# instruction_tl_arbiter_flat

**config.mk**
```make
export PLATFORM = sky130hd
export DESIGN_NAME = instruction_tl_arbiter_flat
export DESIGN_NICKNAME = d
export VERILOG_FILES = /design/src/rtl/instruction_tl_arbiter_pkg.sv /design/src/rtl/instruction_tl_arbiter_if.sv /design/src/rtl/instruction_tl_arbiter_rr_arb2.sv /design/src/rtl/instruction_tl_arbiter.sv /design/src/flat_wrapper.sv
export SDC_FILE = /design/constraint.sdc
export NUM_CORES = 1
export LEC_CHECK = 0
export CORE_UTILIZATION = 39
export CTS_CLUSTER_DIAMETER = 30
export CTS_CLUSTER_SIZE = 16
export DETAILED_ROUTE_END_ITERATION = 10
export PLACE_DENSITY = 0.82
export SYNTH_ARGS = -nofsm -noshare
export SYNTH_HDL_FRONTEND = slang
export SYNTH_SLANG_ARGS = --single-unit
```
**constraint.sdc**
```tcl
create_clock -name clock -period 4.5 [get_ports clock]
set_input_delay 0.45 -clock clock [delete_from_list [all_inputs] [get_ports clock]]
set_output_delay 0.45 -clock clock [all_outputs]
set_load 0.02 [all_outputs]
```
**src/rtl/instruction_tl_arbiter_pkg.sv**
```systemverilog
// TileLink-UL opcodes and mask/beat helpers shared by the instruction-port arbiter.
package instruction_tl_pkg;
    localparam logic [2:0] TL_OP_GET             = 3'd4;
    localparam logic [2:0] TL_OP_ACCESS_ACK_DATA = 3'd1;
    localparam int         LG_BEAT               = 2;
    localparam int         BEAT_CNT_W            = 16;

    function automatic logic [3:0] tl_mask(input logic [3:0] size, input logic [1:0] addr_lo);
        logic [3:0] m;
        if (size >= 4'd2)
            m = 4'hF;
        else if (size == 4'd1)
            m = addr_lo[1] ? 4'b1100 : 4'b0011;
        else
            m = 4'b0001 << addr_lo;
        return m;
    endfunction

    // Remaining beats after the first; oversize requests still get a full count.
    function automatic logic [BEAT_CNT_W-1:0] tl_beats_m1(input logic [3:0] size);
        logic [BEAT_CNT_W-1:0] n;
        if (size > 4'(LG_BEAT))
            n = (BEAT_CNT_W'(1) << (size - 4'(LG_BEAT))) - BEAT_CNT_W'(1);
        else
            n = '0;
        return n;
    endfunction
endpackage

```
**src/rtl/instruction_tl_arbiter_if.sv**
```systemverilog
// Requester-side and TileLink-side signals of the instruction-port arbiter.
interface instruction_tl_arbiter_if #(
    parameter int ADDR_W = 32,
    parameter int DATA_W = 32
);
    logic [1:0]          req_valid;
    logic [1:0]          req_ready;
    logic [2*ADDR_W-1:0] req_address;
    logic [7:0]          req_size;
    logic [1:0]          rsp_valid;
    logic [1:0]          rsp_ready;
    logic [DATA_W-1:0]   rsp_data;
    logic                rsp_denied;
    logic                rsp_corrupt;
    logic                rsp_last;

    logic                tl_a_valid;
    logic                tl_a_ready;
    logic [2:0]          tl_a_opcode;
    logic [2:0]          tl_a_param;
    logic [3:0]          tl_a_size;
    logic                tl_a_source;
    logic [ADDR_W-1:0]   tl_a_address;
    logic [DATA_W/8-1:0] tl_a_mask;

    logic                tl_d_valid;
    logic                tl_d_ready;
    logic [2:0]          tl_d_opcode;
    logic [1:0]          tl_d_param;
    logic [3:0]          tl_d_size;
    logic                tl_d_source;
    logic                tl_d_sink;
    logic                tl_d_denied;
    logic                tl_d_corrupt;
    logic [DATA_W-1:0]   tl_d_data;

    modport master (
        input  req_valid, req_address, req_size, rsp_ready,
        input  tl_a_ready,
        input  tl_d_valid, tl_d_opcode, tl_d_param, tl_d_size, tl_d_source,
        input  tl_d_sink, tl_d_denied, tl_d_corrupt, tl_d_data,
        output req_ready, rsp_valid, rsp_data, rsp_denied, rsp_corrupt, rsp_last,
        output tl_a_valid, tl_a_opcode, tl_a_param, tl_a_size, tl_a_source,
        output tl_a_address, tl_a_mask, tl_d_ready
    );

    modport slave (
        output req_valid, req_address, req_size, rsp_ready,
        output tl_a_ready,
        output tl_d_valid, tl_d_opcode, tl_d_param, tl_d_size, tl_d_source,
        output tl_d_sink, tl_d_denied, tl_d_corrupt, tl_d_data,
        input  req_ready, rsp_valid, rsp_data, rsp_denied, rsp_corrupt, rsp_last,
        input  tl_a_valid, tl_a_opcode, tl_a_param, tl_a_size, tl_a_source,
        input  tl_a_address, tl_a_mask, tl_d_ready
    );
endinterface

```
**src/rtl/instruction_tl_arbiter_rr_arb2.sv**
```systemverilog
// Two-way round-robin arbiter; a stalled grant is frozen until it fires.
module instruction_tl_rr_arb2 (
    input  logic       clock,
    input  logic       reset,
    input  logic [1:0] i_eligible,
    input  logic       i_lock,
    input  logic       i_fire,
    output logic       o_valid,
    output logic       o_grant
);
    logic r_rr;
    logic r_locked;
    logic r_lockGrant;
    logic w_pick;

    always_comb begin
        w_pick = r_rr;
        if (i_eligible[r_rr])
            w_pick = r_rr;
        else if (i_eligible[~r_rr])
            w_pick = ~r_rr;
        o_grant = r_locked ? r_lockGrant : w_pick;
        o_valid = r_locked | (|i_eligible);
    end

    always_ff @(posedge clock) begin
        if (reset) begin
            r_rr        <= 1'b0;
            r_locked    <= 1'b0;
            r_lockGrant <= 1'b0;
        end else if (i_fire) begin
            r_rr     <= ~o_grant;
            r_locked <= 1'b0;
        end else if (i_lock) begin
            r_locked    <= 1'b1;
            r_lockGrant <= o_grant;
        end
    end
endmodule

```
**src/rtl/instruction_tl_arbiter.sv**
```systemverilog
// Shares the hart-0 instruction TileLink-UL port between the fetch unit and the debug fetch path.
// Optional perf counters are enabled with INSTRUCTION_TL_ARBITER_PERF_EN.
module instruction_tl_arbiter
    import instruction_tl_pkg::*;
#(
    parameter int ADDR_W   = 32,
    parameter int DATA_W   = 32,
    parameter int MAX_SIZE = 6
) (
    input  logic                       clock,
    input  logic                       reset,
    instruction_tl_arbiter_if.master   bus,
`ifdef INSTRUCTION_TL_ARBITER_PERF_EN
    output logic [31:0]                perf_grant0,
    output logic [31:0]                perf_grant1,
    output logic [31:0]                perf_denied,
`endif
    output logic                       protocol_err
);
    logic [1:0]            r_outstanding;
    logic [BEAT_CNT_W-1:0] r_beatCnt [2];
    logic                  r_protocolErr;
    logic [1:0]            w_eligible;
    logic                  w_grantValid;
    logic                  w_grant;
    logic                  w_aFire;
    logic [3:0]            w_aSize;
    logic [ADDR_W-1:0]     w_aAddr;
    logic                  w_src;
    logic                  w_dOwned;
    logic                  w_dFire;
    logic                  w_dLast;
    logic                  w_unused;

    assign w_eligible = bus.req_valid & ~r_outstanding;

    instruction_tl_rr_arb2 u_arb (
        .clock      (clock),
        .reset      (reset),
        .i_eligible (w_eligible),
        .i_lock     (w_grantValid & ~bus.tl_a_ready),
        .i_fire     (w_aFire),
        .o_valid    (w_grantValid),
        .o_grant    (w_grant)
    );

    assign w_aSize = w_grant ? bus.req_size[7:4] : bus.req_size[3:0];
    assign w_aAddr = w_grant ? bus.req_address[2*ADDR_W-1:ADDR_W] : bus.req_address[ADDR_W-1:0];
    assign w_aFire = w_grantValid & bus.tl_a_ready;

    assign bus.tl_a_valid   = w_grantValid;
    assign bus.tl_a_opcode  = TL_OP_GET;
    assign bus.tl_a_param   = 3'd0;
    assign bus.tl_a_size    = w_aSize;
    assign bus.tl_a_source  = w_grant;
    assign bus.tl_a_address = w_aAddr;
    assign bus.tl_a_mask    = tl_mask(w_aSize, w_aAddr[1:0]);

    assign w_src    = bus.tl_d_source;
    assign w_dOwned = r_outstanding[w_src] && (bus.tl_d_opcode == TL_OP_ACCESS_ACK_DATA);
    assign w_dFire  = bus.tl_d_valid & bus.tl_d_ready;
    assign w_dLast  = (r_beatCnt[w_src] == '0);

    // Beats nobody is waiting for are swallowed so the D channel never wedges.
    always_comb begin
        bus.req_ready  = 2'b00;
        bus.rsp_valid  = 2'b00;
        bus.tl_d_ready = 1'b1;
        if (w_aFire)
            bus.req_ready[w_grant] = 1'b1;
        if (w_dOwned) begin
            bus.rsp_valid[w_src] = bus.tl_d_valid;
            bus.tl_d_ready       = bus.rsp_ready[w_src];
        end
    end

    assign bus.rsp_data    = bus.tl_d_data;
    assign bus.rsp_denied  = bus.tl_d_denied;
    assign bus.rsp_corrupt = bus.tl_d_corrupt;
    assign bus.rsp_last    = w_dLast;
    assign protocol_err    = r_protocolErr;
    assign w_unused        = ^{bus.tl_d_param, bus.tl_d_size, bus.tl_d_sink};

    always_ff @(posedge clock) begin
        if (reset) begin
            r_outstanding <= 2'b00;
            r_beatCnt[0]  <= '0;
            r_beatCnt[1]  <= '0;
            r_protocolErr <= 1'b0;
        end else begin
            for (int i = 0; i < 2; i++) begin
                if (w_aFire && (w_grant == 1'(i))) begin
                    r_outstanding[i] <= 1'b1;
                    r_beatCnt[i]     <= tl_beats_m1(w_aSize);
                end else if (w_dFire && w_dOwned && (w_src == 1'(i))) begin
                    if (r_beatCnt[i] == '0)
                        r_outstanding[i] <= 1'b0;
                    else
                        r_beatCnt[i] <= r_beatCnt[i] - 1'b1;
                end
            end
            if ((w_dFire && !w_dOwned) || (w_aFire && (w_aSize > 4'(MAX_SIZE))))
                r_protocolErr <= 1'b1;
        end
    end

`ifdef INSTRUCTION_TL_ARBITER_PERF_EN
    logic [31:0] r_perfGrant0;
    logic [31:0] r_perfGrant1;
    logic [31:0] r_perfDenied;

    always_ff @(posedge clock) begin
        if (reset) begin
            r_perfGrant0 <= '0;
            r_perfGrant1 <= '0;
            r_perfDenied <= '0;
        end else begin
            if (w_aFire && !w_grant && (r_perfGrant0 != 32'hFFFF_FFFF))
                r_perfGrant0 <= r_perfGrant0 + 32'd1;
            if (w_aFire && w_grant && (r_perfGrant1 != 32'hFFFF_FFFF))
                r_perfGrant1 <= r_perfGrant1 + 32'd1;
            if (w_dFire && w_dOwned && w_dLast && bus.tl_d_denied && (r_perfDenied != 32'hFFFF_FFFF))
                r_perfDenied <= r_perfDenied + 32'd1;
        end
    end

    assign perf_grant0 = r_perfGrant0;
    assign perf_grant1 = r_perfGrant1;
    assign perf_denied = r_perfDenied;
`endif
endmodule

```
**src/flat_wrapper.sv**
```systemverilog
// flat-port wrapper written by rule: the top's interface ports become plain ports
module instruction_tl_arbiter_flat import instruction_tl_pkg::*;
#(
    parameter int ADDR_W   = 32,
    parameter int DATA_W   = 32,
    parameter int MAX_SIZE = 6
)
  (clock, reset, protocol_err, bus_req_valid, bus_req_address, bus_req_size, bus_rsp_ready, bus_tl_a_ready, bus_tl_d_valid, bus_tl_d_opcode, bus_tl_d_param, bus_tl_d_size, bus_tl_d_source, bus_tl_d_sink, bus_tl_d_denied, bus_tl_d_corrupt, bus_tl_d_data, bus_req_ready, bus_rsp_valid, bus_rsp_data, bus_rsp_denied, bus_rsp_corrupt, bus_rsp_last, bus_tl_a_valid, bus_tl_a_opcode, bus_tl_a_param, bus_tl_a_size, bus_tl_a_source, bus_tl_a_address, bus_tl_a_mask, bus_tl_d_ready);
  instruction_tl_arbiter_if #(.ADDR_W(ADDR_W), .DATA_W(DATA_W)) bus_i ();
  input  logic clock;
  input  logic reset;
  output logic protocol_err;
  input wire logic [$bits(bus_i.req_valid)-1:0] bus_req_valid;
  input wire logic [$bits(bus_i.req_address)-1:0] bus_req_address;
  input wire logic [$bits(bus_i.req_size)-1:0] bus_req_size;
  input wire logic [$bits(bus_i.rsp_ready)-1:0] bus_rsp_ready;
  input wire logic [$bits(bus_i.tl_a_ready)-1:0] bus_tl_a_ready;
  input wire logic [$bits(bus_i.tl_d_valid)-1:0] bus_tl_d_valid;
  input wire logic [$bits(bus_i.tl_d_opcode)-1:0] bus_tl_d_opcode;
  input wire logic [$bits(bus_i.tl_d_param)-1:0] bus_tl_d_param;
  input wire logic [$bits(bus_i.tl_d_size)-1:0] bus_tl_d_size;
  input wire logic [$bits(bus_i.tl_d_source)-1:0] bus_tl_d_source;
  input wire logic [$bits(bus_i.tl_d_sink)-1:0] bus_tl_d_sink;
  input wire logic [$bits(bus_i.tl_d_denied)-1:0] bus_tl_d_denied;
  input wire logic [$bits(bus_i.tl_d_corrupt)-1:0] bus_tl_d_corrupt;
  input wire logic [$bits(bus_i.tl_d_data)-1:0] bus_tl_d_data;
  output wire logic [$bits(bus_i.req_ready)-1:0] bus_req_ready;
  output wire logic [$bits(bus_i.rsp_valid)-1:0] bus_rsp_valid;
  output wire logic [$bits(bus_i.rsp_data)-1:0] bus_rsp_data;
  output wire logic [$bits(bus_i.rsp_denied)-1:0] bus_rsp_denied;
  output wire logic [$bits(bus_i.rsp_corrupt)-1:0] bus_rsp_corrupt;
  output wire logic [$bits(bus_i.rsp_last)-1:0] bus_rsp_last;
  output wire logic [$bits(bus_i.tl_a_valid)-1:0] bus_tl_a_valid;
  output wire logic [$bits(bus_i.tl_a_opcode)-1:0] bus_tl_a_opcode;
  output wire logic [$bits(bus_i.tl_a_param)-1:0] bus_tl_a_param;
  output wire logic [$bits(bus_i.tl_a_size)-1:0] bus_tl_a_size;
  output wire logic [$bits(bus_i.tl_a_source)-1:0] bus_tl_a_source;
  output wire logic [$bits(bus_i.tl_a_address)-1:0] bus_tl_a_address;
  output wire logic [$bits(bus_i.tl_a_mask)-1:0] bus_tl_a_mask;
  output wire logic [$bits(bus_i.tl_d_ready)-1:0] bus_tl_d_ready;
  assign bus_i.req_valid = bus_req_valid;
  assign bus_i.req_address = bus_req_address;
  assign bus_i.req_size = bus_req_size;
  assign bus_i.rsp_ready = bus_rsp_ready;
  assign bus_i.tl_a_ready = bus_tl_a_ready;
  assign bus_i.tl_d_valid = bus_tl_d_valid;
  assign bus_i.tl_d_opcode = bus_tl_d_opcode;
  assign bus_i.tl_d_param = bus_tl_d_param;
  assign bus_i.tl_d_size = bus_tl_d_size;
  assign bus_i.tl_d_source = bus_tl_d_source;
  assign bus_i.tl_d_sink = bus_tl_d_sink;
  assign bus_i.tl_d_denied = bus_tl_d_denied;
  assign bus_i.tl_d_corrupt = bus_tl_d_corrupt;
  assign bus_i.tl_d_data = bus_tl_d_data;
  assign bus_req_ready = bus_i.req_ready;
  assign bus_rsp_valid = bus_i.rsp_valid;
  assign bus_rsp_data = bus_i.rsp_data;
  assign bus_rsp_denied = bus_i.rsp_denied;
  assign bus_rsp_corrupt = bus_i.rsp_corrupt;
  assign bus_rsp_last = bus_i.rsp_last;
  assign bus_tl_a_valid = bus_i.tl_a_valid;
  assign bus_tl_a_opcode = bus_i.tl_a_opcode;
  assign bus_tl_a_param = bus_i.tl_a_param;
  assign bus_tl_a_size = bus_i.tl_a_size;
  assign bus_tl_a_source = bus_i.tl_a_source;
  assign bus_tl_a_address = bus_i.tl_a_address;
  assign bus_tl_a_mask = bus_i.tl_a_mask;
  assign bus_tl_d_ready = bus_i.tl_d_ready;
  instruction_tl_arbiter #(.ADDR_W(ADDR_W), .DATA_W(DATA_W), .MAX_SIZE(MAX_SIZE)) u_core (.clock(clock), .reset(reset), .bus(bus_i), .protocol_err(protocol_err));
endmodule
```
# legacy_ttc_decoder

[src/rtl/legacy_ttc_decoder.sv]
// legacy_ttc_decoder
//   Receiver for the 2-bit-per-clock legacy TTC command stream. Three-symbol
//   commands (S0 always 11, then S1, S2) are decoded into one-clock
//   trigger / BCR / ECR / master-reset pulses. The block keeps a local BCID
//   counter and an event counter, and tags each trigger with both.
// Ports
//   clk_40       in   40 MHz clock, all logic on posedge
//   rst_40       in   async active-high reset
//   encode_ttc   in   [1:0] one symbol per clock (11 = mark, 00 = space)
//   trigger_out  out  1-clk pulse, trigger decoded
//   bcr_out      out  1-clk pulse, bunch-counter reset decoded
//   ecr_out      out  1-clk pulse, event-counter reset decoded
//   mreset_out   out  1-clk pulse, master reset decoded
//   bcid         out  [11:0] free-running local BCID
//   trig_bcid    out  [11:0] BCID captured at the last trigger
//   trig_evid    out  [EVID_WIDTH-1:0] event number of the last trigger
//   err_count    out  [ERR_WIDTH-1:0] saturating protocol-error count
//   decode_error out  1-clk pulse, invalid symbol or sequence
module legacy_ttc_decoder #(
    parameter int BX_PER_ORBIT = 3564,
    parameter int BCR_OFFSET   = 0,
    parameter int EVID_WIDTH   = 24,
    parameter int ERR_WIDTH    = 8
) (
    input  logic                  clk_40,
    input  logic                  rst_40,
    input  logic [1:0]            encode_ttc,
    output logic                  trigger_out,
    output logic                  bcr_out,
    output logic                  ecr_out,
    output logic                  mreset_out,
    output logic [11:0]           bcid,
    output logic [11:0]           trig_bcid,
    output logic [EVID_WIDTH-1:0] trig_evid,
    output logic [ERR_WIDTH-1:0]  err_count,
    output logic                  decode_error
);

    localparam logic [11:0] BCID_MAX  = 12'(BX_PER_ORBIT - 1);
    localparam logic [11:0] BCID_LOAD = 12'(BCR_OFFSET);

    typedef enum logic [1:0] {IDLE, SYM1, SYM2} state_t;

    state_t state, state_nxt;
    logic   s1_mark, s1_mark_nxt;   // latched S1: 1 = 11, 0 = 00
    logic   trig_d, bcr_d, ecr_d, mrst_d, err_d;
    logic   sym_mark, sym_bad;

    logic [EVID_WIDTH-1:0] ev_cnt;

    assign sym_mark = (encode_ttc == 2'b11);
    assign sym_bad  = (encode_ttc == 2'b01) || (encode_ttc == 2'b10);

    // Next-state and decode strobes; the strobes are registered into the
    // pulse outputs, so a command shows up the clock after its S2.
    always_comb begin
        state_nxt   = state;
        s1_mark_nxt = s1_mark;
        trig_d      = 1'b0;
        bcr_d       = 1'b0;
        ecr_d       = 1'b0;
        mrst_d      = 1'b0;
        err_d       = 1'b0;
        case (state)
            IDLE: begin
                if (sym_mark)     state_nxt = SYM1;
                else if (sym_bad) err_d     = 1'b1;
            end
            SYM1: begin
                if (sym_bad) begin
                    err_d     = 1'b1;
                    state_nxt = IDLE;
                end else begin
                    s1_mark_nxt = sym_mark;
                    state_nxt   = SYM2;
                end
            end
            SYM2: begin
                state_nxt = IDLE;
                if (sym_bad) begin
                    err_d = 1'b1;
                end else begin
                    case ({s1_mark, sym_mark})
                        2'b00:   trig_d = 1'b1;
                        2'b10:   bcr_d  = 1'b1;
                        2'b11:   ecr_d  = 1'b1;
                        default: mrst_d = 1'b1;
                    endcase
                end
            end
            default: state_nxt = IDLE;
        endcase
    end

    always_ff @(posedge clk_40 or posedge rst_40) begin
        if (rst_40) begin
            state   <= IDLE;
            s1_mark <= 1'b0;
        end else begin
            state   <= state_nxt;
            s1_mark <= s1_mark_nxt;
        end
    end

    always_ff @(posedge clk_40 or posedge rst_40) begin
        if (rst_40) begin
            trigger_out  <= 1'b0;
            bcr_out      <= 1'b0;
            ecr_out      <= 1'b0;
            mreset_out   <= 1'b0;
            decode_error <= 1'b0;
            bcid         <= '0;
            trig_bcid    <= '0;
            trig_evid    <= '0;
            ev_cnt       <= '0;
            err_count    <= '0;
        end else begin
            trigger_out  <= trig_d;
            bcr_out      <= bcr_d;
            ecr_out      <= ecr_d;
            mreset_out   <= mrst_d;
            decode_error <= err_d;

            // BCR load wins over the orbit wrap
            if (bcr_d)                 bcid <= BCID_LOAD;
            else if (bcid == BCID_MAX) bcid <= '0;
            else                       bcid <= bcid + 12'd1;

            if (trig_d) begin
                trig_bcid <= bcid;
                trig_evid <= ev_cnt;
                ev_cnt    <= ev_cnt + 1'b1;
            end
            if (ecr_d) ev_cnt <= '0;

            if (err_d && (err_count != {ERR_WIDTH{1'b1}}))
                err_count <= err_count + 1'b1;

            // master reset never coincides with an error or another command
            if (mrst_d) begin
                ev_cnt    <= '0;
                err_count <= '0;
                trig_bcid <= '0;
                trig_evid <= '0;
            end
        end
    end

endmodule
[config.mk]
export PLATFORM = sky130hd
export DESIGN_NAME = legacy_ttc_decoder
export DESIGN_NICKNAME = d
export VERILOG_FILES = /design/src/rtl/legacy_ttc_decoder.sv
export SDC_FILE = /design/constraint.sdc
export NUM_CORES = 1
export LEC_CHECK = 0
export ABC_AREA = 1
export CAP_MARGIN = 10
export CORE_MARGIN = 1.5
export CORE_UTILIZATION = 45
export DETAILED_ROUTE_END_ITERATION = 6
export MAX_ROUTING_LAYER = met4
export PLACE_DENSITY_LB_ADDON = 0.3
export SLEW_MARGIN = 20
export SYNTH_ARGS = -nofsm -noshare
export SYNTH_HDL_FRONTEND = slang
export SYNTH_SLANG_ARGS = --single-unit
[constraint.sdc]
create_clock -name clk_40 -period 2.4 [get_ports clk_40]
set_input_delay 0.24 -clock clk_40 [delete_from_list [all_inputs] [get_ports clk_40]]
set_output_delay 0.24 -clock clk_40 [all_outputs]
set_load 0.1 [all_outputs]
# control_unit

[src/rtl/control_unit_pkg.sv]
// Shared BIP definitions: opcodes, datapath select encodings and control FSM state codes.
// Imported by the control unit, its decoder and the datapath.
package control_unit_pkg;

  localparam int OPC_W = 5;

  localparam logic [OPC_W-1:0] OP_HLT  = 5'd0;
  localparam logic [OPC_W-1:0] OP_STO  = 5'd1;
  localparam logic [OPC_W-1:0] OP_LD   = 5'd2;
  localparam logic [OPC_W-1:0] OP_LDI  = 5'd3;
  localparam logic [OPC_W-1:0] OP_ADD  = 5'd4;
  localparam logic [OPC_W-1:0] OP_ADDI = 5'd5;
  localparam logic [OPC_W-1:0] OP_SUB  = 5'd6;
  localparam logic [OPC_W-1:0] OP_SUBI = 5'd7;

  localparam logic [1:0] SELA_MEM = 2'd0;
  localparam logic [1:0] SELA_IMM = 2'd1;
  localparam logic [1:0] SELA_ALU = 2'd2;

  localparam logic SELB_MEM = 1'b0;
  localparam logic SELB_IMM = 1'b1;

  typedef enum logic [1:0] {
    ST_IDLE = 2'd0,
    ST_RUN  = 2'd1,
    ST_HALT = 2'd2
  } state_t;

endpackage

[src/rtl/instruction_decoder.sv]
// Purely combinational opcode decode into accumulator / data-memory control and datapath selects.
// Unlisted opcodes fall through to the all-zero NOP pattern.
module instruction_decoder
  import control_unit_pkg::*;
#(
  parameter int OPCODE_LENGTH = 5
) (
  input  logic [OPCODE_LENGTH-1:0] opcode,
  output logic                     wr_acc,
  output logic                     wr_ram,
  output logic                     rd_ram,
  output logic [1:0]               sel_a,
  output logic                     sel_b
);

  always_comb begin
    wr_acc = 1'b0;
    wr_ram = 1'b0;
    rd_ram = 1'b0;
    sel_a  = SELA_MEM;
    sel_b  = SELB_MEM;
    case (opcode)
      OPCODE_LENGTH'(OP_STO): begin
        wr_ram = 1'b1;
      end
      OPCODE_LENGTH'(OP_LD): begin
        wr_acc = 1'b1;
        rd_ram = 1'b1;
      end
      OPCODE_LENGTH'(OP_LDI): begin
        wr_acc = 1'b1;
        sel_a  = SELA_IMM;
      end
      OPCODE_LENGTH'(OP_ADD), OPCODE_LENGTH'(OP_SUB): begin
        wr_acc = 1'b1;
        rd_ram = 1'b1;
        sel_a  = SELA_ALU;
      end
      OPCODE_LENGTH'(OP_ADDI), OPCODE_LENGTH'(OP_SUBI): begin
        wr_acc = 1'b1;
        sel_a  = SELA_ALU;
        sel_b  = SELB_IMM;
      end
      default: begin
      end
    endcase
  end

endmodule

[src/rtl/control_unit.sv]
// BIP control unit: IDLE/RUN/HALT sequencer, program counter and RUN cycle counter.
// Control outputs are decoded combinationally from the fetched word and gated to zero outside RUN.
module control_unit
  import control_unit_pkg::*;
#(
  parameter int OPCODE_LENGTH      = 5,
  parameter int OPERANDO_LENGTH    = 11,
  parameter int INSTRUCTION_LENGTH = 16,
  parameter int COUNTER_LENGTH     = 16
) (
  input  logic                          i_clock,
  input  logic                          i_reset,
  input  logic                          i_start,
  input  logic [INSTRUCTION_LENGTH-1:0] i_instruction,
  output logic [OPERANDO_LENGTH-1:0]    o_pc,
  output logic [1:0]                    o_selA,
  output logic                          o_selB,
  output logic                          o_wrACC,
  output logic                          o_wrRAM,
  output logic                          o_rdRAM,
  output logic [OPCODE_LENGTH-1:0]      o_opcode,
  output logic [OPERANDO_LENGTH-1:0]    o_operando,
  output logic                          o_halt,
  output logic [COUNTER_LENGTH-1:0]     o_cycles,
  output logic [1:0]                    o_state
);

  state_t                      state_q, state_d;
  logic [OPERANDO_LENGTH-1:0]  pc_q, pc_d;
  logic [COUNTER_LENGTH-1:0]   cycles_q;

  logic [OPCODE_LENGTH-1:0]    opcode_f;
  logic [OPERANDO_LENGTH-1:0]  operand_f;
  logic                        running;
  logic                        is_hlt;

  logic                        dec_wr_acc;
  logic                        dec_wr_ram;
  logic                        dec_rd_ram;
  logic [1:0]                  dec_sel_a;
  logic                        dec_sel_b;

  assign opcode_f  = i_instruction[INSTRUCTION_LENGTH-1 -: OPCODE_LENGTH];
  assign operand_f = i_instruction[OPERANDO_LENGTH-1:0];
  assign running   = (state_q == ST_RUN);
  assign is_hlt    = (opcode_f == OPCODE_LENGTH'(OP_HLT));

  instruction_decoder #(
    .OPCODE_LENGTH(OPCODE_LENGTH)
  ) u_decoder (
    .opcode (opcode_f),
    .wr_acc (dec_wr_acc),
    .wr_ram (dec_wr_ram),
    .rd_ram (dec_rd_ram),
    .sel_a  (dec_sel_a),
    .sel_b  (dec_sel_b)
  );

  always_ff @(posedge i_clock or negedge i_reset) begin
    if (!i_reset) begin
      state_q  <= ST_IDLE;
      pc_q     <= '0;
      cycles_q <= '0;
    end else begin
      state_q <= state_d;
      pc_q    <= pc_d;
      // The HLT cycle itself is counted; the counter sticks at all-ones.
      if (running && (cycles_q != '1)) begin
        cycles_q <= cycles_q + COUNTER_LENGTH'(1);
      end
    end
  end

  always_comb begin
    state_d = state_q;
    pc_d    = pc_q;
    case (state_q)
      ST_IDLE: begin
        pc_d = '0;
        if (i_start) begin
          state_d = ST_RUN;
        end
      end
      ST_RUN: begin
        // PC wraps naturally at the top of the address space.
        if (is_hlt) begin
          state_d = ST_HALT;
        end else begin
          pc_d = pc_q + OPERANDO_LENGTH'(1);
        end
      end
      ST_HALT: begin
        state_d = ST_HALT;
      end
      default: begin
        state_d = ST_IDLE;
        pc_d    = '0;
      end
    endcase
  end

  always_comb begin
    o_wrACC    = 1'b0;
    o_wrRAM    = 1'b0;
    o_rdRAM    = 1'b0;
    o_selA     = SELA_MEM;
    o_selB     = SELB_MEM;
    o_opcode   = '0;
    o_operando = '0;
    if (running) begin
      o_wrACC    = dec_wr_acc;
      o_wrRAM    = dec_wr_ram;
      o_rdRAM    = dec_rd_ram;
      o_selA     = dec_sel_a;
      o_selB     = dec_sel_b;
      o_opcode   = opcode_f;
      o_operando = operand_f;
    end
  end

  assign o_pc     = pc_q;
  assign o_cycles = cycles_q;
  assign o_halt   = (state_q == ST_HALT);
  assign o_state  = state_q;

endmodule

[config.mk]
export PLATFORM = sky130hd
export DESIGN_NAME = control_unit
export DESIGN_NICKNAME = d
export VERILOG_FILES = /design/src/rtl/control_unit_pkg.sv /design/src/rtl/instruction_decoder.sv /design/src/rtl/control_unit.sv
export SDC_FILE = /design/constraint.sdc
export NUM_CORES = 1
export LEC_CHECK = 0
export CORE_MARGIN = 2
export CORE_UTILIZATION = 25
export CTS_CLUSTER_DIAMETER = 60
export DETAILED_ROUTE_END_ITERATION = 8
export SLEW_MARGIN = 20
export SYNTH_ARGS = -nofsm -noshare
export SYNTH_HDL_FRONTEND = slang
export SYNTH_SLANG_ARGS = --single-unit
[constraint.sdc]
create_clock -name i_clock -period 2.2 [get_ports i_clock]
set_clock_uncertainty 0.05 [all_clocks]
set_input_delay 0.33 -clock i_clock [delete_from_list [all_inputs] [get_ports i_clock]]
set_output_delay 0.33 -clock i_clock [all_outputs]
set_load 0.02 [all_outputs]
# ysyx_22041412_icache

File: src/rtl/ysyx_22041412_icache.sv
// ysyx_22041412_icache
// Direct-mapped instruction cache with 128-bit lines and a two-beat, 64-bit
// refill port. Each line has one valid bit. The cache keeps hit and miss
// counters and supports an abandon request (clean_i) and a full invalidate
// (fence_i).
//
// state  | meaning
// -------+--------------------------------------------------------------
// IDLE   | waiting for a fetch; applies fence_i; clean_ack_o is high
// LOOKUP | latched address compared against tag/valid
// REFILL | two-beat memory read of the missing line
// RESP   | one-cycle ready_o pulse with the line on data_o
//
// Ports
//   clk, rst            : clock and synchronous active-low reset
//   valid_i, addr_i     : fetch request from the IFU (addr_i[3:0] ignored)
//   clean_i             : IFU abandons its request
//   fence_i             : invalidate every line
//   ready_o, data_o     : response pulse and fetched line
//   clean_ack_o         : high while the cache is in IDLE
//   mem_valid_o/addr_o  : refill read request, 16-byte aligned
//   mem_ready_i/rdata_i : refill beat handshake and data
//   hit_cnt_o/miss_cnt_o: free-running, wrapping event counters
module ysyx_22041412_icache #(
  parameter int IDX_W = 4
) (
  input  logic         clk,
  input  logic         rst,
  input  logic         valid_i,
  input  logic [31:0]  addr_i,
  input  logic         clean_i,
  input  logic         fence_i,
  output logic         ready_o,
  output logic [127:0] data_o,
  output logic         clean_ack_o,
  output logic         mem_valid_o,
  output logic [31:0]  mem_addr_o,
  input  logic         mem_ready_i,
  input  logic [63:0]  mem_rdata_i,
  output logic [31:0]  hit_cnt_o,
  output logic [31:0]  miss_cnt_o
);

  localparam int LINES = 1 << IDX_W;
  localparam int TAG_W = 28 - IDX_W;

  typedef enum logic [1:0] {
    IDLE   = 2'd0,
    LOOKUP = 2'd1,
    REFILL = 2'd2,
    RESP   = 2'd3
  } state_t;

  state_t state, state_n;

  logic [31:4]      addr_q;
  logic [IDX_W-1:0] idx;
  logic [TAG_W-1:0] tag;

  logic [LINES-1:0] valid_q;
  logic [TAG_W-1:0] tag_arr  [LINES];
  logic [127:0]     data_arr [LINES];

  logic [63:0] beat0_q;
  logic        beat_q;
  logic        clean_pend;
  logic        fence_pend;
  logic [31:0] hit_cnt_q;
  logic [31:0] miss_cnt_q;

  logic hit;
  logic beat_fire;
  logic last_beat;
  logic accept;
  logic hit_inc;
  logic miss_inc;
  logic fence_apply;
  logic unused_addr_bits;

  assign idx = addr_q[IDX_W+3:4];
  assign tag = addr_q[31:IDX_W+4];
  assign hit = valid_q[idx] && (tag_arr[idx] == tag);

  assign beat_fire = (state == REFILL) && mem_ready_i;
  assign last_beat = beat_fire && beat_q;

  assign unused_addr_bits = ^addr_i[3:0];

  always_ff @(posedge clk) begin
    if (!rst) state <= IDLE;
    else      state <= state_n;
  end

  always_comb begin
    state_n     = state;
    accept      = 1'b0;
    hit_inc     = 1'b0;
    miss_inc    = 1'b0;
    fence_apply = 1'b0;
    ready_o     = 1'b0;
    case (state)
      IDLE: begin
        if (fence_i) begin
          fence_apply = 1'b1;
        end else if (!clean_i && valid_i) begin
          accept  = 1'b1;
          state_n = LOOKUP;
        end
      end
      LOOKUP: begin
        if (clean_i) begin
          state_n = IDLE;
        end else if (hit) begin
          hit_inc = 1'b1;
          state_n = RESP;
        end else begin
          miss_inc = 1'b1;
          state_n  = REFILL;
        end
      end
      REFILL: begin
        // The burst always completes; an abandon seen during it only
        // skips the response.
        if (last_beat) state_n = (clean_pend || clean_i) ? IDLE : RESP;
      end
      RESP: begin
        ready_o = !clean_i;
        state_n = IDLE;
      end
      default: state_n = IDLE;
    endcase
    // A fence that arrived while busy takes effect as we re-enter IDLE,
    // so the next request already sees the invalidated array.
    if ((state != IDLE) && (state_n == IDLE) && (fence_pend || fence_i))
      fence_apply = 1'b1;
  end

  always_ff @(posedge clk) begin
    if (!rst) begin
      valid_q    <= '0;
      hit_cnt_q  <= '0;
      miss_cnt_q <= '0;
      beat_q     <= 1'b0;
      clean_pend <= 1'b0;
      fence_pend <= 1'b0;
    end else begin
      if (hit_inc)  hit_cnt_q  <= hit_cnt_q + 32'd1;
      if (miss_inc) miss_cnt_q <= miss_cnt_q + 32'd1;

      if (miss_inc)       beat_q <= 1'b0;
      else if (beat_fire) beat_q <= ~beat_q;

      if (last_beat)                       clean_pend <= 1'b0;
      else if ((state == REFILL) && clean_i) clean_pend <= 1'b1;

      if (fence_apply)                     fence_pend <= 1'b0;
      else if ((state != IDLE) && fence_i) fence_pend <= 1'b1;

      // Invalidate wins over a refill completing in the same cycle.
      if (fence_apply)    valid_q      <= '0;
      else if (last_beat) valid_q[idx] <= 1'b1;
    end
  end

  always_ff @(posedge clk) begin
    if (accept) addr_q <= addr_i[31:4];
    if (beat_fire && !beat_q) beat0_q <= mem_rdata_i;
    // Gated by rst so a reset landing on the final beat leaves the line alone.
    if (rst && last_beat) begin
      data_arr[idx] <= {mem_rdata_i, beat0_q};
      tag_arr[idx]  <= tag;
    end
  end

  assign data_o      = data_arr[idx];
  assign clean_ack_o = (state == IDLE);
  assign mem_valid_o = (state == REFILL);
  assign mem_addr_o  = {addr_q, 4'b0000};
  assign hit_cnt_o   = hit_cnt_q;
  assign miss_cnt_o  = miss_cnt_q;

endmodule

File: config.mk
export PLATFORM = sky130hd
export DESIGN_NAME = ysyx_22041412_icache
export DESIGN_NICKNAME = d
export VERILOG_FILES = /design/src/rtl/ysyx_22041412_icache.sv
export SDC_FILE = /design/constraint.sdc
export NUM_CORES = 2
export LEC_CHECK = 0
export ABC_AREA = 1
export ABC_CLOCK_PERIOD_IN_PS = 21100
export CORE_AREA = 8 8 595 597
export DETAILED_ROUTE_END_ITERATION = 8
export DIE_AREA = 0 0 603 605
export PLACE_DENSITY = 0.45
export RECOVER_POWER = 25
export SLEW_MARGIN = 20
export SYNTH_ARGS = -nofsm -noshare
export SYNTH_HDL_FRONTEND = slang
export SYNTH_SLANG_ARGS = --single-unit
File: constraint.sdc
create_clock -name clk -period 21.1 [get_ports clk]
set_input_delay 4.22 -clock clk [delete_from_list [all_inputs] [get_ports clk]]
set_output_delay 4.22 -clock clk [all_outputs]
set_load 0.02 [all_outputs]

==> layout pictures side by side <==
A small window of the routed layout.
image #1
Window x 28 to 58, y 28 to 58 um. Cells in grey, sequential cells in the stronger grey; small squares are vias.
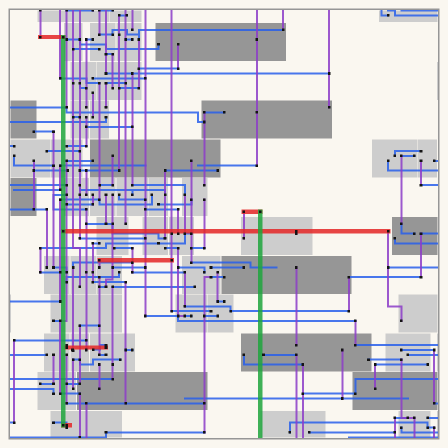
image #2
Window x 35 to 65, y 35 to 65 um. Cells in grey, sequential cells in the stronger grey; small squares are vias.
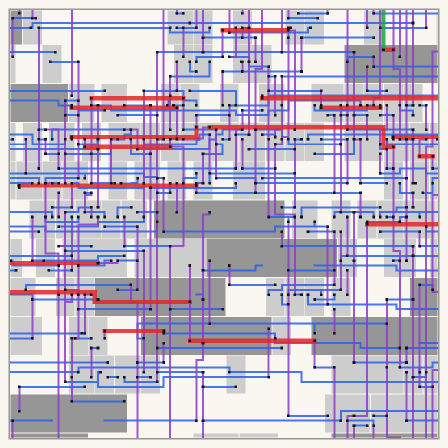
image #3
Window x 35 to 65, y 35 to 65 um. Cells in grey, sequential cells in the stronger grey; small squares are vias.
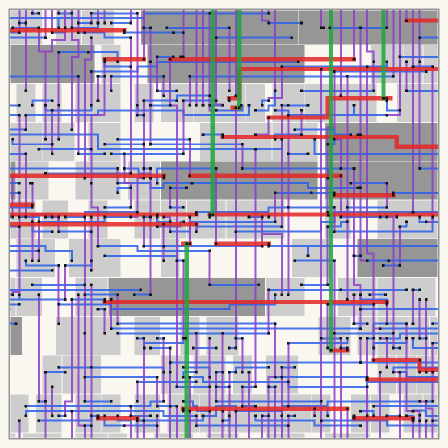
image #2: legacy_ttc_decoder
image #3: instruction_tl_arbiter_flat
image #1: control_unit

Key to image #2:
Key: M1 = blue; M2 = purple; M3 = red; M4 = green
Most frequent: nand2_1 (23), nor2_1 (14), inv_1 (11). Sequential cells in the window: 7. 88 logic cells have their middle in the window. Netlist names of flops here include `ev_cnt` (7).

### Logic cells by family, instruction_tl_arbiter_flat

Drawn at 4 px/um.
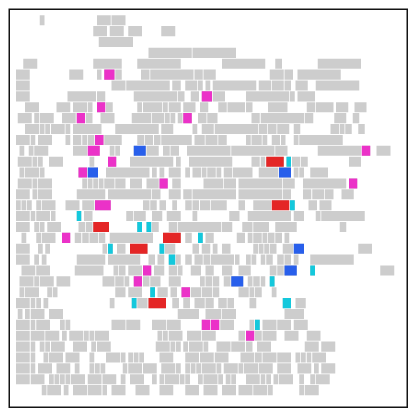
Key: fa/ha/maj cells = red [cells 6]; inv cells = cyan [cells 15]; non-inverting ao/oa cells = blue [cells 6]; and/or cells = magenta [cells 20]
Final Instance Count excl. Fillers: 682
combinational fraction of the cell area: 43.8%
most frequent logic cell in the layout: clkdlybuf4s50_1

==> flow_summary.rst, instruction_tl_arbiter_flat <==
Synthesis and place-and-route
=============================

.. list-table::
   :header-rows: 1

   * - Metric
     - Value
   * - Synth Cell Area
     - 3680 um^2
   * - Clock net sink count
     - 38
   * - Cell taking the most area after synthesis
     - edfxtp_1
   * - Leading post-synthesis cells by instance count
     - 121 x nand2_1, 41 x buf_4, 32 x edfxtp_1
   * - Gpl congestion
     - 0.893
   * - Worst min-delay path endpoint
     - u_core.protocol_err
   * - Share of synthesized cell area in and-or and or-and compound cells
     - 16.1%
   * - Cell total after placement
     - 674
   * - Register bit count reported by yosys
     - 38
   * - Cells along the critical path
     - clkdlybuf4s50_1, nand2b_1, maj3_2, mux2i_4, buf_4, mux2i_2, buf_4, nand2_2, a21oi_1, o21ai_0, clkdlybuf4s50_1
   * - Share of the synthesized area in the top cell type
     - 26.1%
   * - FF-to-FF path depth
     - 15
   * - Final routed wire length divided by cell count
     - 16.2 um
   * - Die Outline Area
     - 9820 um^2
   * - Top library cells by usage in the layout, fill and taps aside
     - 132 x clkdlybuf4s50_1, 121 x nand2_1, 32 x edfxtp_1
   * - Result of the run
     - complete, no violations
   * - Endpoint class of the critical path
     - primary output
   * - Total negative slack for setup checks
     - 0 ps
   * - Launch instance of the worst register-to-register path
     - u_core.r_outstanding[0]
   * - Path type of the worst min-delay path
     - register to register
   * - Total buffers and inverters traversed by the critical path
     - 4
   * - Required time of the worst setup path
     - 4050 ps
   * - Fp_density
     - 40.0%
   * - Hold Path Stages
     - 2
   * - GR Overflow Total
     - 0
   * - Area fraction in mux cells
     - 3.37%
   * - Minimum clock period after layout
     - 4010 ps
   * - Horizontal die dimension
     - 99.1 um
   * - Mapped Cells
     - 475
   * - Layout overhead on the synthesized area
     - 33.6%
-- instruction_tl_arbiter_flat: per-layer routing --
layer / track usage, % / vias up
li1: - / 1805
met1: 28.3 / 1708
met2: 39.9 / 181
met3: 4.50 / 21
met4: 4.19 / 0
met5: 0 / -
-- instruction_tl_arbiter_flat: layout make-up --
cell class,instances,area [um^2]
clock buffers,6,72.6
clock inverters,2,8.76
fillers,811,4280
inverters,15,60.1
multi-input cells,367,2150
flip-flops and latches,38,1080
well taps,111,139
repair buffers,143,1400
### Wiring heat map, legacy_ttc_decoder

Drawn at 3 px/um. The die is cut into 20 by 20 equal tiles; dark purple is low, yellow is high, scaled to the fullest tile. Values are wire area over tile area, all layers added.
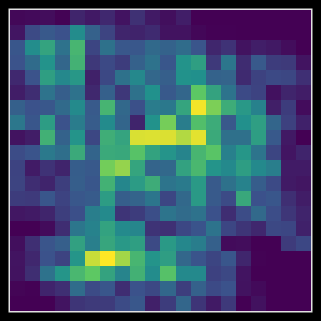
The mean over all tiles is 0.15. The emptiest ninth of the die: south-east. 11% of the tiles are nearly empty. The densest ninth of the die: centre. The fullest tile reaches 0.51.

### Cell placement, legacy_ttc_decoder

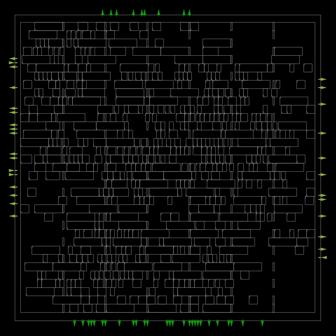
total number of tap cells: 111
core utilization of the finished layout: 54.9%
# fillers: 870
total core area: 9200 um^2

==> flow_summary.rst, legacy_ttc_decoder <==
Synthesis and place-and-route
=============================

.. list-table::
   :header-rows: 1

   * - Metric
     - Value
   * - Result of the run
     - complete, no violations
   * - Postcts setup bufs
     - 0
   * - Net count entering floorplan
     - 533
   * - Clock tree from TritonCTS
     - done
   * - Initial antenna violation count
     - 0
   * - Half-perimeter wire length after detailed placement
     - 6.86 mm
   * - Area fraction in mux cells
     - 0%
   * - Endpoint class of the critical path
     - register
   * - # rows
     - 35
   * - Global-route track usage on met3
     - 3.48%
   * - Most congested layer reported by global routing
     - met2
   * - Leading post-synthesis cells by instance count
     - 144 x nand2_1, 88 x dfrtp_1, 73 x nor2_1
   * - Yosys adder share
     - 2.64%
   * - Capturing point of the worst reg2reg path
     - ev_cnt[22]
   * - Router iterations before antenna repair
     - 5
   * - Crit share post-route
     - 75.1%
   * - Most used DFF post-synth
     - dfrtp_1
   * - Number of levels in the clock H-tree
     - 3
   * - Share of the synthesized area in the top cell type
     - 51.7%
   * - Combinational fraction of the cell area
     - 35.2%
   * - Final Hold Viols
     - 0
   * - Combined global-route utilization of all metal layers
     - 21.2%
   * - Final Setup Violations
     - 0
-- legacy_ttc_decoder: metrics by stage --
step                setup slack, ps  hold WS (ps)
detailed placement              270           474
global placement                333           469
floorplan                       296           484
global route                    430           361
CTS                             580           328
finish                          597           321
-- legacy_ttc_decoder: worst max-delay path: stages (launching register included) --
cell and delay (ps):
dfrtp_1 410, inv_1 130, ha_1 190, inv_1 70, nor2_4 150, nand2_2 80, inv_2 90, nand2_4 200
inv_2 240, nand3_1 100, nand3_1 80
### Cell placement, ysyx_22041412_icache

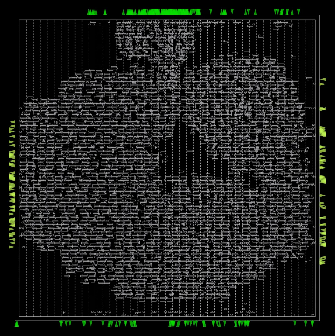
total number of tap cells: 4578
Final Instance Count excl. Fillers: 13000
total core area: 345000 um^2
sequential share of cell area: 64.7%

==> flow_summary.rst, ysyx_22041412_icache <==
Synthesis and place-and-route
=============================

.. list-table::
   :header-rows: 1

   * - Metric
     - Value
   * - Result of the run
     - complete, no violations
   * - Hold slack
     - 446 ps
   * - Slowest stage cell on the critical path
     - buf_4
   * - Horizontal die dimension
     - 603 um
   * - Final Setup Violations
     - 0
   * - Placement Cell Area
     - 111000 um^2
   * - Number of vias after detailed routing
     - 65800
   * - Clock tree buffer depth
     - 4
   * - Total detailed-routing wirelength
     - 328 mm
   * - Metal2 WL
     - 160 mm
   * - Total CTS buffers
     - 295
   * - Required time of the worst setup path
     - 16880 ps
   * - Share of synthesized cell area in and-or and or-and compound cells
     - 10.9%
   * - RSZ-0062 raised after global routing
     - no
   * - Most popular library cell in the synthesized design by count
     - edfxtp_1
   * - Initial antenna violation count
     - 41
   * - Total negative slack for setup checks
     - 0 ps
   * - Area fraction in mux cells
     - 0.146%
   * - Endpoint class of the critical path
     - primary output
   * - Clock net sink count
     - 2613
   * - End point of the critical path
     - data_o[56]
   * - Cells along the critical path
     - buf_12, buf_12, buf_4, buf_4, o21ai_0, o22ai_1, nor2_1, o22ai_1, clkdlybuf4s50_1
   * - Core utilization of the finished layout
     - 34.8%
==> ysyx_22041412_icache: cell type report <==
class                      count  area (um^2)  share of cell area [%]
timing repair buffer         441         4330                    3.61
inverter                     230          902                   0.752
tap                         4578         5730                    4.77
sequential                  2613        77600                    64.7
antenna                       12         30.0                  0.0250
clock buffer                 365         7790                    6.50
clock inverter               158         1290                    1.07
multi-input combinational   4577        22300                    18.6
### Signal wires by layer, control_unit

Drawn at 4 px/um. Only two layers are drawn.
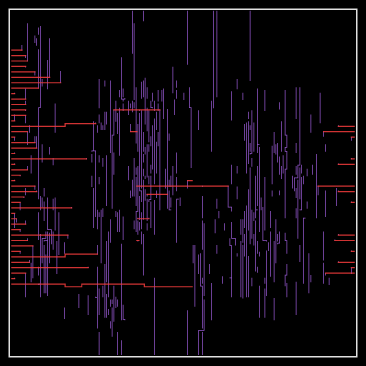
Key: M3 = red [wire length 385 um]; M2 = purple [wire length 2090 um]

==> flow_summary.rst, control_unit <==
Synthesis and place-and-route
=============================

.. list-table::
   :header-rows: 1

   * - Metric
     - Value
   * - Most congested layer reported by global routing
     - met2
   * - Worst stage delay on the critical path
     - 410 ps
   * - Clock slew at reported path FFs
     - 60 ps
   * - Gpl congestion
     - 0.741
   * - Final Instance Count excl. Fillers
     - 339
   * - Share of the yosys chip area belonging to registers
     - 42.6%
   * - Met2 routing resource usage after global routing
     - 20.1%
   * - Non-clock buffer total of the final layout
     - 76
   * - Clock insertion delay at the later pin of the skew report
     - 280 ps
   * - Metal2 WL
     - 2.09 mm
   * - Total negative slack for setup checks
     - 0 ps
   * - Result of the run
     - complete, no violations
   * - Leading post-synthesis cells by instance count
     - 29 x dfrtp_1, 20 x nand2_1, 18 x and2_1
   * - Cts-stage hold buffer count
     - 0
   * - Area of all placed cells without fillers
     - 2600 um^2
   * - Highest achievable clock rate
     - 0.488 GHz
-- control_unit: sequential cells by signal, indices dropped and copies added, names as in the netlist --
name / cells
o_cycles: 16
o_pc: 11
o_state: 2
-- control_unit: path summary, 6_finish.rpt --
path / cells past startpoint / startpoint / slack (ps) / end
min: 2 / i_reset / 390 / o_state[0]
max reg2reg: 6 / o_state[1] / 230 / o_pc[5]
min reg2reg: 1 / o_cycles[15] / 470 / o_cycles[15]
max: 5 / o_state[1] / 150 / o_rdRAM
min in group i_clock: 1 / o_cycles[15] / 470 / o_cycles[15]
max in group asynchronous: 2 / i_reset / 1420 / o_cycles[2]

# mcu_register_bridge_flat

### Logic cells by family, mcu_register_bridge_flat

Drawn at 6 px/um.
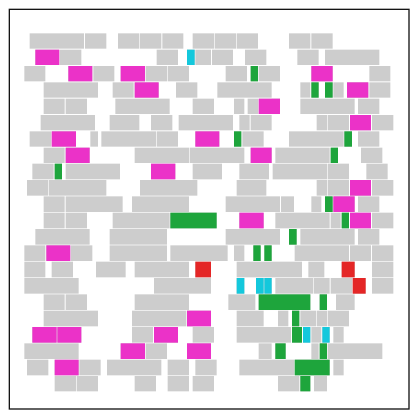

<file path="src/rtl/mcu_register_bridge_pkg.sv">
// Shared types and constants for the MCU-to-register-file bridge.
// State encoding and byte-enable patterns live here so the FSM and its users agree.
package mcu_register_bridge_pkg;

   typedef enum logic [2:0] {
      ST_IDLE     = 3'd0,
      ST_WR_PULSE = 3'd1,
      ST_WR_HOLD  = 3'd2,
      ST_RD_PULSE = 3'd3,
      ST_RD_WAIT  = 3'd4,
      ST_RELEASE  = 3'd5
   } state_e;

   localparam logic [1:0] BE_LO   = 2'b01;
   localparam logic [1:0] BE_HI   = 2'b10;
   localparam logic [1:0] BE_WORD = 2'b11;

   // Odd byte addresses land in the upper lane of the 16-bit word.
   function automatic logic [1:0] write_be(input logic lane);
      return lane ? BE_HI : BE_LO;
   endfunction

endpackage

</file>
<file path="src/rtl/mcu_register_bridge_if.sv">
// Signal bundle between the MCU external bus, the bridge and the register file.
// The bridge uses the slave view; the MCU/register-file side uses the master view.
interface mcu_register_bridge_if #(
   parameter int ADDR_WIDTH = 8,
   parameter int DATA_WIDTH = 16
);

   logic                  mcu_ncs;
   logic                  mcu_nrd;
   logic                  mcu_nwr;
   logic [ADDR_WIDTH:0]   mcu_addr;
   logic [7:0]            mcu_data_in;
   logic [7:0]            mcu_data_out;
   logic                  mcu_data_oe;

   logic                  reg_en;
   logic                  reg_rd;
   logic                  reg_wr;
   logic [1:0]            reg_be;
   logic [ADDR_WIDTH-1:0] reg_addr;
   logic [DATA_WIDTH-1:0] reg_data_in;
   logic [DATA_WIDTH-1:0] reg_data_out;

   modport slave (
      input  mcu_ncs, mcu_nrd, mcu_nwr, mcu_addr, mcu_data_in, reg_data_out,
      output mcu_data_out, mcu_data_oe,
      output reg_en, reg_rd, reg_wr, reg_be, reg_addr, reg_data_in
   );

   modport master (
      output mcu_ncs, mcu_nrd, mcu_nwr, mcu_addr, mcu_data_in, reg_data_out,
      input  mcu_data_out, mcu_data_oe,
      input  reg_en, reg_rd, reg_wr, reg_be, reg_addr, reg_data_in
   );

endinterface

</file>
<file path="src/rtl/mcu_register_bridge_strobe_sync.sv">
// Two-flop synchroniser plus two-sample low filter for one active-low MCU strobe.
// All flops reset high so a strobe never appears asserted out of reset.
module mcu_register_bridge_strobe_sync (
   input  logic clk,
   input  logic reset,
   input  logic strobe_n_i,
   output logic asserted_o
);

   logic meta_q;
   logic sync_q;
   logic prev_q;

   always_ff @(posedge clk or posedge reset) begin
      if (reset) begin
         meta_q <= 1'b1;
         sync_q <= 1'b1;
         prev_q <= 1'b1;
      end else begin
         meta_q <= strobe_n_i;
         sync_q <= meta_q;
         prev_q <= sync_q;
      end
   end

   // A single low synchronised sample is treated as a glitch.
   assign asserted_o = ~sync_q & ~prev_q;

endmodule

</file>
<file path="src/rtl/mcu_register_bridge.sv">
// Converts asynchronous MCU byte-bus strobes into single-cycle word accesses on the
// register file, steering byte lanes and latching read data back for the MCU.
module mcu_register_bridge
   import mcu_register_bridge_pkg::*;
#(
   parameter int ADDR_WIDTH   = 8,
   parameter int DATA_WIDTH   = 16,
   parameter int READ_LATENCY = 2
) (
   input  logic               clk,
   input  logic               reset,
   mcu_register_bridge_if.slave bus
);

   localparam int CNT_W = (READ_LATENCY > 1) ? $clog2(READ_LATENCY) : 1;
   localparam logic [CNT_W-1:0] RD_LAST = CNT_W'(READ_LATENCY - 1);

   logic cs_act;
   logic nrd_act;
   logic nwr_act;
   logic rd_act;
   logic wr_act;

   state_e                state_q, state_d;
   logic [ADDR_WIDTH-1:0] addr_q, addr_d;
   logic                  lane_q, lane_d;
   logic [DATA_WIDTH-1:0] data_q, data_d;
   logic [1:0]            be_q, be_d;
   logic [CNT_W-1:0]      cnt_q, cnt_d;
   logic [7:0]            dout_q, dout_d;

   mcu_register_bridge_strobe_sync u_sync_ncs (
      .clk        (clk),
      .reset      (reset),
      .strobe_n_i (bus.mcu_ncs),
      .asserted_o (cs_act)
   );

   mcu_register_bridge_strobe_sync u_sync_nrd (
      .clk        (clk),
      .reset      (reset),
      .strobe_n_i (bus.mcu_nrd),
      .asserted_o (nrd_act)
   );

   mcu_register_bridge_strobe_sync u_sync_nwr (
      .clk        (clk),
      .reset      (reset),
      .strobe_n_i (bus.mcu_nwr),
      .asserted_o (nwr_act)
   );

   assign rd_act = cs_act & nrd_act;
   assign wr_act = cs_act & nwr_act;

   always_ff @(posedge clk or posedge reset) begin
      if (reset) begin
         state_q <= ST_IDLE;
         addr_q  <= '0;
         lane_q  <= 1'b0;
         data_q  <= '0;
         be_q    <= '0;
         cnt_q   <= '0;
         dout_q  <= 8'h00;
      end else begin
         state_q <= state_d;
         addr_q  <= addr_d;
         lane_q  <= lane_d;
         data_q  <= data_d;
         be_q    <= be_d;
         cnt_q   <= cnt_d;
         dout_q  <= dout_d;
      end
   end

   always_comb begin
      state_d = state_q;
      addr_d  = addr_q;
      lane_d  = lane_q;
      data_d  = data_q;
      be_d    = be_q;
      cnt_d   = cnt_q;
      dout_d  = dout_q;

      case (state_q)
         ST_IDLE: begin
            if (rd_act && wr_act) begin
               state_d = ST_RELEASE;
            end else if (wr_act) begin
               addr_d  = bus.mcu_addr[ADDR_WIDTH:1];
               lane_d  = bus.mcu_addr[0];
               data_d  = DATA_WIDTH'({bus.mcu_data_in, bus.mcu_data_in});
               be_d    = write_be(bus.mcu_addr[0]);
               state_d = ST_WR_PULSE;
            end else if (rd_act) begin
               addr_d  = bus.mcu_addr[ADDR_WIDTH:1];
               lane_d  = bus.mcu_addr[0];
               be_d    = BE_WORD;
               state_d = ST_RD_PULSE;
            end
         end
         ST_WR_PULSE: state_d = ST_WR_HOLD;
         ST_WR_HOLD:  state_d = ST_RELEASE;
         ST_RD_PULSE: begin
            cnt_d   = '0;
            state_d = ST_RD_WAIT;
         end
         ST_RD_WAIT: begin
            if (cnt_q == RD_LAST) begin
               dout_d  = lane_q ? bus.reg_data_out[15:8] : bus.reg_data_out[7:0];
               state_d = ST_RELEASE;
            end else begin
               cnt_d = cnt_q + 1'b1;
            end
         end
         // Hold here until the MCU lets go so a long strobe yields one access.
         ST_RELEASE: begin
            if (!rd_act && !wr_act) begin
               state_d = ST_IDLE;
            end
         end
         default: state_d = ST_IDLE;
      endcase
   end

   assign bus.reg_en = (state_q == ST_WR_PULSE) || (state_q == ST_WR_HOLD) ||
                       (state_q == ST_RD_PULSE) || (state_q == ST_RD_WAIT);
   assign bus.reg_wr = (state_q == ST_WR_PULSE);
   assign bus.reg_rd = (state_q == ST_RD_PULSE);
   assign bus.reg_be = bus.reg_en ? be_q : 2'b00;
   assign bus.reg_addr     = addr_q;
   assign bus.reg_data_in  = data_q;
   assign bus.mcu_data_out = dout_q;

   // Unsynchronised on purpose: the MCU pins must turn around within its bus cycle.
   assign bus.mcu_data_oe = ~bus.mcu_ncs & ~bus.mcu_nrd;

endmodule
</file>
<file path="src/flat_wrapper.sv">
// flat-port wrapper written by rule: the top's interface ports become plain ports
module mcu_register_bridge_flat import mcu_register_bridge_pkg::*;
#(
   parameter int ADDR_WIDTH   = 8,
   parameter int DATA_WIDTH   = 16,
   parameter int READ_LATENCY = 2
)
  (clk, reset, bus_mcu_ncs, bus_mcu_nrd, bus_mcu_nwr, bus_mcu_addr, bus_mcu_data_in, bus_reg_data_out, bus_mcu_data_out, bus_mcu_data_oe, bus_reg_en, bus_reg_rd, bus_reg_wr, bus_reg_be, bus_reg_addr, bus_reg_data_in);
  mcu_register_bridge_if #(.ADDR_WIDTH(ADDR_WIDTH), .DATA_WIDTH(DATA_WIDTH)) bus_i ();
  input  logic clk;
  input  logic reset;
  input wire logic [$bits(bus_i.mcu_ncs)-1:0] bus_mcu_ncs;
  input wire logic [$bits(bus_i.mcu_nrd)-1:0] bus_mcu_nrd;
  input wire logic [$bits(bus_i.mcu_nwr)-1:0] bus_mcu_nwr;
  input wire logic [$bits(bus_i.mcu_addr)-1:0] bus_mcu_addr;
  input wire logic [$bits(bus_i.mcu_data_in)-1:0] bus_mcu_data_in;
  input wire logic [$bits(bus_i.reg_data_out)-1:0] bus_reg_data_out;
  output wire logic [$bits(bus_i.mcu_data_out)-1:0] bus_mcu_data_out;
  output wire logic [$bits(bus_i.mcu_data_oe)-1:0] bus_mcu_data_oe;
  output wire logic [$bits(bus_i.reg_en)-1:0] bus_reg_en;
  output wire logic [$bits(bus_i.reg_rd)-1:0] bus_reg_rd;
  output wire logic [$bits(bus_i.reg_wr)-1:0] bus_reg_wr;
  output wire logic [$bits(bus_i.reg_be)-1:0] bus_reg_be;
  output wire logic [$bits(bus_i.reg_addr)-1:0] bus_reg_addr;
  output wire logic [$bits(bus_i.reg_data_in)-1:0] bus_reg_data_in;
  assign bus_i.mcu_ncs = bus_mcu_ncs;
  assign bus_i.mcu_nrd = bus_mcu_nrd;
  assign bus_i.mcu_nwr = bus_mcu_nwr;
  assign bus_i.mcu_addr = bus_mcu_addr;
  assign bus_i.mcu_data_in = bus_mcu_data_in;
  assign bus_i.reg_data_out = bus_reg_data_out;
  assign bus_mcu_data_out = bus_i.mcu_data_out;
  assign bus_mcu_data_oe = bus_i.mcu_data_oe;
  assign bus_reg_en = bus_i.reg_en;
  assign bus_reg_rd = bus_i.reg_rd;
  assign bus_reg_wr = bus_i.reg_wr;
  assign bus_reg_be = bus_i.reg_be;
  assign bus_reg_addr = bus_i.reg_addr;
  assign bus_reg_data_in = bus_i.reg_data_in;
  mcu_register_bridge #(.ADDR_WIDTH(ADDR_WIDTH), .DATA_WIDTH(DATA_WIDTH), .READ_LATENCY(READ_LATENCY)) u_core (.clk(clk), .reset(reset), .bus(bus_i));
endmodule
</file>
<file path="config.mk">
export PLATFORM = sky130hd
export DESIGN_NAME = mcu_register_bridge_flat
export DESIGN_NICKNAME = d
export VERILOG_FILES = /design/src/rtl/mcu_register_bridge_pkg.sv /design/src/rtl/mcu_register_bridge_if.sv /design/src/rtl/mcu_register_bridge_strobe_sync.sv /design/src/rtl/mcu_register_bridge.sv /design/src/flat_wrapper.sv
export SDC_FILE = /design/constraint.sdc
export NUM_CORES = 1
export LEC_CHECK = 0
export CAP_MARGIN = 15
export CORE_MARGIN = 2
export CORE_UTILIZATION = 44
export DETAILED_ROUTE_END_ITERATION = 12
export GPL_TIMING_DRIVEN = 1
export PLACE_DENSITY_LB_ADDON = 0.05
export SKIP_CTS_REPAIR_TIMING = 1
export SYNTH_ARGS = -nofsm -noshare
export SYNTH_HDL_FRONTEND = slang
export SYNTH_SLANG_ARGS = --single-unit
</file>
<file path="constraint.sdc">
create_clock -name clk -period 5.65 [get_ports clk]
set_input_delay 1.13 -clock clk [delete_from_list [all_inputs] [get_ports clk]]
set_output_delay 1.13 -clock clk [all_outputs]
set_load 0.02 [all_outputs]
</file>
# ct_block_writer

`config.mk`:
```
export PLATFORM = sky130hd
export DESIGN_NAME = ct_block_writer
export DESIGN_NICKNAME = d
export VERILOG_FILES = /design/src/rtl/aes_pkg.sv /design/src/rtl/ct_blk_fifo.sv /design/src/rtl/ct_block_writer.sv
export SDC_FILE = /design/constraint.sdc
export NUM_CORES = 1
export LEC_CHECK = 0
export CAP_MARGIN = 20
export CORE_MARGIN = 1.5
export CORE_UTILIZATION = 58
export CTS_BUF_LIST = sky130_fd_sc_hd__clkbuf_2
export CTS_CLUSTER_SIZE = 16
export DETAILED_ROUTE_END_ITERATION = 10
export PLACE_DENSITY = 0.95
export SLEW_MARGIN = 20
export SYNTH_ARGS = -nofsm -noshare
export SYNTH_HDL_FRONTEND = slang
export SYNTH_SLANG_ARGS = --single-unit
```
`constraint.sdc`:
```
create_clock -name clk -period 11 [get_ports clk]
set_clock_uncertainty 0.1 [all_clocks]
set_input_delay 1.65 -clock clk [delete_from_list [all_inputs] [get_ports clk]]
set_output_delay 1.65 -clock clk [all_outputs]
set_load 0.01 [all_outputs]
```
`src/rtl/aes_pkg.sv`:
```
// aes_pkg: block/byte constants, writer FSM states and byte helper shared by the ciphertext path.
// Rev 1.0
`default_nettype none

package aes_pkg;

  localparam int BLK_BYTES = 16;
  localparam int BLK_W     = 128;

  typedef enum logic [0:0] {
    ST_IDLE  = 1'b0,
    ST_WRITE = 1'b1
  } state_e;

  typedef logic [3:0] byte_idx_t;

  // Byte k counted from the MSB end of the block.
  function automatic logic [7:0] blk_byte(input logic [BLK_W-1:0] blk, input byte_idx_t k);
    logic [BLK_W-1:0] s;
    s = blk << {k, 3'b000};
    return s[BLK_W-1 -: 8];
  endfunction

endpackage

`default_nettype wire

```
`src/rtl/ct_blk_fifo.sv`:
```
// ct_blk_fifo: DEPTH x 128 block FIFO with flush, same-cycle push/pop and a look-ahead head.
// Rev 1.0
`default_nettype none

module ct_blk_fifo
  import aes_pkg::*;
#(
  parameter int DEPTH = 2,
  parameter int CW    = $clog2(DEPTH + 1)
) (
  input  logic             clk,
  input  logic             rst,
  input  logic             i_flush,
  input  logic             i_push,
  input  logic             i_pop,
  input  logic [BLK_W-1:0] i_din,
  output logic             o_full,
  output logic             o_empty,
  output logic [CW-1:0]    o_count,
  output logic [BLK_W-1:0] o_nxt_head,
  output logic             o_nxt_empty
);

  localparam int c_PW = (DEPTH > 1) ? $clog2(DEPTH) : 1;

  logic [BLK_W-1:0] r_mem [2**c_PW];
  logic [c_PW-1:0]  r_rd;
  logic [c_PW-1:0]  r_wr;
  logic [CW-1:0]    r_cnt;
  logic             w_pop;
  logic             w_push;
  logic             w_last;

  function automatic logic [c_PW-1:0] ptr_inc(input logic [c_PW-1:0] p);
    return (p == c_PW'(DEPTH - 1)) ? '0 : p + 1'b1;
  endfunction

  assign o_full  = (r_cnt == CW'(DEPTH));
  assign o_empty = (r_cnt == '0);
  assign o_count = r_cnt;
  assign w_last  = (r_cnt == CW'(1));
  assign w_pop   = i_pop && !o_empty && !i_flush;
  assign w_push  = i_push && (!o_full || w_pop || i_flush);

  always_ff @(posedge clk) begin
    if (rst) begin
      r_rd  <= '0;
      r_wr  <= '0;
      r_cnt <= '0;
    end else if (i_flush) begin
      r_rd  <= '0;
      r_wr  <= w_push ? ptr_inc('0) : '0;
      r_cnt <= CW'(w_push);
    end else begin
      if (w_push) r_wr <= ptr_inc(r_wr);
      if (w_pop)  r_rd <= ptr_inc(r_rd);
      r_cnt <= r_cnt + CW'(w_push) - CW'(w_pop);
    end
  end

  always_ff @(posedge clk) begin
    if (w_push) r_mem[i_flush ? '0 : r_wr] <= i_din;
  end

  // Head as it will be after this edge; bypasses i_din when that entry is being written now.
  always_comb begin
    o_nxt_head = r_mem[r_rd];
    if (i_flush || (w_pop ? w_last : o_empty)) o_nxt_head = i_din;
    else if (w_pop)                            o_nxt_head = r_mem[ptr_inc(r_rd)];
  end

  assign o_nxt_empty = i_flush ? !w_push
                               : ((o_empty && !w_push) || (w_last && w_pop && !w_push));

endmodule

`default_nettype wire

```
`src/rtl/ct_block_writer.sv`:
```
// ct_block_writer: buffers AES ciphertext blocks and writes them MSB-first into a RAM slot ring.
// Optional checksum outputs with CT_XOR_CHECK_EN. Rev 1.0
`default_nettype none

module ct_block_writer
  import aes_pkg::*;
#(
  parameter int ADDR_W    = 8,
  parameter int BUF_DEPTH = 2
) (
  input  logic              clk,
  input  logic              rst,
  input  logic              blk_valid,
  input  logic [127:0]      blk_data,
  input  logic              ptr_clr,
  input  logic              ovf_clr,
  output logic              ram_we,
  output logic [ADDR_W-1:0] ram_addr,
  output logic [7:0]        ram_data,
  output logic [ADDR_W-5:0] blk_cnt,
  output logic              busy,
  output logic              overflow
`ifdef CT_XOR_CHECK_EN
  ,
  output logic [7:0]        blk_chk,
  output logic              blk_chk_valid
`endif
);

  localparam int        c_SLOT_W = ADDR_W - 4;
  localparam int        c_CNT_W  = $clog2(BUF_DEPTH + 1);
  localparam byte_idx_t c_LAST   = byte_idx_t'(BLK_BYTES - 1);

  state_e              r_state;
  state_e              w_state_nxt;
  byte_idx_t           r_k;
  byte_idx_t           w_k_nxt;
  logic [c_SLOT_W-1:0] r_cnt;
  logic [c_SLOT_W-1:0] w_cnt_nxt;
  logic [ADDR_W-1:0]   r_addr;
  logic [7:0]          r_data;
  logic                r_ovf;
  logic                w_full;
  logic                w_empty;
  logic [c_CNT_W-1:0]  w_count;
  logic [BLK_W-1:0]    w_nxt_head;
  logic                w_nxt_empty;
  logic                w_pop;
  logic                w_push;
  logic                w_drop;

  assign w_pop  = (r_state == ST_WRITE) && (r_k == c_LAST) && !ptr_clr && !w_empty;
  assign w_push = blk_valid && (ptr_clr || !w_full || w_pop);
  assign w_drop = blk_valid && !w_push;

  ct_blk_fifo #(.DEPTH(BUF_DEPTH), .CW(c_CNT_W)) u_fifo (
    .clk        (clk),
    .rst        (rst),
    .i_flush    (ptr_clr),
    .i_push     (w_push),
    .i_pop      (w_pop),
    .i_din      (blk_data),
    .o_full     (w_full),
    .o_empty    (w_empty),
    .o_count    (w_count),
    .o_nxt_head (w_nxt_head),
    .o_nxt_empty(w_nxt_empty)
  );

  always_comb begin
    w_state_nxt = r_state;
    w_k_nxt     = r_k;
    if (ptr_clr) begin
      w_state_nxt = w_nxt_empty ? ST_IDLE : ST_WRITE;
      w_k_nxt     = '0;
    end else begin
      case (r_state)
        ST_IDLE: begin
          w_k_nxt = '0;
          if (!w_nxt_empty) w_state_nxt = ST_WRITE;
        end
        ST_WRITE: begin
          w_k_nxt = r_k + 1'b1;
          if (r_k == c_LAST && w_nxt_empty) w_state_nxt = ST_IDLE;
        end
        default: begin
          w_state_nxt = ST_IDLE;
          w_k_nxt     = '0;
        end
      endcase
    end
  end

  assign w_cnt_nxt = ptr_clr ? '0 : (w_pop ? r_cnt + 1'b1 : r_cnt);

  always_ff @(posedge clk) begin
    if (rst) begin
      r_state <= ST_IDLE;
      r_k     <= '0;
      r_cnt   <= '0;
      r_addr  <= '0;
      r_data  <= '0;
      r_ovf   <= 1'b0;
    end else begin
      r_state <= w_state_nxt;
      r_k     <= w_k_nxt;
      r_cnt   <= w_cnt_nxt;
      // Address/data are prepared one cycle ahead so the byte lands with ram_we.
      if (w_state_nxt == ST_WRITE) begin
        r_addr <= {w_cnt_nxt, w_k_nxt};
        r_data <= blk_byte(w_nxt_head, w_k_nxt);
      end
      if (w_drop)       r_ovf <= 1'b1;
      else if (ovf_clr) r_ovf <= 1'b0;
    end
  end

  assign ram_we   = (r_state == ST_WRITE);
  assign ram_addr = r_addr;
  assign ram_data = r_data;
  assign blk_cnt  = r_cnt;
  assign busy     = (w_count != '0);
  assign overflow = r_ovf;

`ifdef CT_XOR_CHECK_EN
  logic [7:0] r_acc;
  logic [7:0] r_chk;
  logic       r_chk_vld;

  always_ff @(posedge clk) begin
    if (rst) begin
      r_acc     <= '0;
      r_chk     <= '0;
      r_chk_vld <= 1'b0;
    end else begin
      r_chk_vld <= w_pop;
      if (ram_we) r_acc <= ((r_k == '0) ? 8'h00 : r_acc) ^ r_data;
      if (w_pop)  r_chk <= r_acc ^ r_data;
    end
  end

  assign blk_chk       = r_chk;
  assign blk_chk_valid = r_chk_vld;
`endif

endmodule

`default_nettype wire

```
### Signal wires by layer, ct_block_writer

Drawn at 2 px/um. Only two layers are drawn.
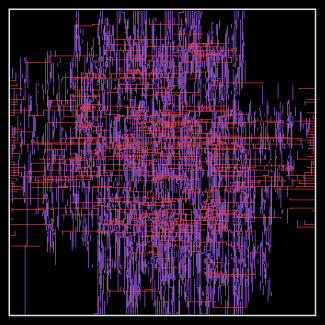
Key: M2 = purple [wire length 16100 um]; M3 = red [wire length 4670 um]

### Logic cells by family, ct_block_writer

Drawn at 2 px/um.
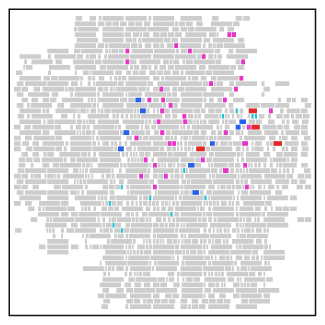
Key: and/or cells = magenta [cells 37]; fa/ha/maj cells = red [cells 4, where east]; non-inverting ao/oa cells = blue [cells 9]; inv cells = cyan [cells 12]

==> flow_summary.rst, ct_block_writer <==
Synthesis and place-and-route
=============================

.. list-table::
   :header-rows: 1

   * - Metric
     - Value
   * - Result of the run
     - complete, no violations
   * - Total detailed-routing wirelength
     - 34.9 mm
   * - Crit path launch type
     - input pin
   * - Cell taking the most area after synthesis
     - edfxtp_1
   * - Minimum setup slack among reg-to-reg paths
     - 6170 ps
   * - Slew headroom
     - 3.75%
   * - Remaining routing DRC violations
     - 0
   * - Area of the multi-input gates
     - 4230 um^2
   * - Largest register by flop count
     - u_fifo.r_mem
   * - Proportion of layout cells with a drive suffix above 1
     - 12.8%
   * - Half-perimeter wire length after detailed placement
     - 21.4 mm
   * - Horizontal die dimension
     - 152 um
   * - Sequential cell fraction of total power
     - 56.3%
   * - Final Setup Violations
     - 0
   * - Beginning of the critical path
     - ptr_clr
   * - Count of multi-input gates
     - 655
   * - Total number of tap cells
     - 280
   * - Met2 routing resource usage after global routing
     - 45.6%
   * - Metal1 wirelength
     - 12.3 mm
   * - Share of the synthesized area in the top cell type
     - 59.4%
   * - Synth Cell Area
     - 12900 um^2
   * - Net switching power of the design
     - 0.000576 W
   * - Sequential cells
     - 287
   * - Non-clock buffer total of the final layout
     - 172
   * - Clock insertion delay at the later pin of the skew report
     - 870 ps
   * - Via-per-instance ratio
     - 6.55
   * - Most frequent logic cell in the layout
     - edfxtp_1
-- ct_block_writer: per-stage QoR --
| step | cells | hold WS, ps | cell area, um^2 | util (%) |
|---|---|---|---|---|
| 6_report | 1535 | 391 | 15300 | 70.1 |
| 5_1_grt | 1535 | 413 | 15300 | 70.1 |
| 4_1_cts | 1532 | 403 | 15300 | 69.8 |
| 3_5_place_dp | 1404 | 386 | 14600 | 66.7 |
| 3_3_place_gp | 1404 | 364 | 14600 | 66.7 |
| 2_1_floorplan | 1036 | 393 | 12900 | - |
### Cell placement, mcu_register_bridge_flat

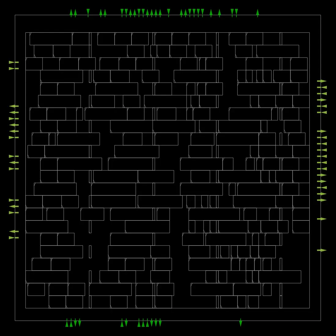
total core area: 3690 um^2
core utilization of the finished layout: 69.2%

### Wiring heat map, mcu_register_bridge_flat

Drawn at 4 px/um. The die is cut into 13 by 13 equal tiles; dark purple is low, yellow is high, scaled to the fullest tile. Values are wire area over tile area, all layers added.
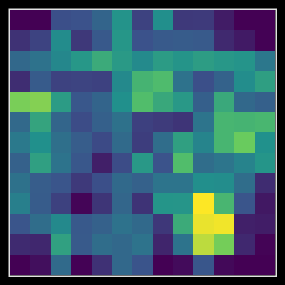
7.1% of the tiles are nearly empty. The densest ninth of the die: east. 25% of the tiles are over half the peak. The mean over all tiles is 0.12.
combined global-route utilization of all metal layers: 15.7%
final routed wire length divided by cell count: 13.1 um
total detailed-routing wirelength: 3.31 mm

Notes on 'Logic cells by family' of mcu_register_bridge_flat above:
Key: inv cells = cyan [cells 6]; and/or cells = red [cells 3]; mux cells = magenta [cells 25, where widely spread]; nor cells = green [cells 21]
combinational fraction of the cell area: 22.9%
Final Instance Count excl. Fillers: 252
most frequent logic cell in the layout: clkdlybuf4s50_1

==> flow_summary.rst, mcu_register_bridge_flat <==
Synthesis and place-and-route
=============================

.. list-table::
   :header-rows: 1

   * - Metric
     - Value
   * - Result of the run
     - complete, no violations
   * - Global-route track usage on met3
     - 4.43%
   * - Area-dominant class
     - flip-flops and latches
   * - Minimum setup slack among reg-to-reg paths
     - 3360 ps
   * - Most congested layer reported by global routing
     - met2
   * - Initial antenna violation count
     - 0
   * - Global routing usage on met1
     - 17.6%
   * - Highest metal layer with signal wires
     - met4
   * - Placement Cell Area
     - 2440 um^2
   * - End point of the critical path
     - bus_mcu_data_oe
   * - Met3 WL
     - 225 um
   * - Peak VDD IR
     - 265 uV
   * - Final Max Slew Viols
     - 0
   * - Number of levels in the clock H-tree
     - 2
   * - Total number of tap cells
     - 48
   * - Reported max-cap violation count
     - 0
   * - Horizontal die dimension
     - 66.4 um
   * - Capturing point of the worst reg2reg path
     - u_core.bus.reg_addr[6]
   * - Clk_buf instances
     - 6
   * - Half-perimeter wire length after detailed placement
     - 2.55 mm
   * - Chip area from the yosys synthesis statistics
     - 1710 um^2
   * - EDFF count, synth
     - 0
   * - Router iterations before antenna repair
     - 4
   * - Count of multi-input gates
     - 73
   * - Net switching power of the design
     - 0.000522 W
   * - Register bit count reported by yosys
     - 40
   * - Ys Warns
     - 0
   * - Power Combinational
     - 0.000718 W
mcu_register_bridge_flat: worst max-delay path, stage by stage:
cell and delay [ps]:
clkdlybuf4s50_1 430, nor2_1 120, clkdlybuf4s50_1 610
mcu_register_bridge_flat: per-stage QoR:
stage,instances,utilization [%],worst slack (ps),power (W)
floorplan,133,-,3100,0.000919
global placement,244,66.2,2260,0.00120
detailed placement,244,66.2,2220,0.00122
CTS,252,69.2,2210,0.00145
global route,252,69.2,2180,0.00151
finish,252,69.2,2230,0.00143

# imem_loader

### Logic cells by family, imem_loader

Drawn at 3 px/um.
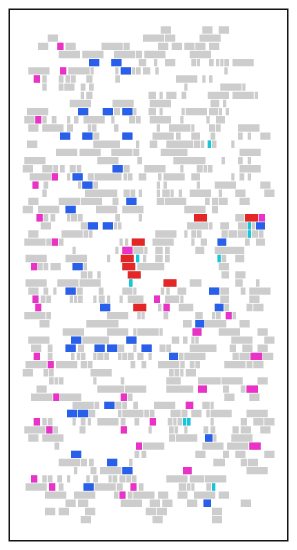

--- src/rtl/imem_loader.sv ---
// Byte-serial instruction memory loader: assembles little-endian words from a byte stream,
// writes them into imem and holds the core in reset until the whole program is loaded.
module imem_loader #(
    parameter int DW             = 32,
    parameter int MEM_SIZE_IN_KB = 1,
    parameter int NO_OF_REGS     = MEM_SIZE_IN_KB * 1024 / 4,
    parameter int AW             = $clog2(NO_OF_REGS)
) (
    input  logic          clk_i,
    input  logic          rst_ni,
    input  logic          start_i,
    input  logic [AW:0]   word_count_i,
    input  logic          byte_valid_i,
    input  logic [7:0]    byte_data_i,
    output logic          byte_ready_o,
    output logic          imem_we_o,
    output logic [AW-1:0] imem_addr_o,
    output logic [DW-1:0] imem_wdata_o,
    output logic          core_rst_o,
    output logic          busy_o,
    output logic          done_o,
    output logic          err_o
);

    localparam int BYTES = DW / 8;
    localparam int BIW   = (BYTES > 1) ? $clog2(BYTES) : 1;

    typedef enum logic [2:0] {
        IDLE,
        LOAD,
        WRITE,
        DONE,
        ERR
    } state_t;

    state_t          state;
    logic [BIW-1:0]  byte_idx;
    logic [AW-1:0]   word_idx;
    logic [AW:0]     count;
    logic [DW-1:0]   asm_word;
    logic [DW-1:0]   next_word;
    logic            count_legal;
    logic            last_word;

    always_comb begin
        next_word = asm_word;
        next_word[{byte_idx, 3'b000} +: 8] = byte_data_i;
    end

    assign count_legal = (word_count_i != '0) && (word_count_i <= (AW+1)'(NO_OF_REGS));
    assign last_word   = ({1'b0, word_idx} == (count - 1'b1));

    // Outputs are registered alongside the state, so each branch sets them for the state it enters.
    always_ff @(posedge clk_i) begin
        if (!rst_ni) begin
            state        <= IDLE;
            byte_idx     <= '0;
            word_idx     <= '0;
            count        <= '0;
            asm_word     <= '0;
            byte_ready_o <= 1'b0;
            imem_we_o    <= 1'b0;
            imem_addr_o  <= '0;
            imem_wdata_o <= '0;
            core_rst_o   <= 1'b1;
            busy_o       <= 1'b0;
            done_o       <= 1'b0;
            err_o        <= 1'b0;
        end else begin
            case (state)
                IDLE, DONE, ERR: begin
                    if (start_i) begin
                        core_rst_o <= 1'b1;
                        done_o     <= 1'b0;
                        if (count_legal) begin
                            state        <= LOAD;
                            count        <= word_count_i;
                            word_idx     <= '0;
                            byte_idx     <= '0;
                            byte_ready_o <= 1'b1;
                            busy_o       <= 1'b1;
                            err_o        <= 1'b0;
                        end else begin
                            state <= ERR;
                            err_o <= 1'b1;
                        end
                    end
                end
                LOAD: begin
                    if (byte_valid_i && byte_ready_o) begin
                        asm_word <= next_word;
                        byte_idx <= byte_idx + 1'b1;
                        if (byte_idx == BIW'(BYTES - 1)) begin
                            state        <= WRITE;
                            byte_ready_o <= 1'b0;
                            imem_we_o    <= 1'b1;
                            imem_addr_o  <= word_idx;
                            imem_wdata_o <= next_word;
                        end
                    end
                end
                WRITE: begin
                    imem_we_o    <= 1'b0;
                    imem_addr_o  <= '0;
                    imem_wdata_o <= '0;
                    word_idx     <= word_idx + 1'b1;
                    if (last_word) begin
                        state      <= DONE;
                        busy_o     <= 1'b0;
                        done_o     <= 1'b1;
                        core_rst_o <= 1'b0;
                    end else begin
                        state        <= LOAD;
                        byte_ready_o <= 1'b1;
                    end
                end
                default: begin
                    state        <= IDLE;
                    byte_ready_o <= 1'b0;
                    imem_we_o    <= 1'b0;
                    busy_o       <= 1'b0;
                    done_o       <= 1'b0;
                    err_o        <= 1'b0;
                    core_rst_o   <= 1'b1;
                end
            endcase
        end
    end

endmodule

--- config.mk ---
export PLATFORM = sky130hd
export DESIGN_NAME = imem_loader
export DESIGN_NICKNAME = d
export VERILOG_FILES = /design/src/rtl/imem_loader.sv
export SDC_FILE = /design/constraint.sdc
export NUM_CORES = 1
export LEC_CHECK = 0
export ABC_CLOCK_PERIOD_IN_PS = 3150
export CELL_PAD_IN_SITES_DETAIL_PLACEMENT = 0
export CELL_PAD_IN_SITES_GLOBAL_PLACEMENT = 2
export CORE_ASPECT_RATIO = 2
export CORE_MARGIN = 4
export CORE_UTILIZATION = 33
export CTS_CLUSTER_SIZE = 28
export DETAILED_ROUTE_END_ITERATION = 8
export GPL_TIMING_DRIVEN = 0
export PLACE_DENSITY_LB_ADDON = 0.08
export SLEW_MARGIN = 5
export SYNTH_ARGS = -nofsm -noshare
export SYNTH_HDL_FRONTEND = slang
export SYNTH_SLANG_ARGS = --single-unit
--- constraint.sdc ---
create_clock -name clk_i -period 3.15 [get_ports clk_i]
set_input_delay 0.945 -clock clk_i [delete_from_list [all_inputs] [get_ports clk_i]]
set_output_delay 0.945 -clock clk_i [all_outputs]
set_load 0.1 [all_outputs]
# ioq_dispatch_reader_flat

===== src/rtl/ooo_pkg.sv =====
// rtl/ooo_pkg.sv - shared unit codes, payload layout and dispatch FSM states for the OoO front end
package ooo_pkg;

    localparam int PAYLOAD_W        = 303;
    localparam int FUNC_UNIT_CODE_W = 3;

    localparam logic [2:0] FX_UNIT_ID     = 3'd0;
    localparam logic [2:0] FP_UNIT_ID     = 3'd1;
    localparam logic [2:0] VX_UNIT_ID     = 3'd2;
    localparam logic [2:0] CR_UNIT_ID     = 3'd3;
    localparam logic [2:0] LS_UNIT_ID     = 3'd4;
    localparam logic [2:0] BRANCH_UNIT_ID = 3'd6;

    // Codes 5 and 7 have no reservation station behind them.
    localparam logic [7:0] LEGAL_UNIT_MASK = 8'b0101_1111;

    typedef struct packed {
        logic [3:0]   instFormat;
        logic [9:0]   opcode;
        logic [5:0]   rd;
        logic [5:0]   rs1;
        logic [5:0]   rs2;
        logic [5:0]   rs3;
        logic [63:0]  imm;
        logic [63:0]  pc;
        logic [136:0] body;
    } payload_t;

    typedef enum logic {
        DISPATCH_RUN,
        DISPATCH_DRAIN
    } dispatch_state_t;

    function automatic logic legal_unit(input logic [2:0] code,
                                        input logic [7:0] mask = LEGAL_UNIT_MASK);
        return mask[code];
    endfunction

endpackage


===== src/rtl/ioq_dispatch_reader_if.sv =====
// rtl/ioq_dispatch_reader_if.sv - queue read port plus per-unit dispatch bus of the in-order queue reader
interface ioq_dispatch_reader_if #(
    parameter int PAYLOAD_W = 303,
    parameter int CODE_W    = 3
);
    logic                     isEmpty_i;
    logic                     readEnable_o;
    logic [PAYLOAD_W-1:0]     payload_i;
    logic [CODE_W-1:0]        funcUnitType_i;
    logic                     flush_i;
    logic [(1<<CODE_W)-1:0]   unitReady_i;
    logic [(1<<CODE_W)-1:0]   unitValid_o;
    logic [PAYLOAD_W-1:0]     payload_o;
    logic                     badUnit_o;

    modport master (
        input  isEmpty_i, payload_i, funcUnitType_i, flush_i, unitReady_i,
        output readEnable_o, unitValid_o, payload_o, badUnit_o
    );

    modport slave (
        output isEmpty_i, payload_i, funcUnitType_i, flush_i, unitReady_i,
        input  readEnable_o, unitValid_o, payload_o, badUnit_o
    );

endinterface


===== src/rtl/skid_fifo2.sv =====
// rtl/skid_fifo2.sv - generic 2-entry FIFO with push/pop/flush and occupancy
module skid_fifo2 #(
    parameter int W = 8
) (
    input  logic         clock_i,
    input  logic         reset_i,
    input  logic         flush,
    input  logic         push,
    input  logic [W-1:0] push_data,
    input  logic         pop,
    output logic [1:0]   occ,
    output logic [W-1:0] head_data
);

    logic [W-1:0] mem_q [2];
    logic         rd_ptr_q;
    logic [1:0]   occ_q;
    logic         wr_ptr;

    // With occ==2 the write slot aliases the head, which is only legal alongside a pop.
    assign wr_ptr = rd_ptr_q ^ occ_q[0];

    always_ff @(posedge clock_i or negedge reset_i) begin
        if (!reset_i) begin
            mem_q[0] <= '0;
            mem_q[1] <= '0;
            rd_ptr_q <= 1'b0;
            occ_q    <= 2'd0;
        end else if (flush) begin
            rd_ptr_q <= 1'b0;
            occ_q    <= 2'd0;
        end else begin
            if (push) begin
                mem_q[wr_ptr] <= push_data;
            end
            if (pop) begin
                rd_ptr_q <= ~rd_ptr_q;
            end
            occ_q <= occ_q + {1'b0, push} - {1'b0, pop};
        end
    end

    assign occ       = occ_q;
    assign head_data = mem_q[rd_ptr_q];

endmodule


===== src/rtl/ioq_dispatch_reader.sv =====
// rtl/ioq_dispatch_reader.sv - in-order queue reader dispatching to FU reservation stations
// Optional statistics and illegal-code logging with IOQ_DISPATCH_STATS_EN.
module ioq_dispatch_reader #(
    parameter int PAYLOAD_W        = ooo_pkg::PAYLOAD_W,
    parameter int funcUnitCodeSize = ooo_pkg::FUNC_UNIT_CODE_W,
    parameter int FXUnitId         = 0,
    parameter int FPUnitId         = 1,
    parameter int VXUnitId         = 2,
    parameter int CRUnitId         = 3,
    parameter int LSUnitId         = 4,
    parameter int BranchUnitID     = 6
`ifdef IOQ_DISPATCH_STATS_EN
    , parameter int statsWidth     = 32
`endif
) (
    input  logic                  clock_i,
    input  logic                  reset_i,
    ioq_dispatch_reader_if.master bus
`ifdef IOQ_DISPATCH_STATS_EN
    , output logic [statsWidth-1:0] dispatchCount_o
`endif
);
    import ooo_pkg::*;

    localparam int         ENTRY_W   = PAYLOAD_W + funcUnitCodeSize;
    localparam logic [7:0] UNIT_MASK = 8'((1 << FXUnitId) | (1 << FPUnitId) | (1 << VXUnitId) |
                                          (1 << CRUnitId) | (1 << LSUnitId) | (1 << BranchUnitID));

    dispatch_state_t             state_q, state_d;
    logic                        inflight_q;
    logic [1:0]                  occ;
    logic [ENTRY_W-1:0]          head_entry;
    logic [funcUnitCodeSize-1:0] head_code;
    logic                        has_head;
    logic                        head_legal;
    logic                        blocked;
    logic                        dispatch_fire;
    logic                        drop;
    logic                        pop;
    logic                        push;
    logic                        read_en;
    logic [7:0]                  unit_valid;

    assign head_code  = head_entry[ENTRY_W-1 -: funcUnitCodeSize];
    assign has_head   = (occ != 2'd0);
    assign head_legal = legal_unit(head_code, UNIT_MASK);
    assign blocked    = bus.flush_i | (state_q == DISPATCH_DRAIN);

    // The entry returning from the queue is discarded on a flush and throughout DRAIN.
    assign push = inflight_q & ~bus.flush_i & (state_q == DISPATCH_RUN);

    always_comb begin
        state_d       = state_q;
        unit_valid    = '0;
        dispatch_fire = 1'b0;
        drop          = 1'b0;
        pop           = 1'b0;
        read_en       = 1'b0;

        if (has_head && !blocked) begin
            if (head_legal) begin
                unit_valid[head_code] = 1'b1;
                dispatch_fire         = bus.unitReady_i[head_code];
            end else begin
                drop = 1'b1;
            end
        end
        pop = dispatch_fire | drop;

        // Never let buffered + in-flight exceed the two skid slots.
        read_en = reset_i && (state_q == DISPATCH_RUN) && !bus.flush_i && !bus.isEmpty_i &&
                  (({1'b0, occ} + {2'b00, inflight_q}) < (3'd2 + {2'b00, pop}));

        case (state_q)
            DISPATCH_RUN:   if (bus.flush_i && (inflight_q || read_en)) state_d = DISPATCH_DRAIN;
            DISPATCH_DRAIN: state_d = DISPATCH_RUN;
            default:        state_d = DISPATCH_RUN;
        endcase
    end

    always_ff @(posedge clock_i or negedge reset_i) begin
        if (!reset_i) begin
            state_q    <= DISPATCH_RUN;
            inflight_q <= 1'b0;
        end else begin
            state_q    <= state_d;
            inflight_q <= read_en;
        end
    end

    skid_fifo2 #(
        .W (ENTRY_W)
    ) u_skid (
        .clock_i   (clock_i),
        .reset_i   (reset_i),
        .flush     (bus.flush_i),
        .push      (push),
        .push_data ({bus.funcUnitType_i, bus.payload_i}),
        .pop       (pop),
        .occ       (occ),
        .head_data (head_entry)
    );

    assign bus.readEnable_o = read_en;
    assign bus.unitValid_o  = unit_valid;
    assign bus.payload_o    = head_entry[PAYLOAD_W-1:0];
    assign bus.badUnit_o    = drop;

`ifdef IOQ_DISPATCH_STATS_EN
    logic [statsWidth-1:0] dispatch_count_q;
    logic [statsWidth-1:0] unit_count_q [8];

    always_ff @(posedge clock_i or negedge reset_i) begin
        if (!reset_i) begin
            dispatch_count_q <= '0;
            for (int i = 0; i < 8; i++) begin
                unit_count_q[i] <= '0;
            end
        end else if (dispatch_fire) begin
            dispatch_count_q        <= dispatch_count_q + statsWidth'(1);
            unit_count_q[head_code] <= unit_count_q[head_code] + statsWidth'(1);
        end
    end

    assign dispatchCount_o = dispatch_count_q;

    always @(posedge clock_i) begin
        if (reset_i && drop) begin
            $display("[ioq_dispatch_reader] dropped entry with illegal unit code %0d at %0t", head_code, $time);
        end
    end
`endif

endmodule


===== src/flat_wrapper.sv =====
// flat-port wrapper written by rule: the top's interface ports become plain ports
module ioq_dispatch_reader_flat import ooo_pkg::*;
#(
    parameter int PAYLOAD_W        = ooo_pkg::PAYLOAD_W,
    parameter int funcUnitCodeSize = ooo_pkg::FUNC_UNIT_CODE_W,
    parameter int FXUnitId         = 0,
    parameter int FPUnitId         = 1,
    parameter int VXUnitId         = 2,
    parameter int CRUnitId         = 3,
    parameter int LSUnitId         = 4,
    parameter int BranchUnitID     = 6

)
  (clock_i, reset_i, bus_isEmpty_i, bus_payload_i, bus_funcUnitType_i, bus_flush_i, bus_unitReady_i, bus_readEnable_o, bus_unitValid_o, bus_payload_o, bus_badUnit_o);
  ioq_dispatch_reader_if #(.PAYLOAD_W(PAYLOAD_W), .CODE_W(3)) bus_i ();
  input  logic clock_i;
  input  logic reset_i;
  input wire logic [$bits(bus_i.isEmpty_i)-1:0] bus_isEmpty_i;
  input wire logic [$bits(bus_i.payload_i)-1:0] bus_payload_i;
  input wire logic [$bits(bus_i.funcUnitType_i)-1:0] bus_funcUnitType_i;
  input wire logic [$bits(bus_i.flush_i)-1:0] bus_flush_i;
  input wire logic [$bits(bus_i.unitReady_i)-1:0] bus_unitReady_i;
  output wire logic [$bits(bus_i.readEnable_o)-1:0] bus_readEnable_o;
  output wire logic [$bits(bus_i.unitValid_o)-1:0] bus_unitValid_o;
  output wire logic [$bits(bus_i.payload_o)-1:0] bus_payload_o;
  output wire logic [$bits(bus_i.badUnit_o)-1:0] bus_badUnit_o;
  assign bus_i.isEmpty_i = bus_isEmpty_i;
  assign bus_i.payload_i = bus_payload_i;
  assign bus_i.funcUnitType_i = bus_funcUnitType_i;
  assign bus_i.flush_i = bus_flush_i;
  assign bus_i.unitReady_i = bus_unitReady_i;
  assign bus_readEnable_o = bus_i.readEnable_o;
  assign bus_unitValid_o = bus_i.unitValid_o;
  assign bus_payload_o = bus_i.payload_o;
  assign bus_badUnit_o = bus_i.badUnit_o;
  ioq_dispatch_reader #(.PAYLOAD_W(PAYLOAD_W), .funcUnitCodeSize(funcUnitCodeSize), .FXUnitId(FXUnitId), .FPUnitId(FPUnitId), .VXUnitId(VXUnitId), .CRUnitId(CRUnitId), .LSUnitId(LSUnitId), .BranchUnitID(BranchUnitID)) u_core (.clock_i(clock_i), .reset_i(reset_i), .bus(bus_i));
endmodule

===== config.mk =====
export PLATFORM = sky130hd
export DESIGN_NAME = ioq_dispatch_reader_flat
export DESIGN_NICKNAME = d
export VERILOG_FILES = /design/src/rtl/ooo_pkg.sv /design/src/rtl/ioq_dispatch_reader_if.sv /design/src/rtl/skid_fifo2.sv /design/src/rtl/ioq_dispatch_reader.sv /design/src/flat_wrapper.sv
export SDC_FILE = /design/constraint.sdc
export NUM_CORES = 1
export LEC_CHECK = 0
export ABC_CLOCK_PERIOD_IN_PS = 2600
export CELL_PAD_IN_SITES_DETAIL_PLACEMENT = 1
export CELL_PAD_IN_SITES_GLOBAL_PLACEMENT = 1
export CORE_AREA = 2 2 242 244
export CTS_CLUSTER_DIAMETER = 150
export DETAILED_ROUTE_END_ITERATION = 6
export DIE_AREA = 0 0 244 246
export DONT_BUFFER_PORTS = 1
export GPL_TIMING_DRIVEN = 0
export PLACE_DENSITY = 0.85
export SLEW_MARGIN = 20
export SYNTH_ARGS = -nofsm -noshare
export SYNTH_HDL_FRONTEND = slang
export SYNTH_SLANG_ARGS = --single-unit

===== constraint.sdc =====
create_clock -name clock_i -period 2.6 [get_ports clock_i]
set_input_delay 0.52 -clock clock_i [delete_from_list [all_inputs] [get_ports clock_i]]
set_output_delay 0.52 -clock clock_i [all_outputs]
set_load 0.005 [all_outputs]

### Wiring heat map, ioq_dispatch_reader_flat

Drawn at 1 px/um. The die is cut into 24 by 25 equal tiles; dark purple is low, yellow is high, scaled to the fullest tile. Values are wire area over tile area, all layers added.
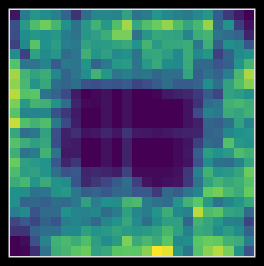
The fullest tile reaches 0.54. The densest ninth of the die: south-east. 8.8% of the tiles are nearly empty. The mean over all tiles is 0.21. 38% of the tiles are over half the peak.

==> flow_summary.rst, ioq_dispatch_reader_flat <==
Synthesis and place-and-route
=============================

.. list-table::
   :header-rows: 1

   * - Metric
     - Value
   * - Result of the run
     - finished with violations
   * - Failing checks
     - hold timing, slew limit, setup timing
   * - Final Setup Violations
     - 10
   * - Layout overhead on the synthesized area
     - 13.9%
   * - Total negative slack for setup checks
     - -850 ps
   * - Final Hold Viols
     - 292
   * - Hold slack
     - -384 ps
   * - Portion of total power attributed to the clock network
     - 26.6%
   * - Final Max Slew Viols
     - 337
   * - Least setup slack across all paths after layout
     - -280 ps
   * - Cell Pwr Density
     - 1220 nW/um^2
   * - Area fraction in mux cells
     - 38.9%
   * - Distinct lib cells used
     - 29
   * - Cts-stage hold buffer count
     - 8
   * - Crit path launch type
     - register
[ioq_dispatch_reader_flat: layout make-up]
cell class                 count  area [um^2]
timing repair buffer          14          125
tap                          765          957
multi-input combinational    958        10700
antenna                        4         10.0
inverter                       1         3.75
clock buffer                  98         2040
sequential                   617        15400
fill                        5307        26900
clock inverter                22          277
buffer                       103          896
[ioq_dispatch_reader_flat: worst max-delay path, cell delays in order, from the launching register on]
cell and delay [ps]:
dfrtp_2 440, mux2i_4 300, mux4_2 570, o22ai_4 210, nor2_4 80, o2bb2ai_4 180
### A small window of the routed layout, imem_loader

Window x 31 to 61, y 73 to 103 um. Cells in grey, sequential cells in the stronger grey; small squares are vias.
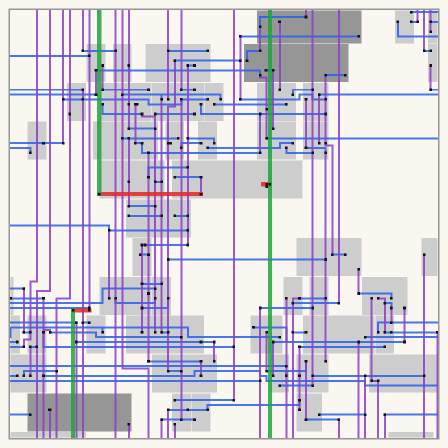
Key: M4 = green; M2 = purple; M3 = red; M1 = blue
Netlist names of flops here include `byte_idx` (2), `asm_word` (1). Most frequent: clkbuf_1 (9), nand2_1 (6), ha_1 (6). Sequential cells in the window: 3. 44 logic cells have their middle in the window.

Notes on 'Logic cells by family' of imem_loader above:
Key: inv cells = cyan [cells 9]; non-inverting ao/oa cells = blue [cells 40]; fa/ha/maj cells = red [cells 8, where centre]; and/or cells = magenta [cells 36, where widely spread]
Final Instance Count excl. Fillers: 807
combinational fraction of the cell area: 41.9%
most frequent logic cell in the layout: dfxtp_1

==> flow_summary.rst, imem_loader <==
Synthesis and place-and-route
=============================

.. list-table::
   :header-rows: 1

   * - Metric
     - Value
   * - Reported max-cap violation count
     - 0
   * - Sequential cells
     - 100
   * - Most congested layer reported by global routing
     - met2
   * - Net switching power of the design
     - 0.000930 W
   * - Clk_buf instances
     - 10
   * - Synth Cell Area
     - 4690 um^2
   * - Combinational cell fraction of total power
     - 19.2%
   * - Core utilization of the finished layout
     - 42.5%
   * - Highest achievable clock rate
     - 0.336 GHz
   * - Initial antenna violation count
     - 0
   * - Clock insertion delay at the later pin of the skew report
     - 340 ps
   * - Inserted Diodes
     - 0
   * - Number of ordinary inverters in the final layout
     - 9
   * - # fillers
     - 1471
   * - Simple-Gate Fraction of Synth Area
     - 25.1%
   * - Chip area from the yosys synthesis statistics
     - 4690 um^2
   * - Crit path launch type
     - input pin
   * - Top library cells by usage in the layout, fill and taps aside
     - 100 x dfxtp_1, 66 x clkdlybuf4s50_1, 64 x nand2_1
   * - Area-dominant class
     - multi-input combinational cells
   * - RSZ-0062 raised after global routing
     - no
   * - P_clk
     - 0.00127 W
   * - Total number of tap cells
     - 189
   * - # rows
     - 61
   * - Power Combinational
     - 0.000630 W
   * - Total CTS buffers
     - 9
   * - Half-perimeter wire length after detailed placement
     - 10.8 mm
   * - Cells along the critical path
     - clkdlybuf4s50_1, or4_4, or3_4, a31oi_4, nor2_4, a21boi_1, o31a_1
   * - Result of the run
     - complete, no violations
   * - Count of multi-input gates
     - 393
   * - Portion of total power attributed to the clock network
     - 38.7%
## imem_loader: path summary, 6_finish.rpt
path                            cells past startpoint                to  slack [ps]
worst max register to register                      6  imem_wdata_o[31]         740
worst max-delay path                                7      byte_ready_o         180
worst min register to register                      2            done_o         440
worst min-delay path                                2            done_o         440
## imem_loader: flip-flops by register name (all words and copies together) (netlist names)
register,flops
byte_ready_o,1
byte_idx,2
word_idx,8
busy_o,1
imem_addr_o,8
done_o,1
state,3
imem_we_o,1
imem_wdata_o,32
count,9
core_rst_o,1
asm_word,32
err_o,1


==> screenshots <==
Wiring heat map.
shot_01.png
Drawn at 3 px/um. The die is cut into 17 by 17 equal tiles; dark purple is low, yellow is high, scaled to the fullest tile. Values are wire area over tile area, all layers added.
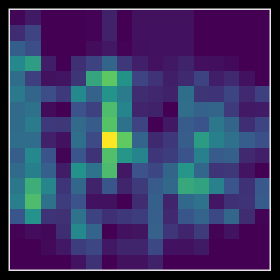
shot_02.png
Drawn at 2 px/um. The die is cut into 30 by 30 equal tiles; dark purple is low, yellow is high, scaled to the fullest tile. Values are wire area over tile area, all layers added.
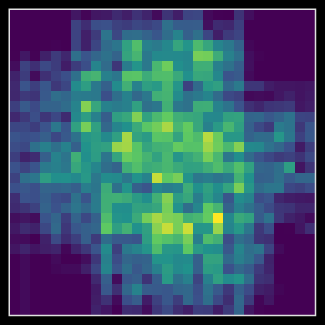
shot_03.png
Drawn at 0.5 px/um. The die is cut into 30 by 30 equal tiles; dark purple is low, yellow is high, scaled to the fullest tile. Values are wire area over tile area, all layers added.
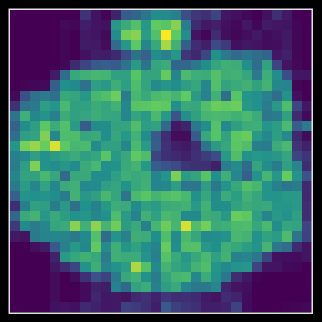
shot_04.png
Drawn at 3 px/um. The die is cut into 20 by 20 equal tiles; dark purple is low, yellow is high, scaled to the fullest tile. Values are wire area over tile area, all layers added.
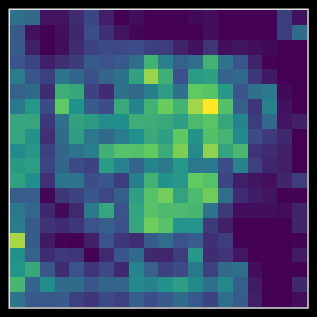
shot_05.png
Drawn at 2 px/um. The die is cut into 18 by 35 equal tiles; dark purple is low, yellow is high, scaled to the fullest tile. Values are wire area over tile area, all layers added.
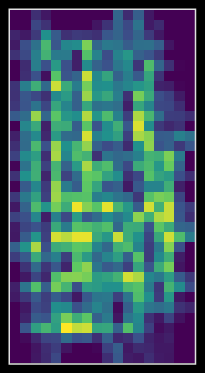
shot_02.png is ct_block_writer.
shot_04.png is instruction_tl_arbiter_flat.
shot_05.png is imem_loader.
shot_03.png is ysyx_22041412_icache.
shot_01.png is control_unit.
Of these, largest die: shot_03.png
Of these, smallest die: shot_01.png

Key to shot_01.png:
The emptiest ninth of the die: north-east. The mean over all tiles is 0.095. The fullest tile reaches 0.51. 6.9% of the tiles are over half the peak. 22% of the tiles are nearly empty. The densest ninth of the die: centre.


==> screenshots <==
Logic cells by family.
panel A
Drawn at 4 px/um.
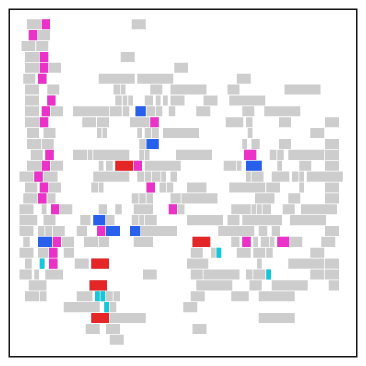
panel B
Drawn at 1.5 px/um.
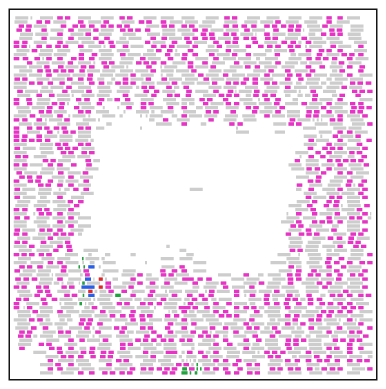
panel C
Drawn at 4 px/um.
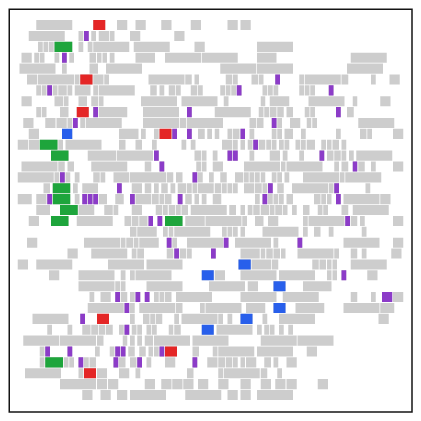
Of these, most cells: panel B
Of these, fewest cells: panel A
| picture | from |
|---|---|
| panel B | ioq_dispatch_reader_flat |
| panel A | control_unit |
| panel C | legacy_ttc_decoder |

Key to panel A:
Key: inv cells = cyan [cells 6]; non-inverting ao/oa cells = blue [cells 7]; and/or cells = magenta [cells 25]; fa/ha/maj cells = red [cells 5]

Power figures rest on the tool's default switching activity, not on a simulated workload.
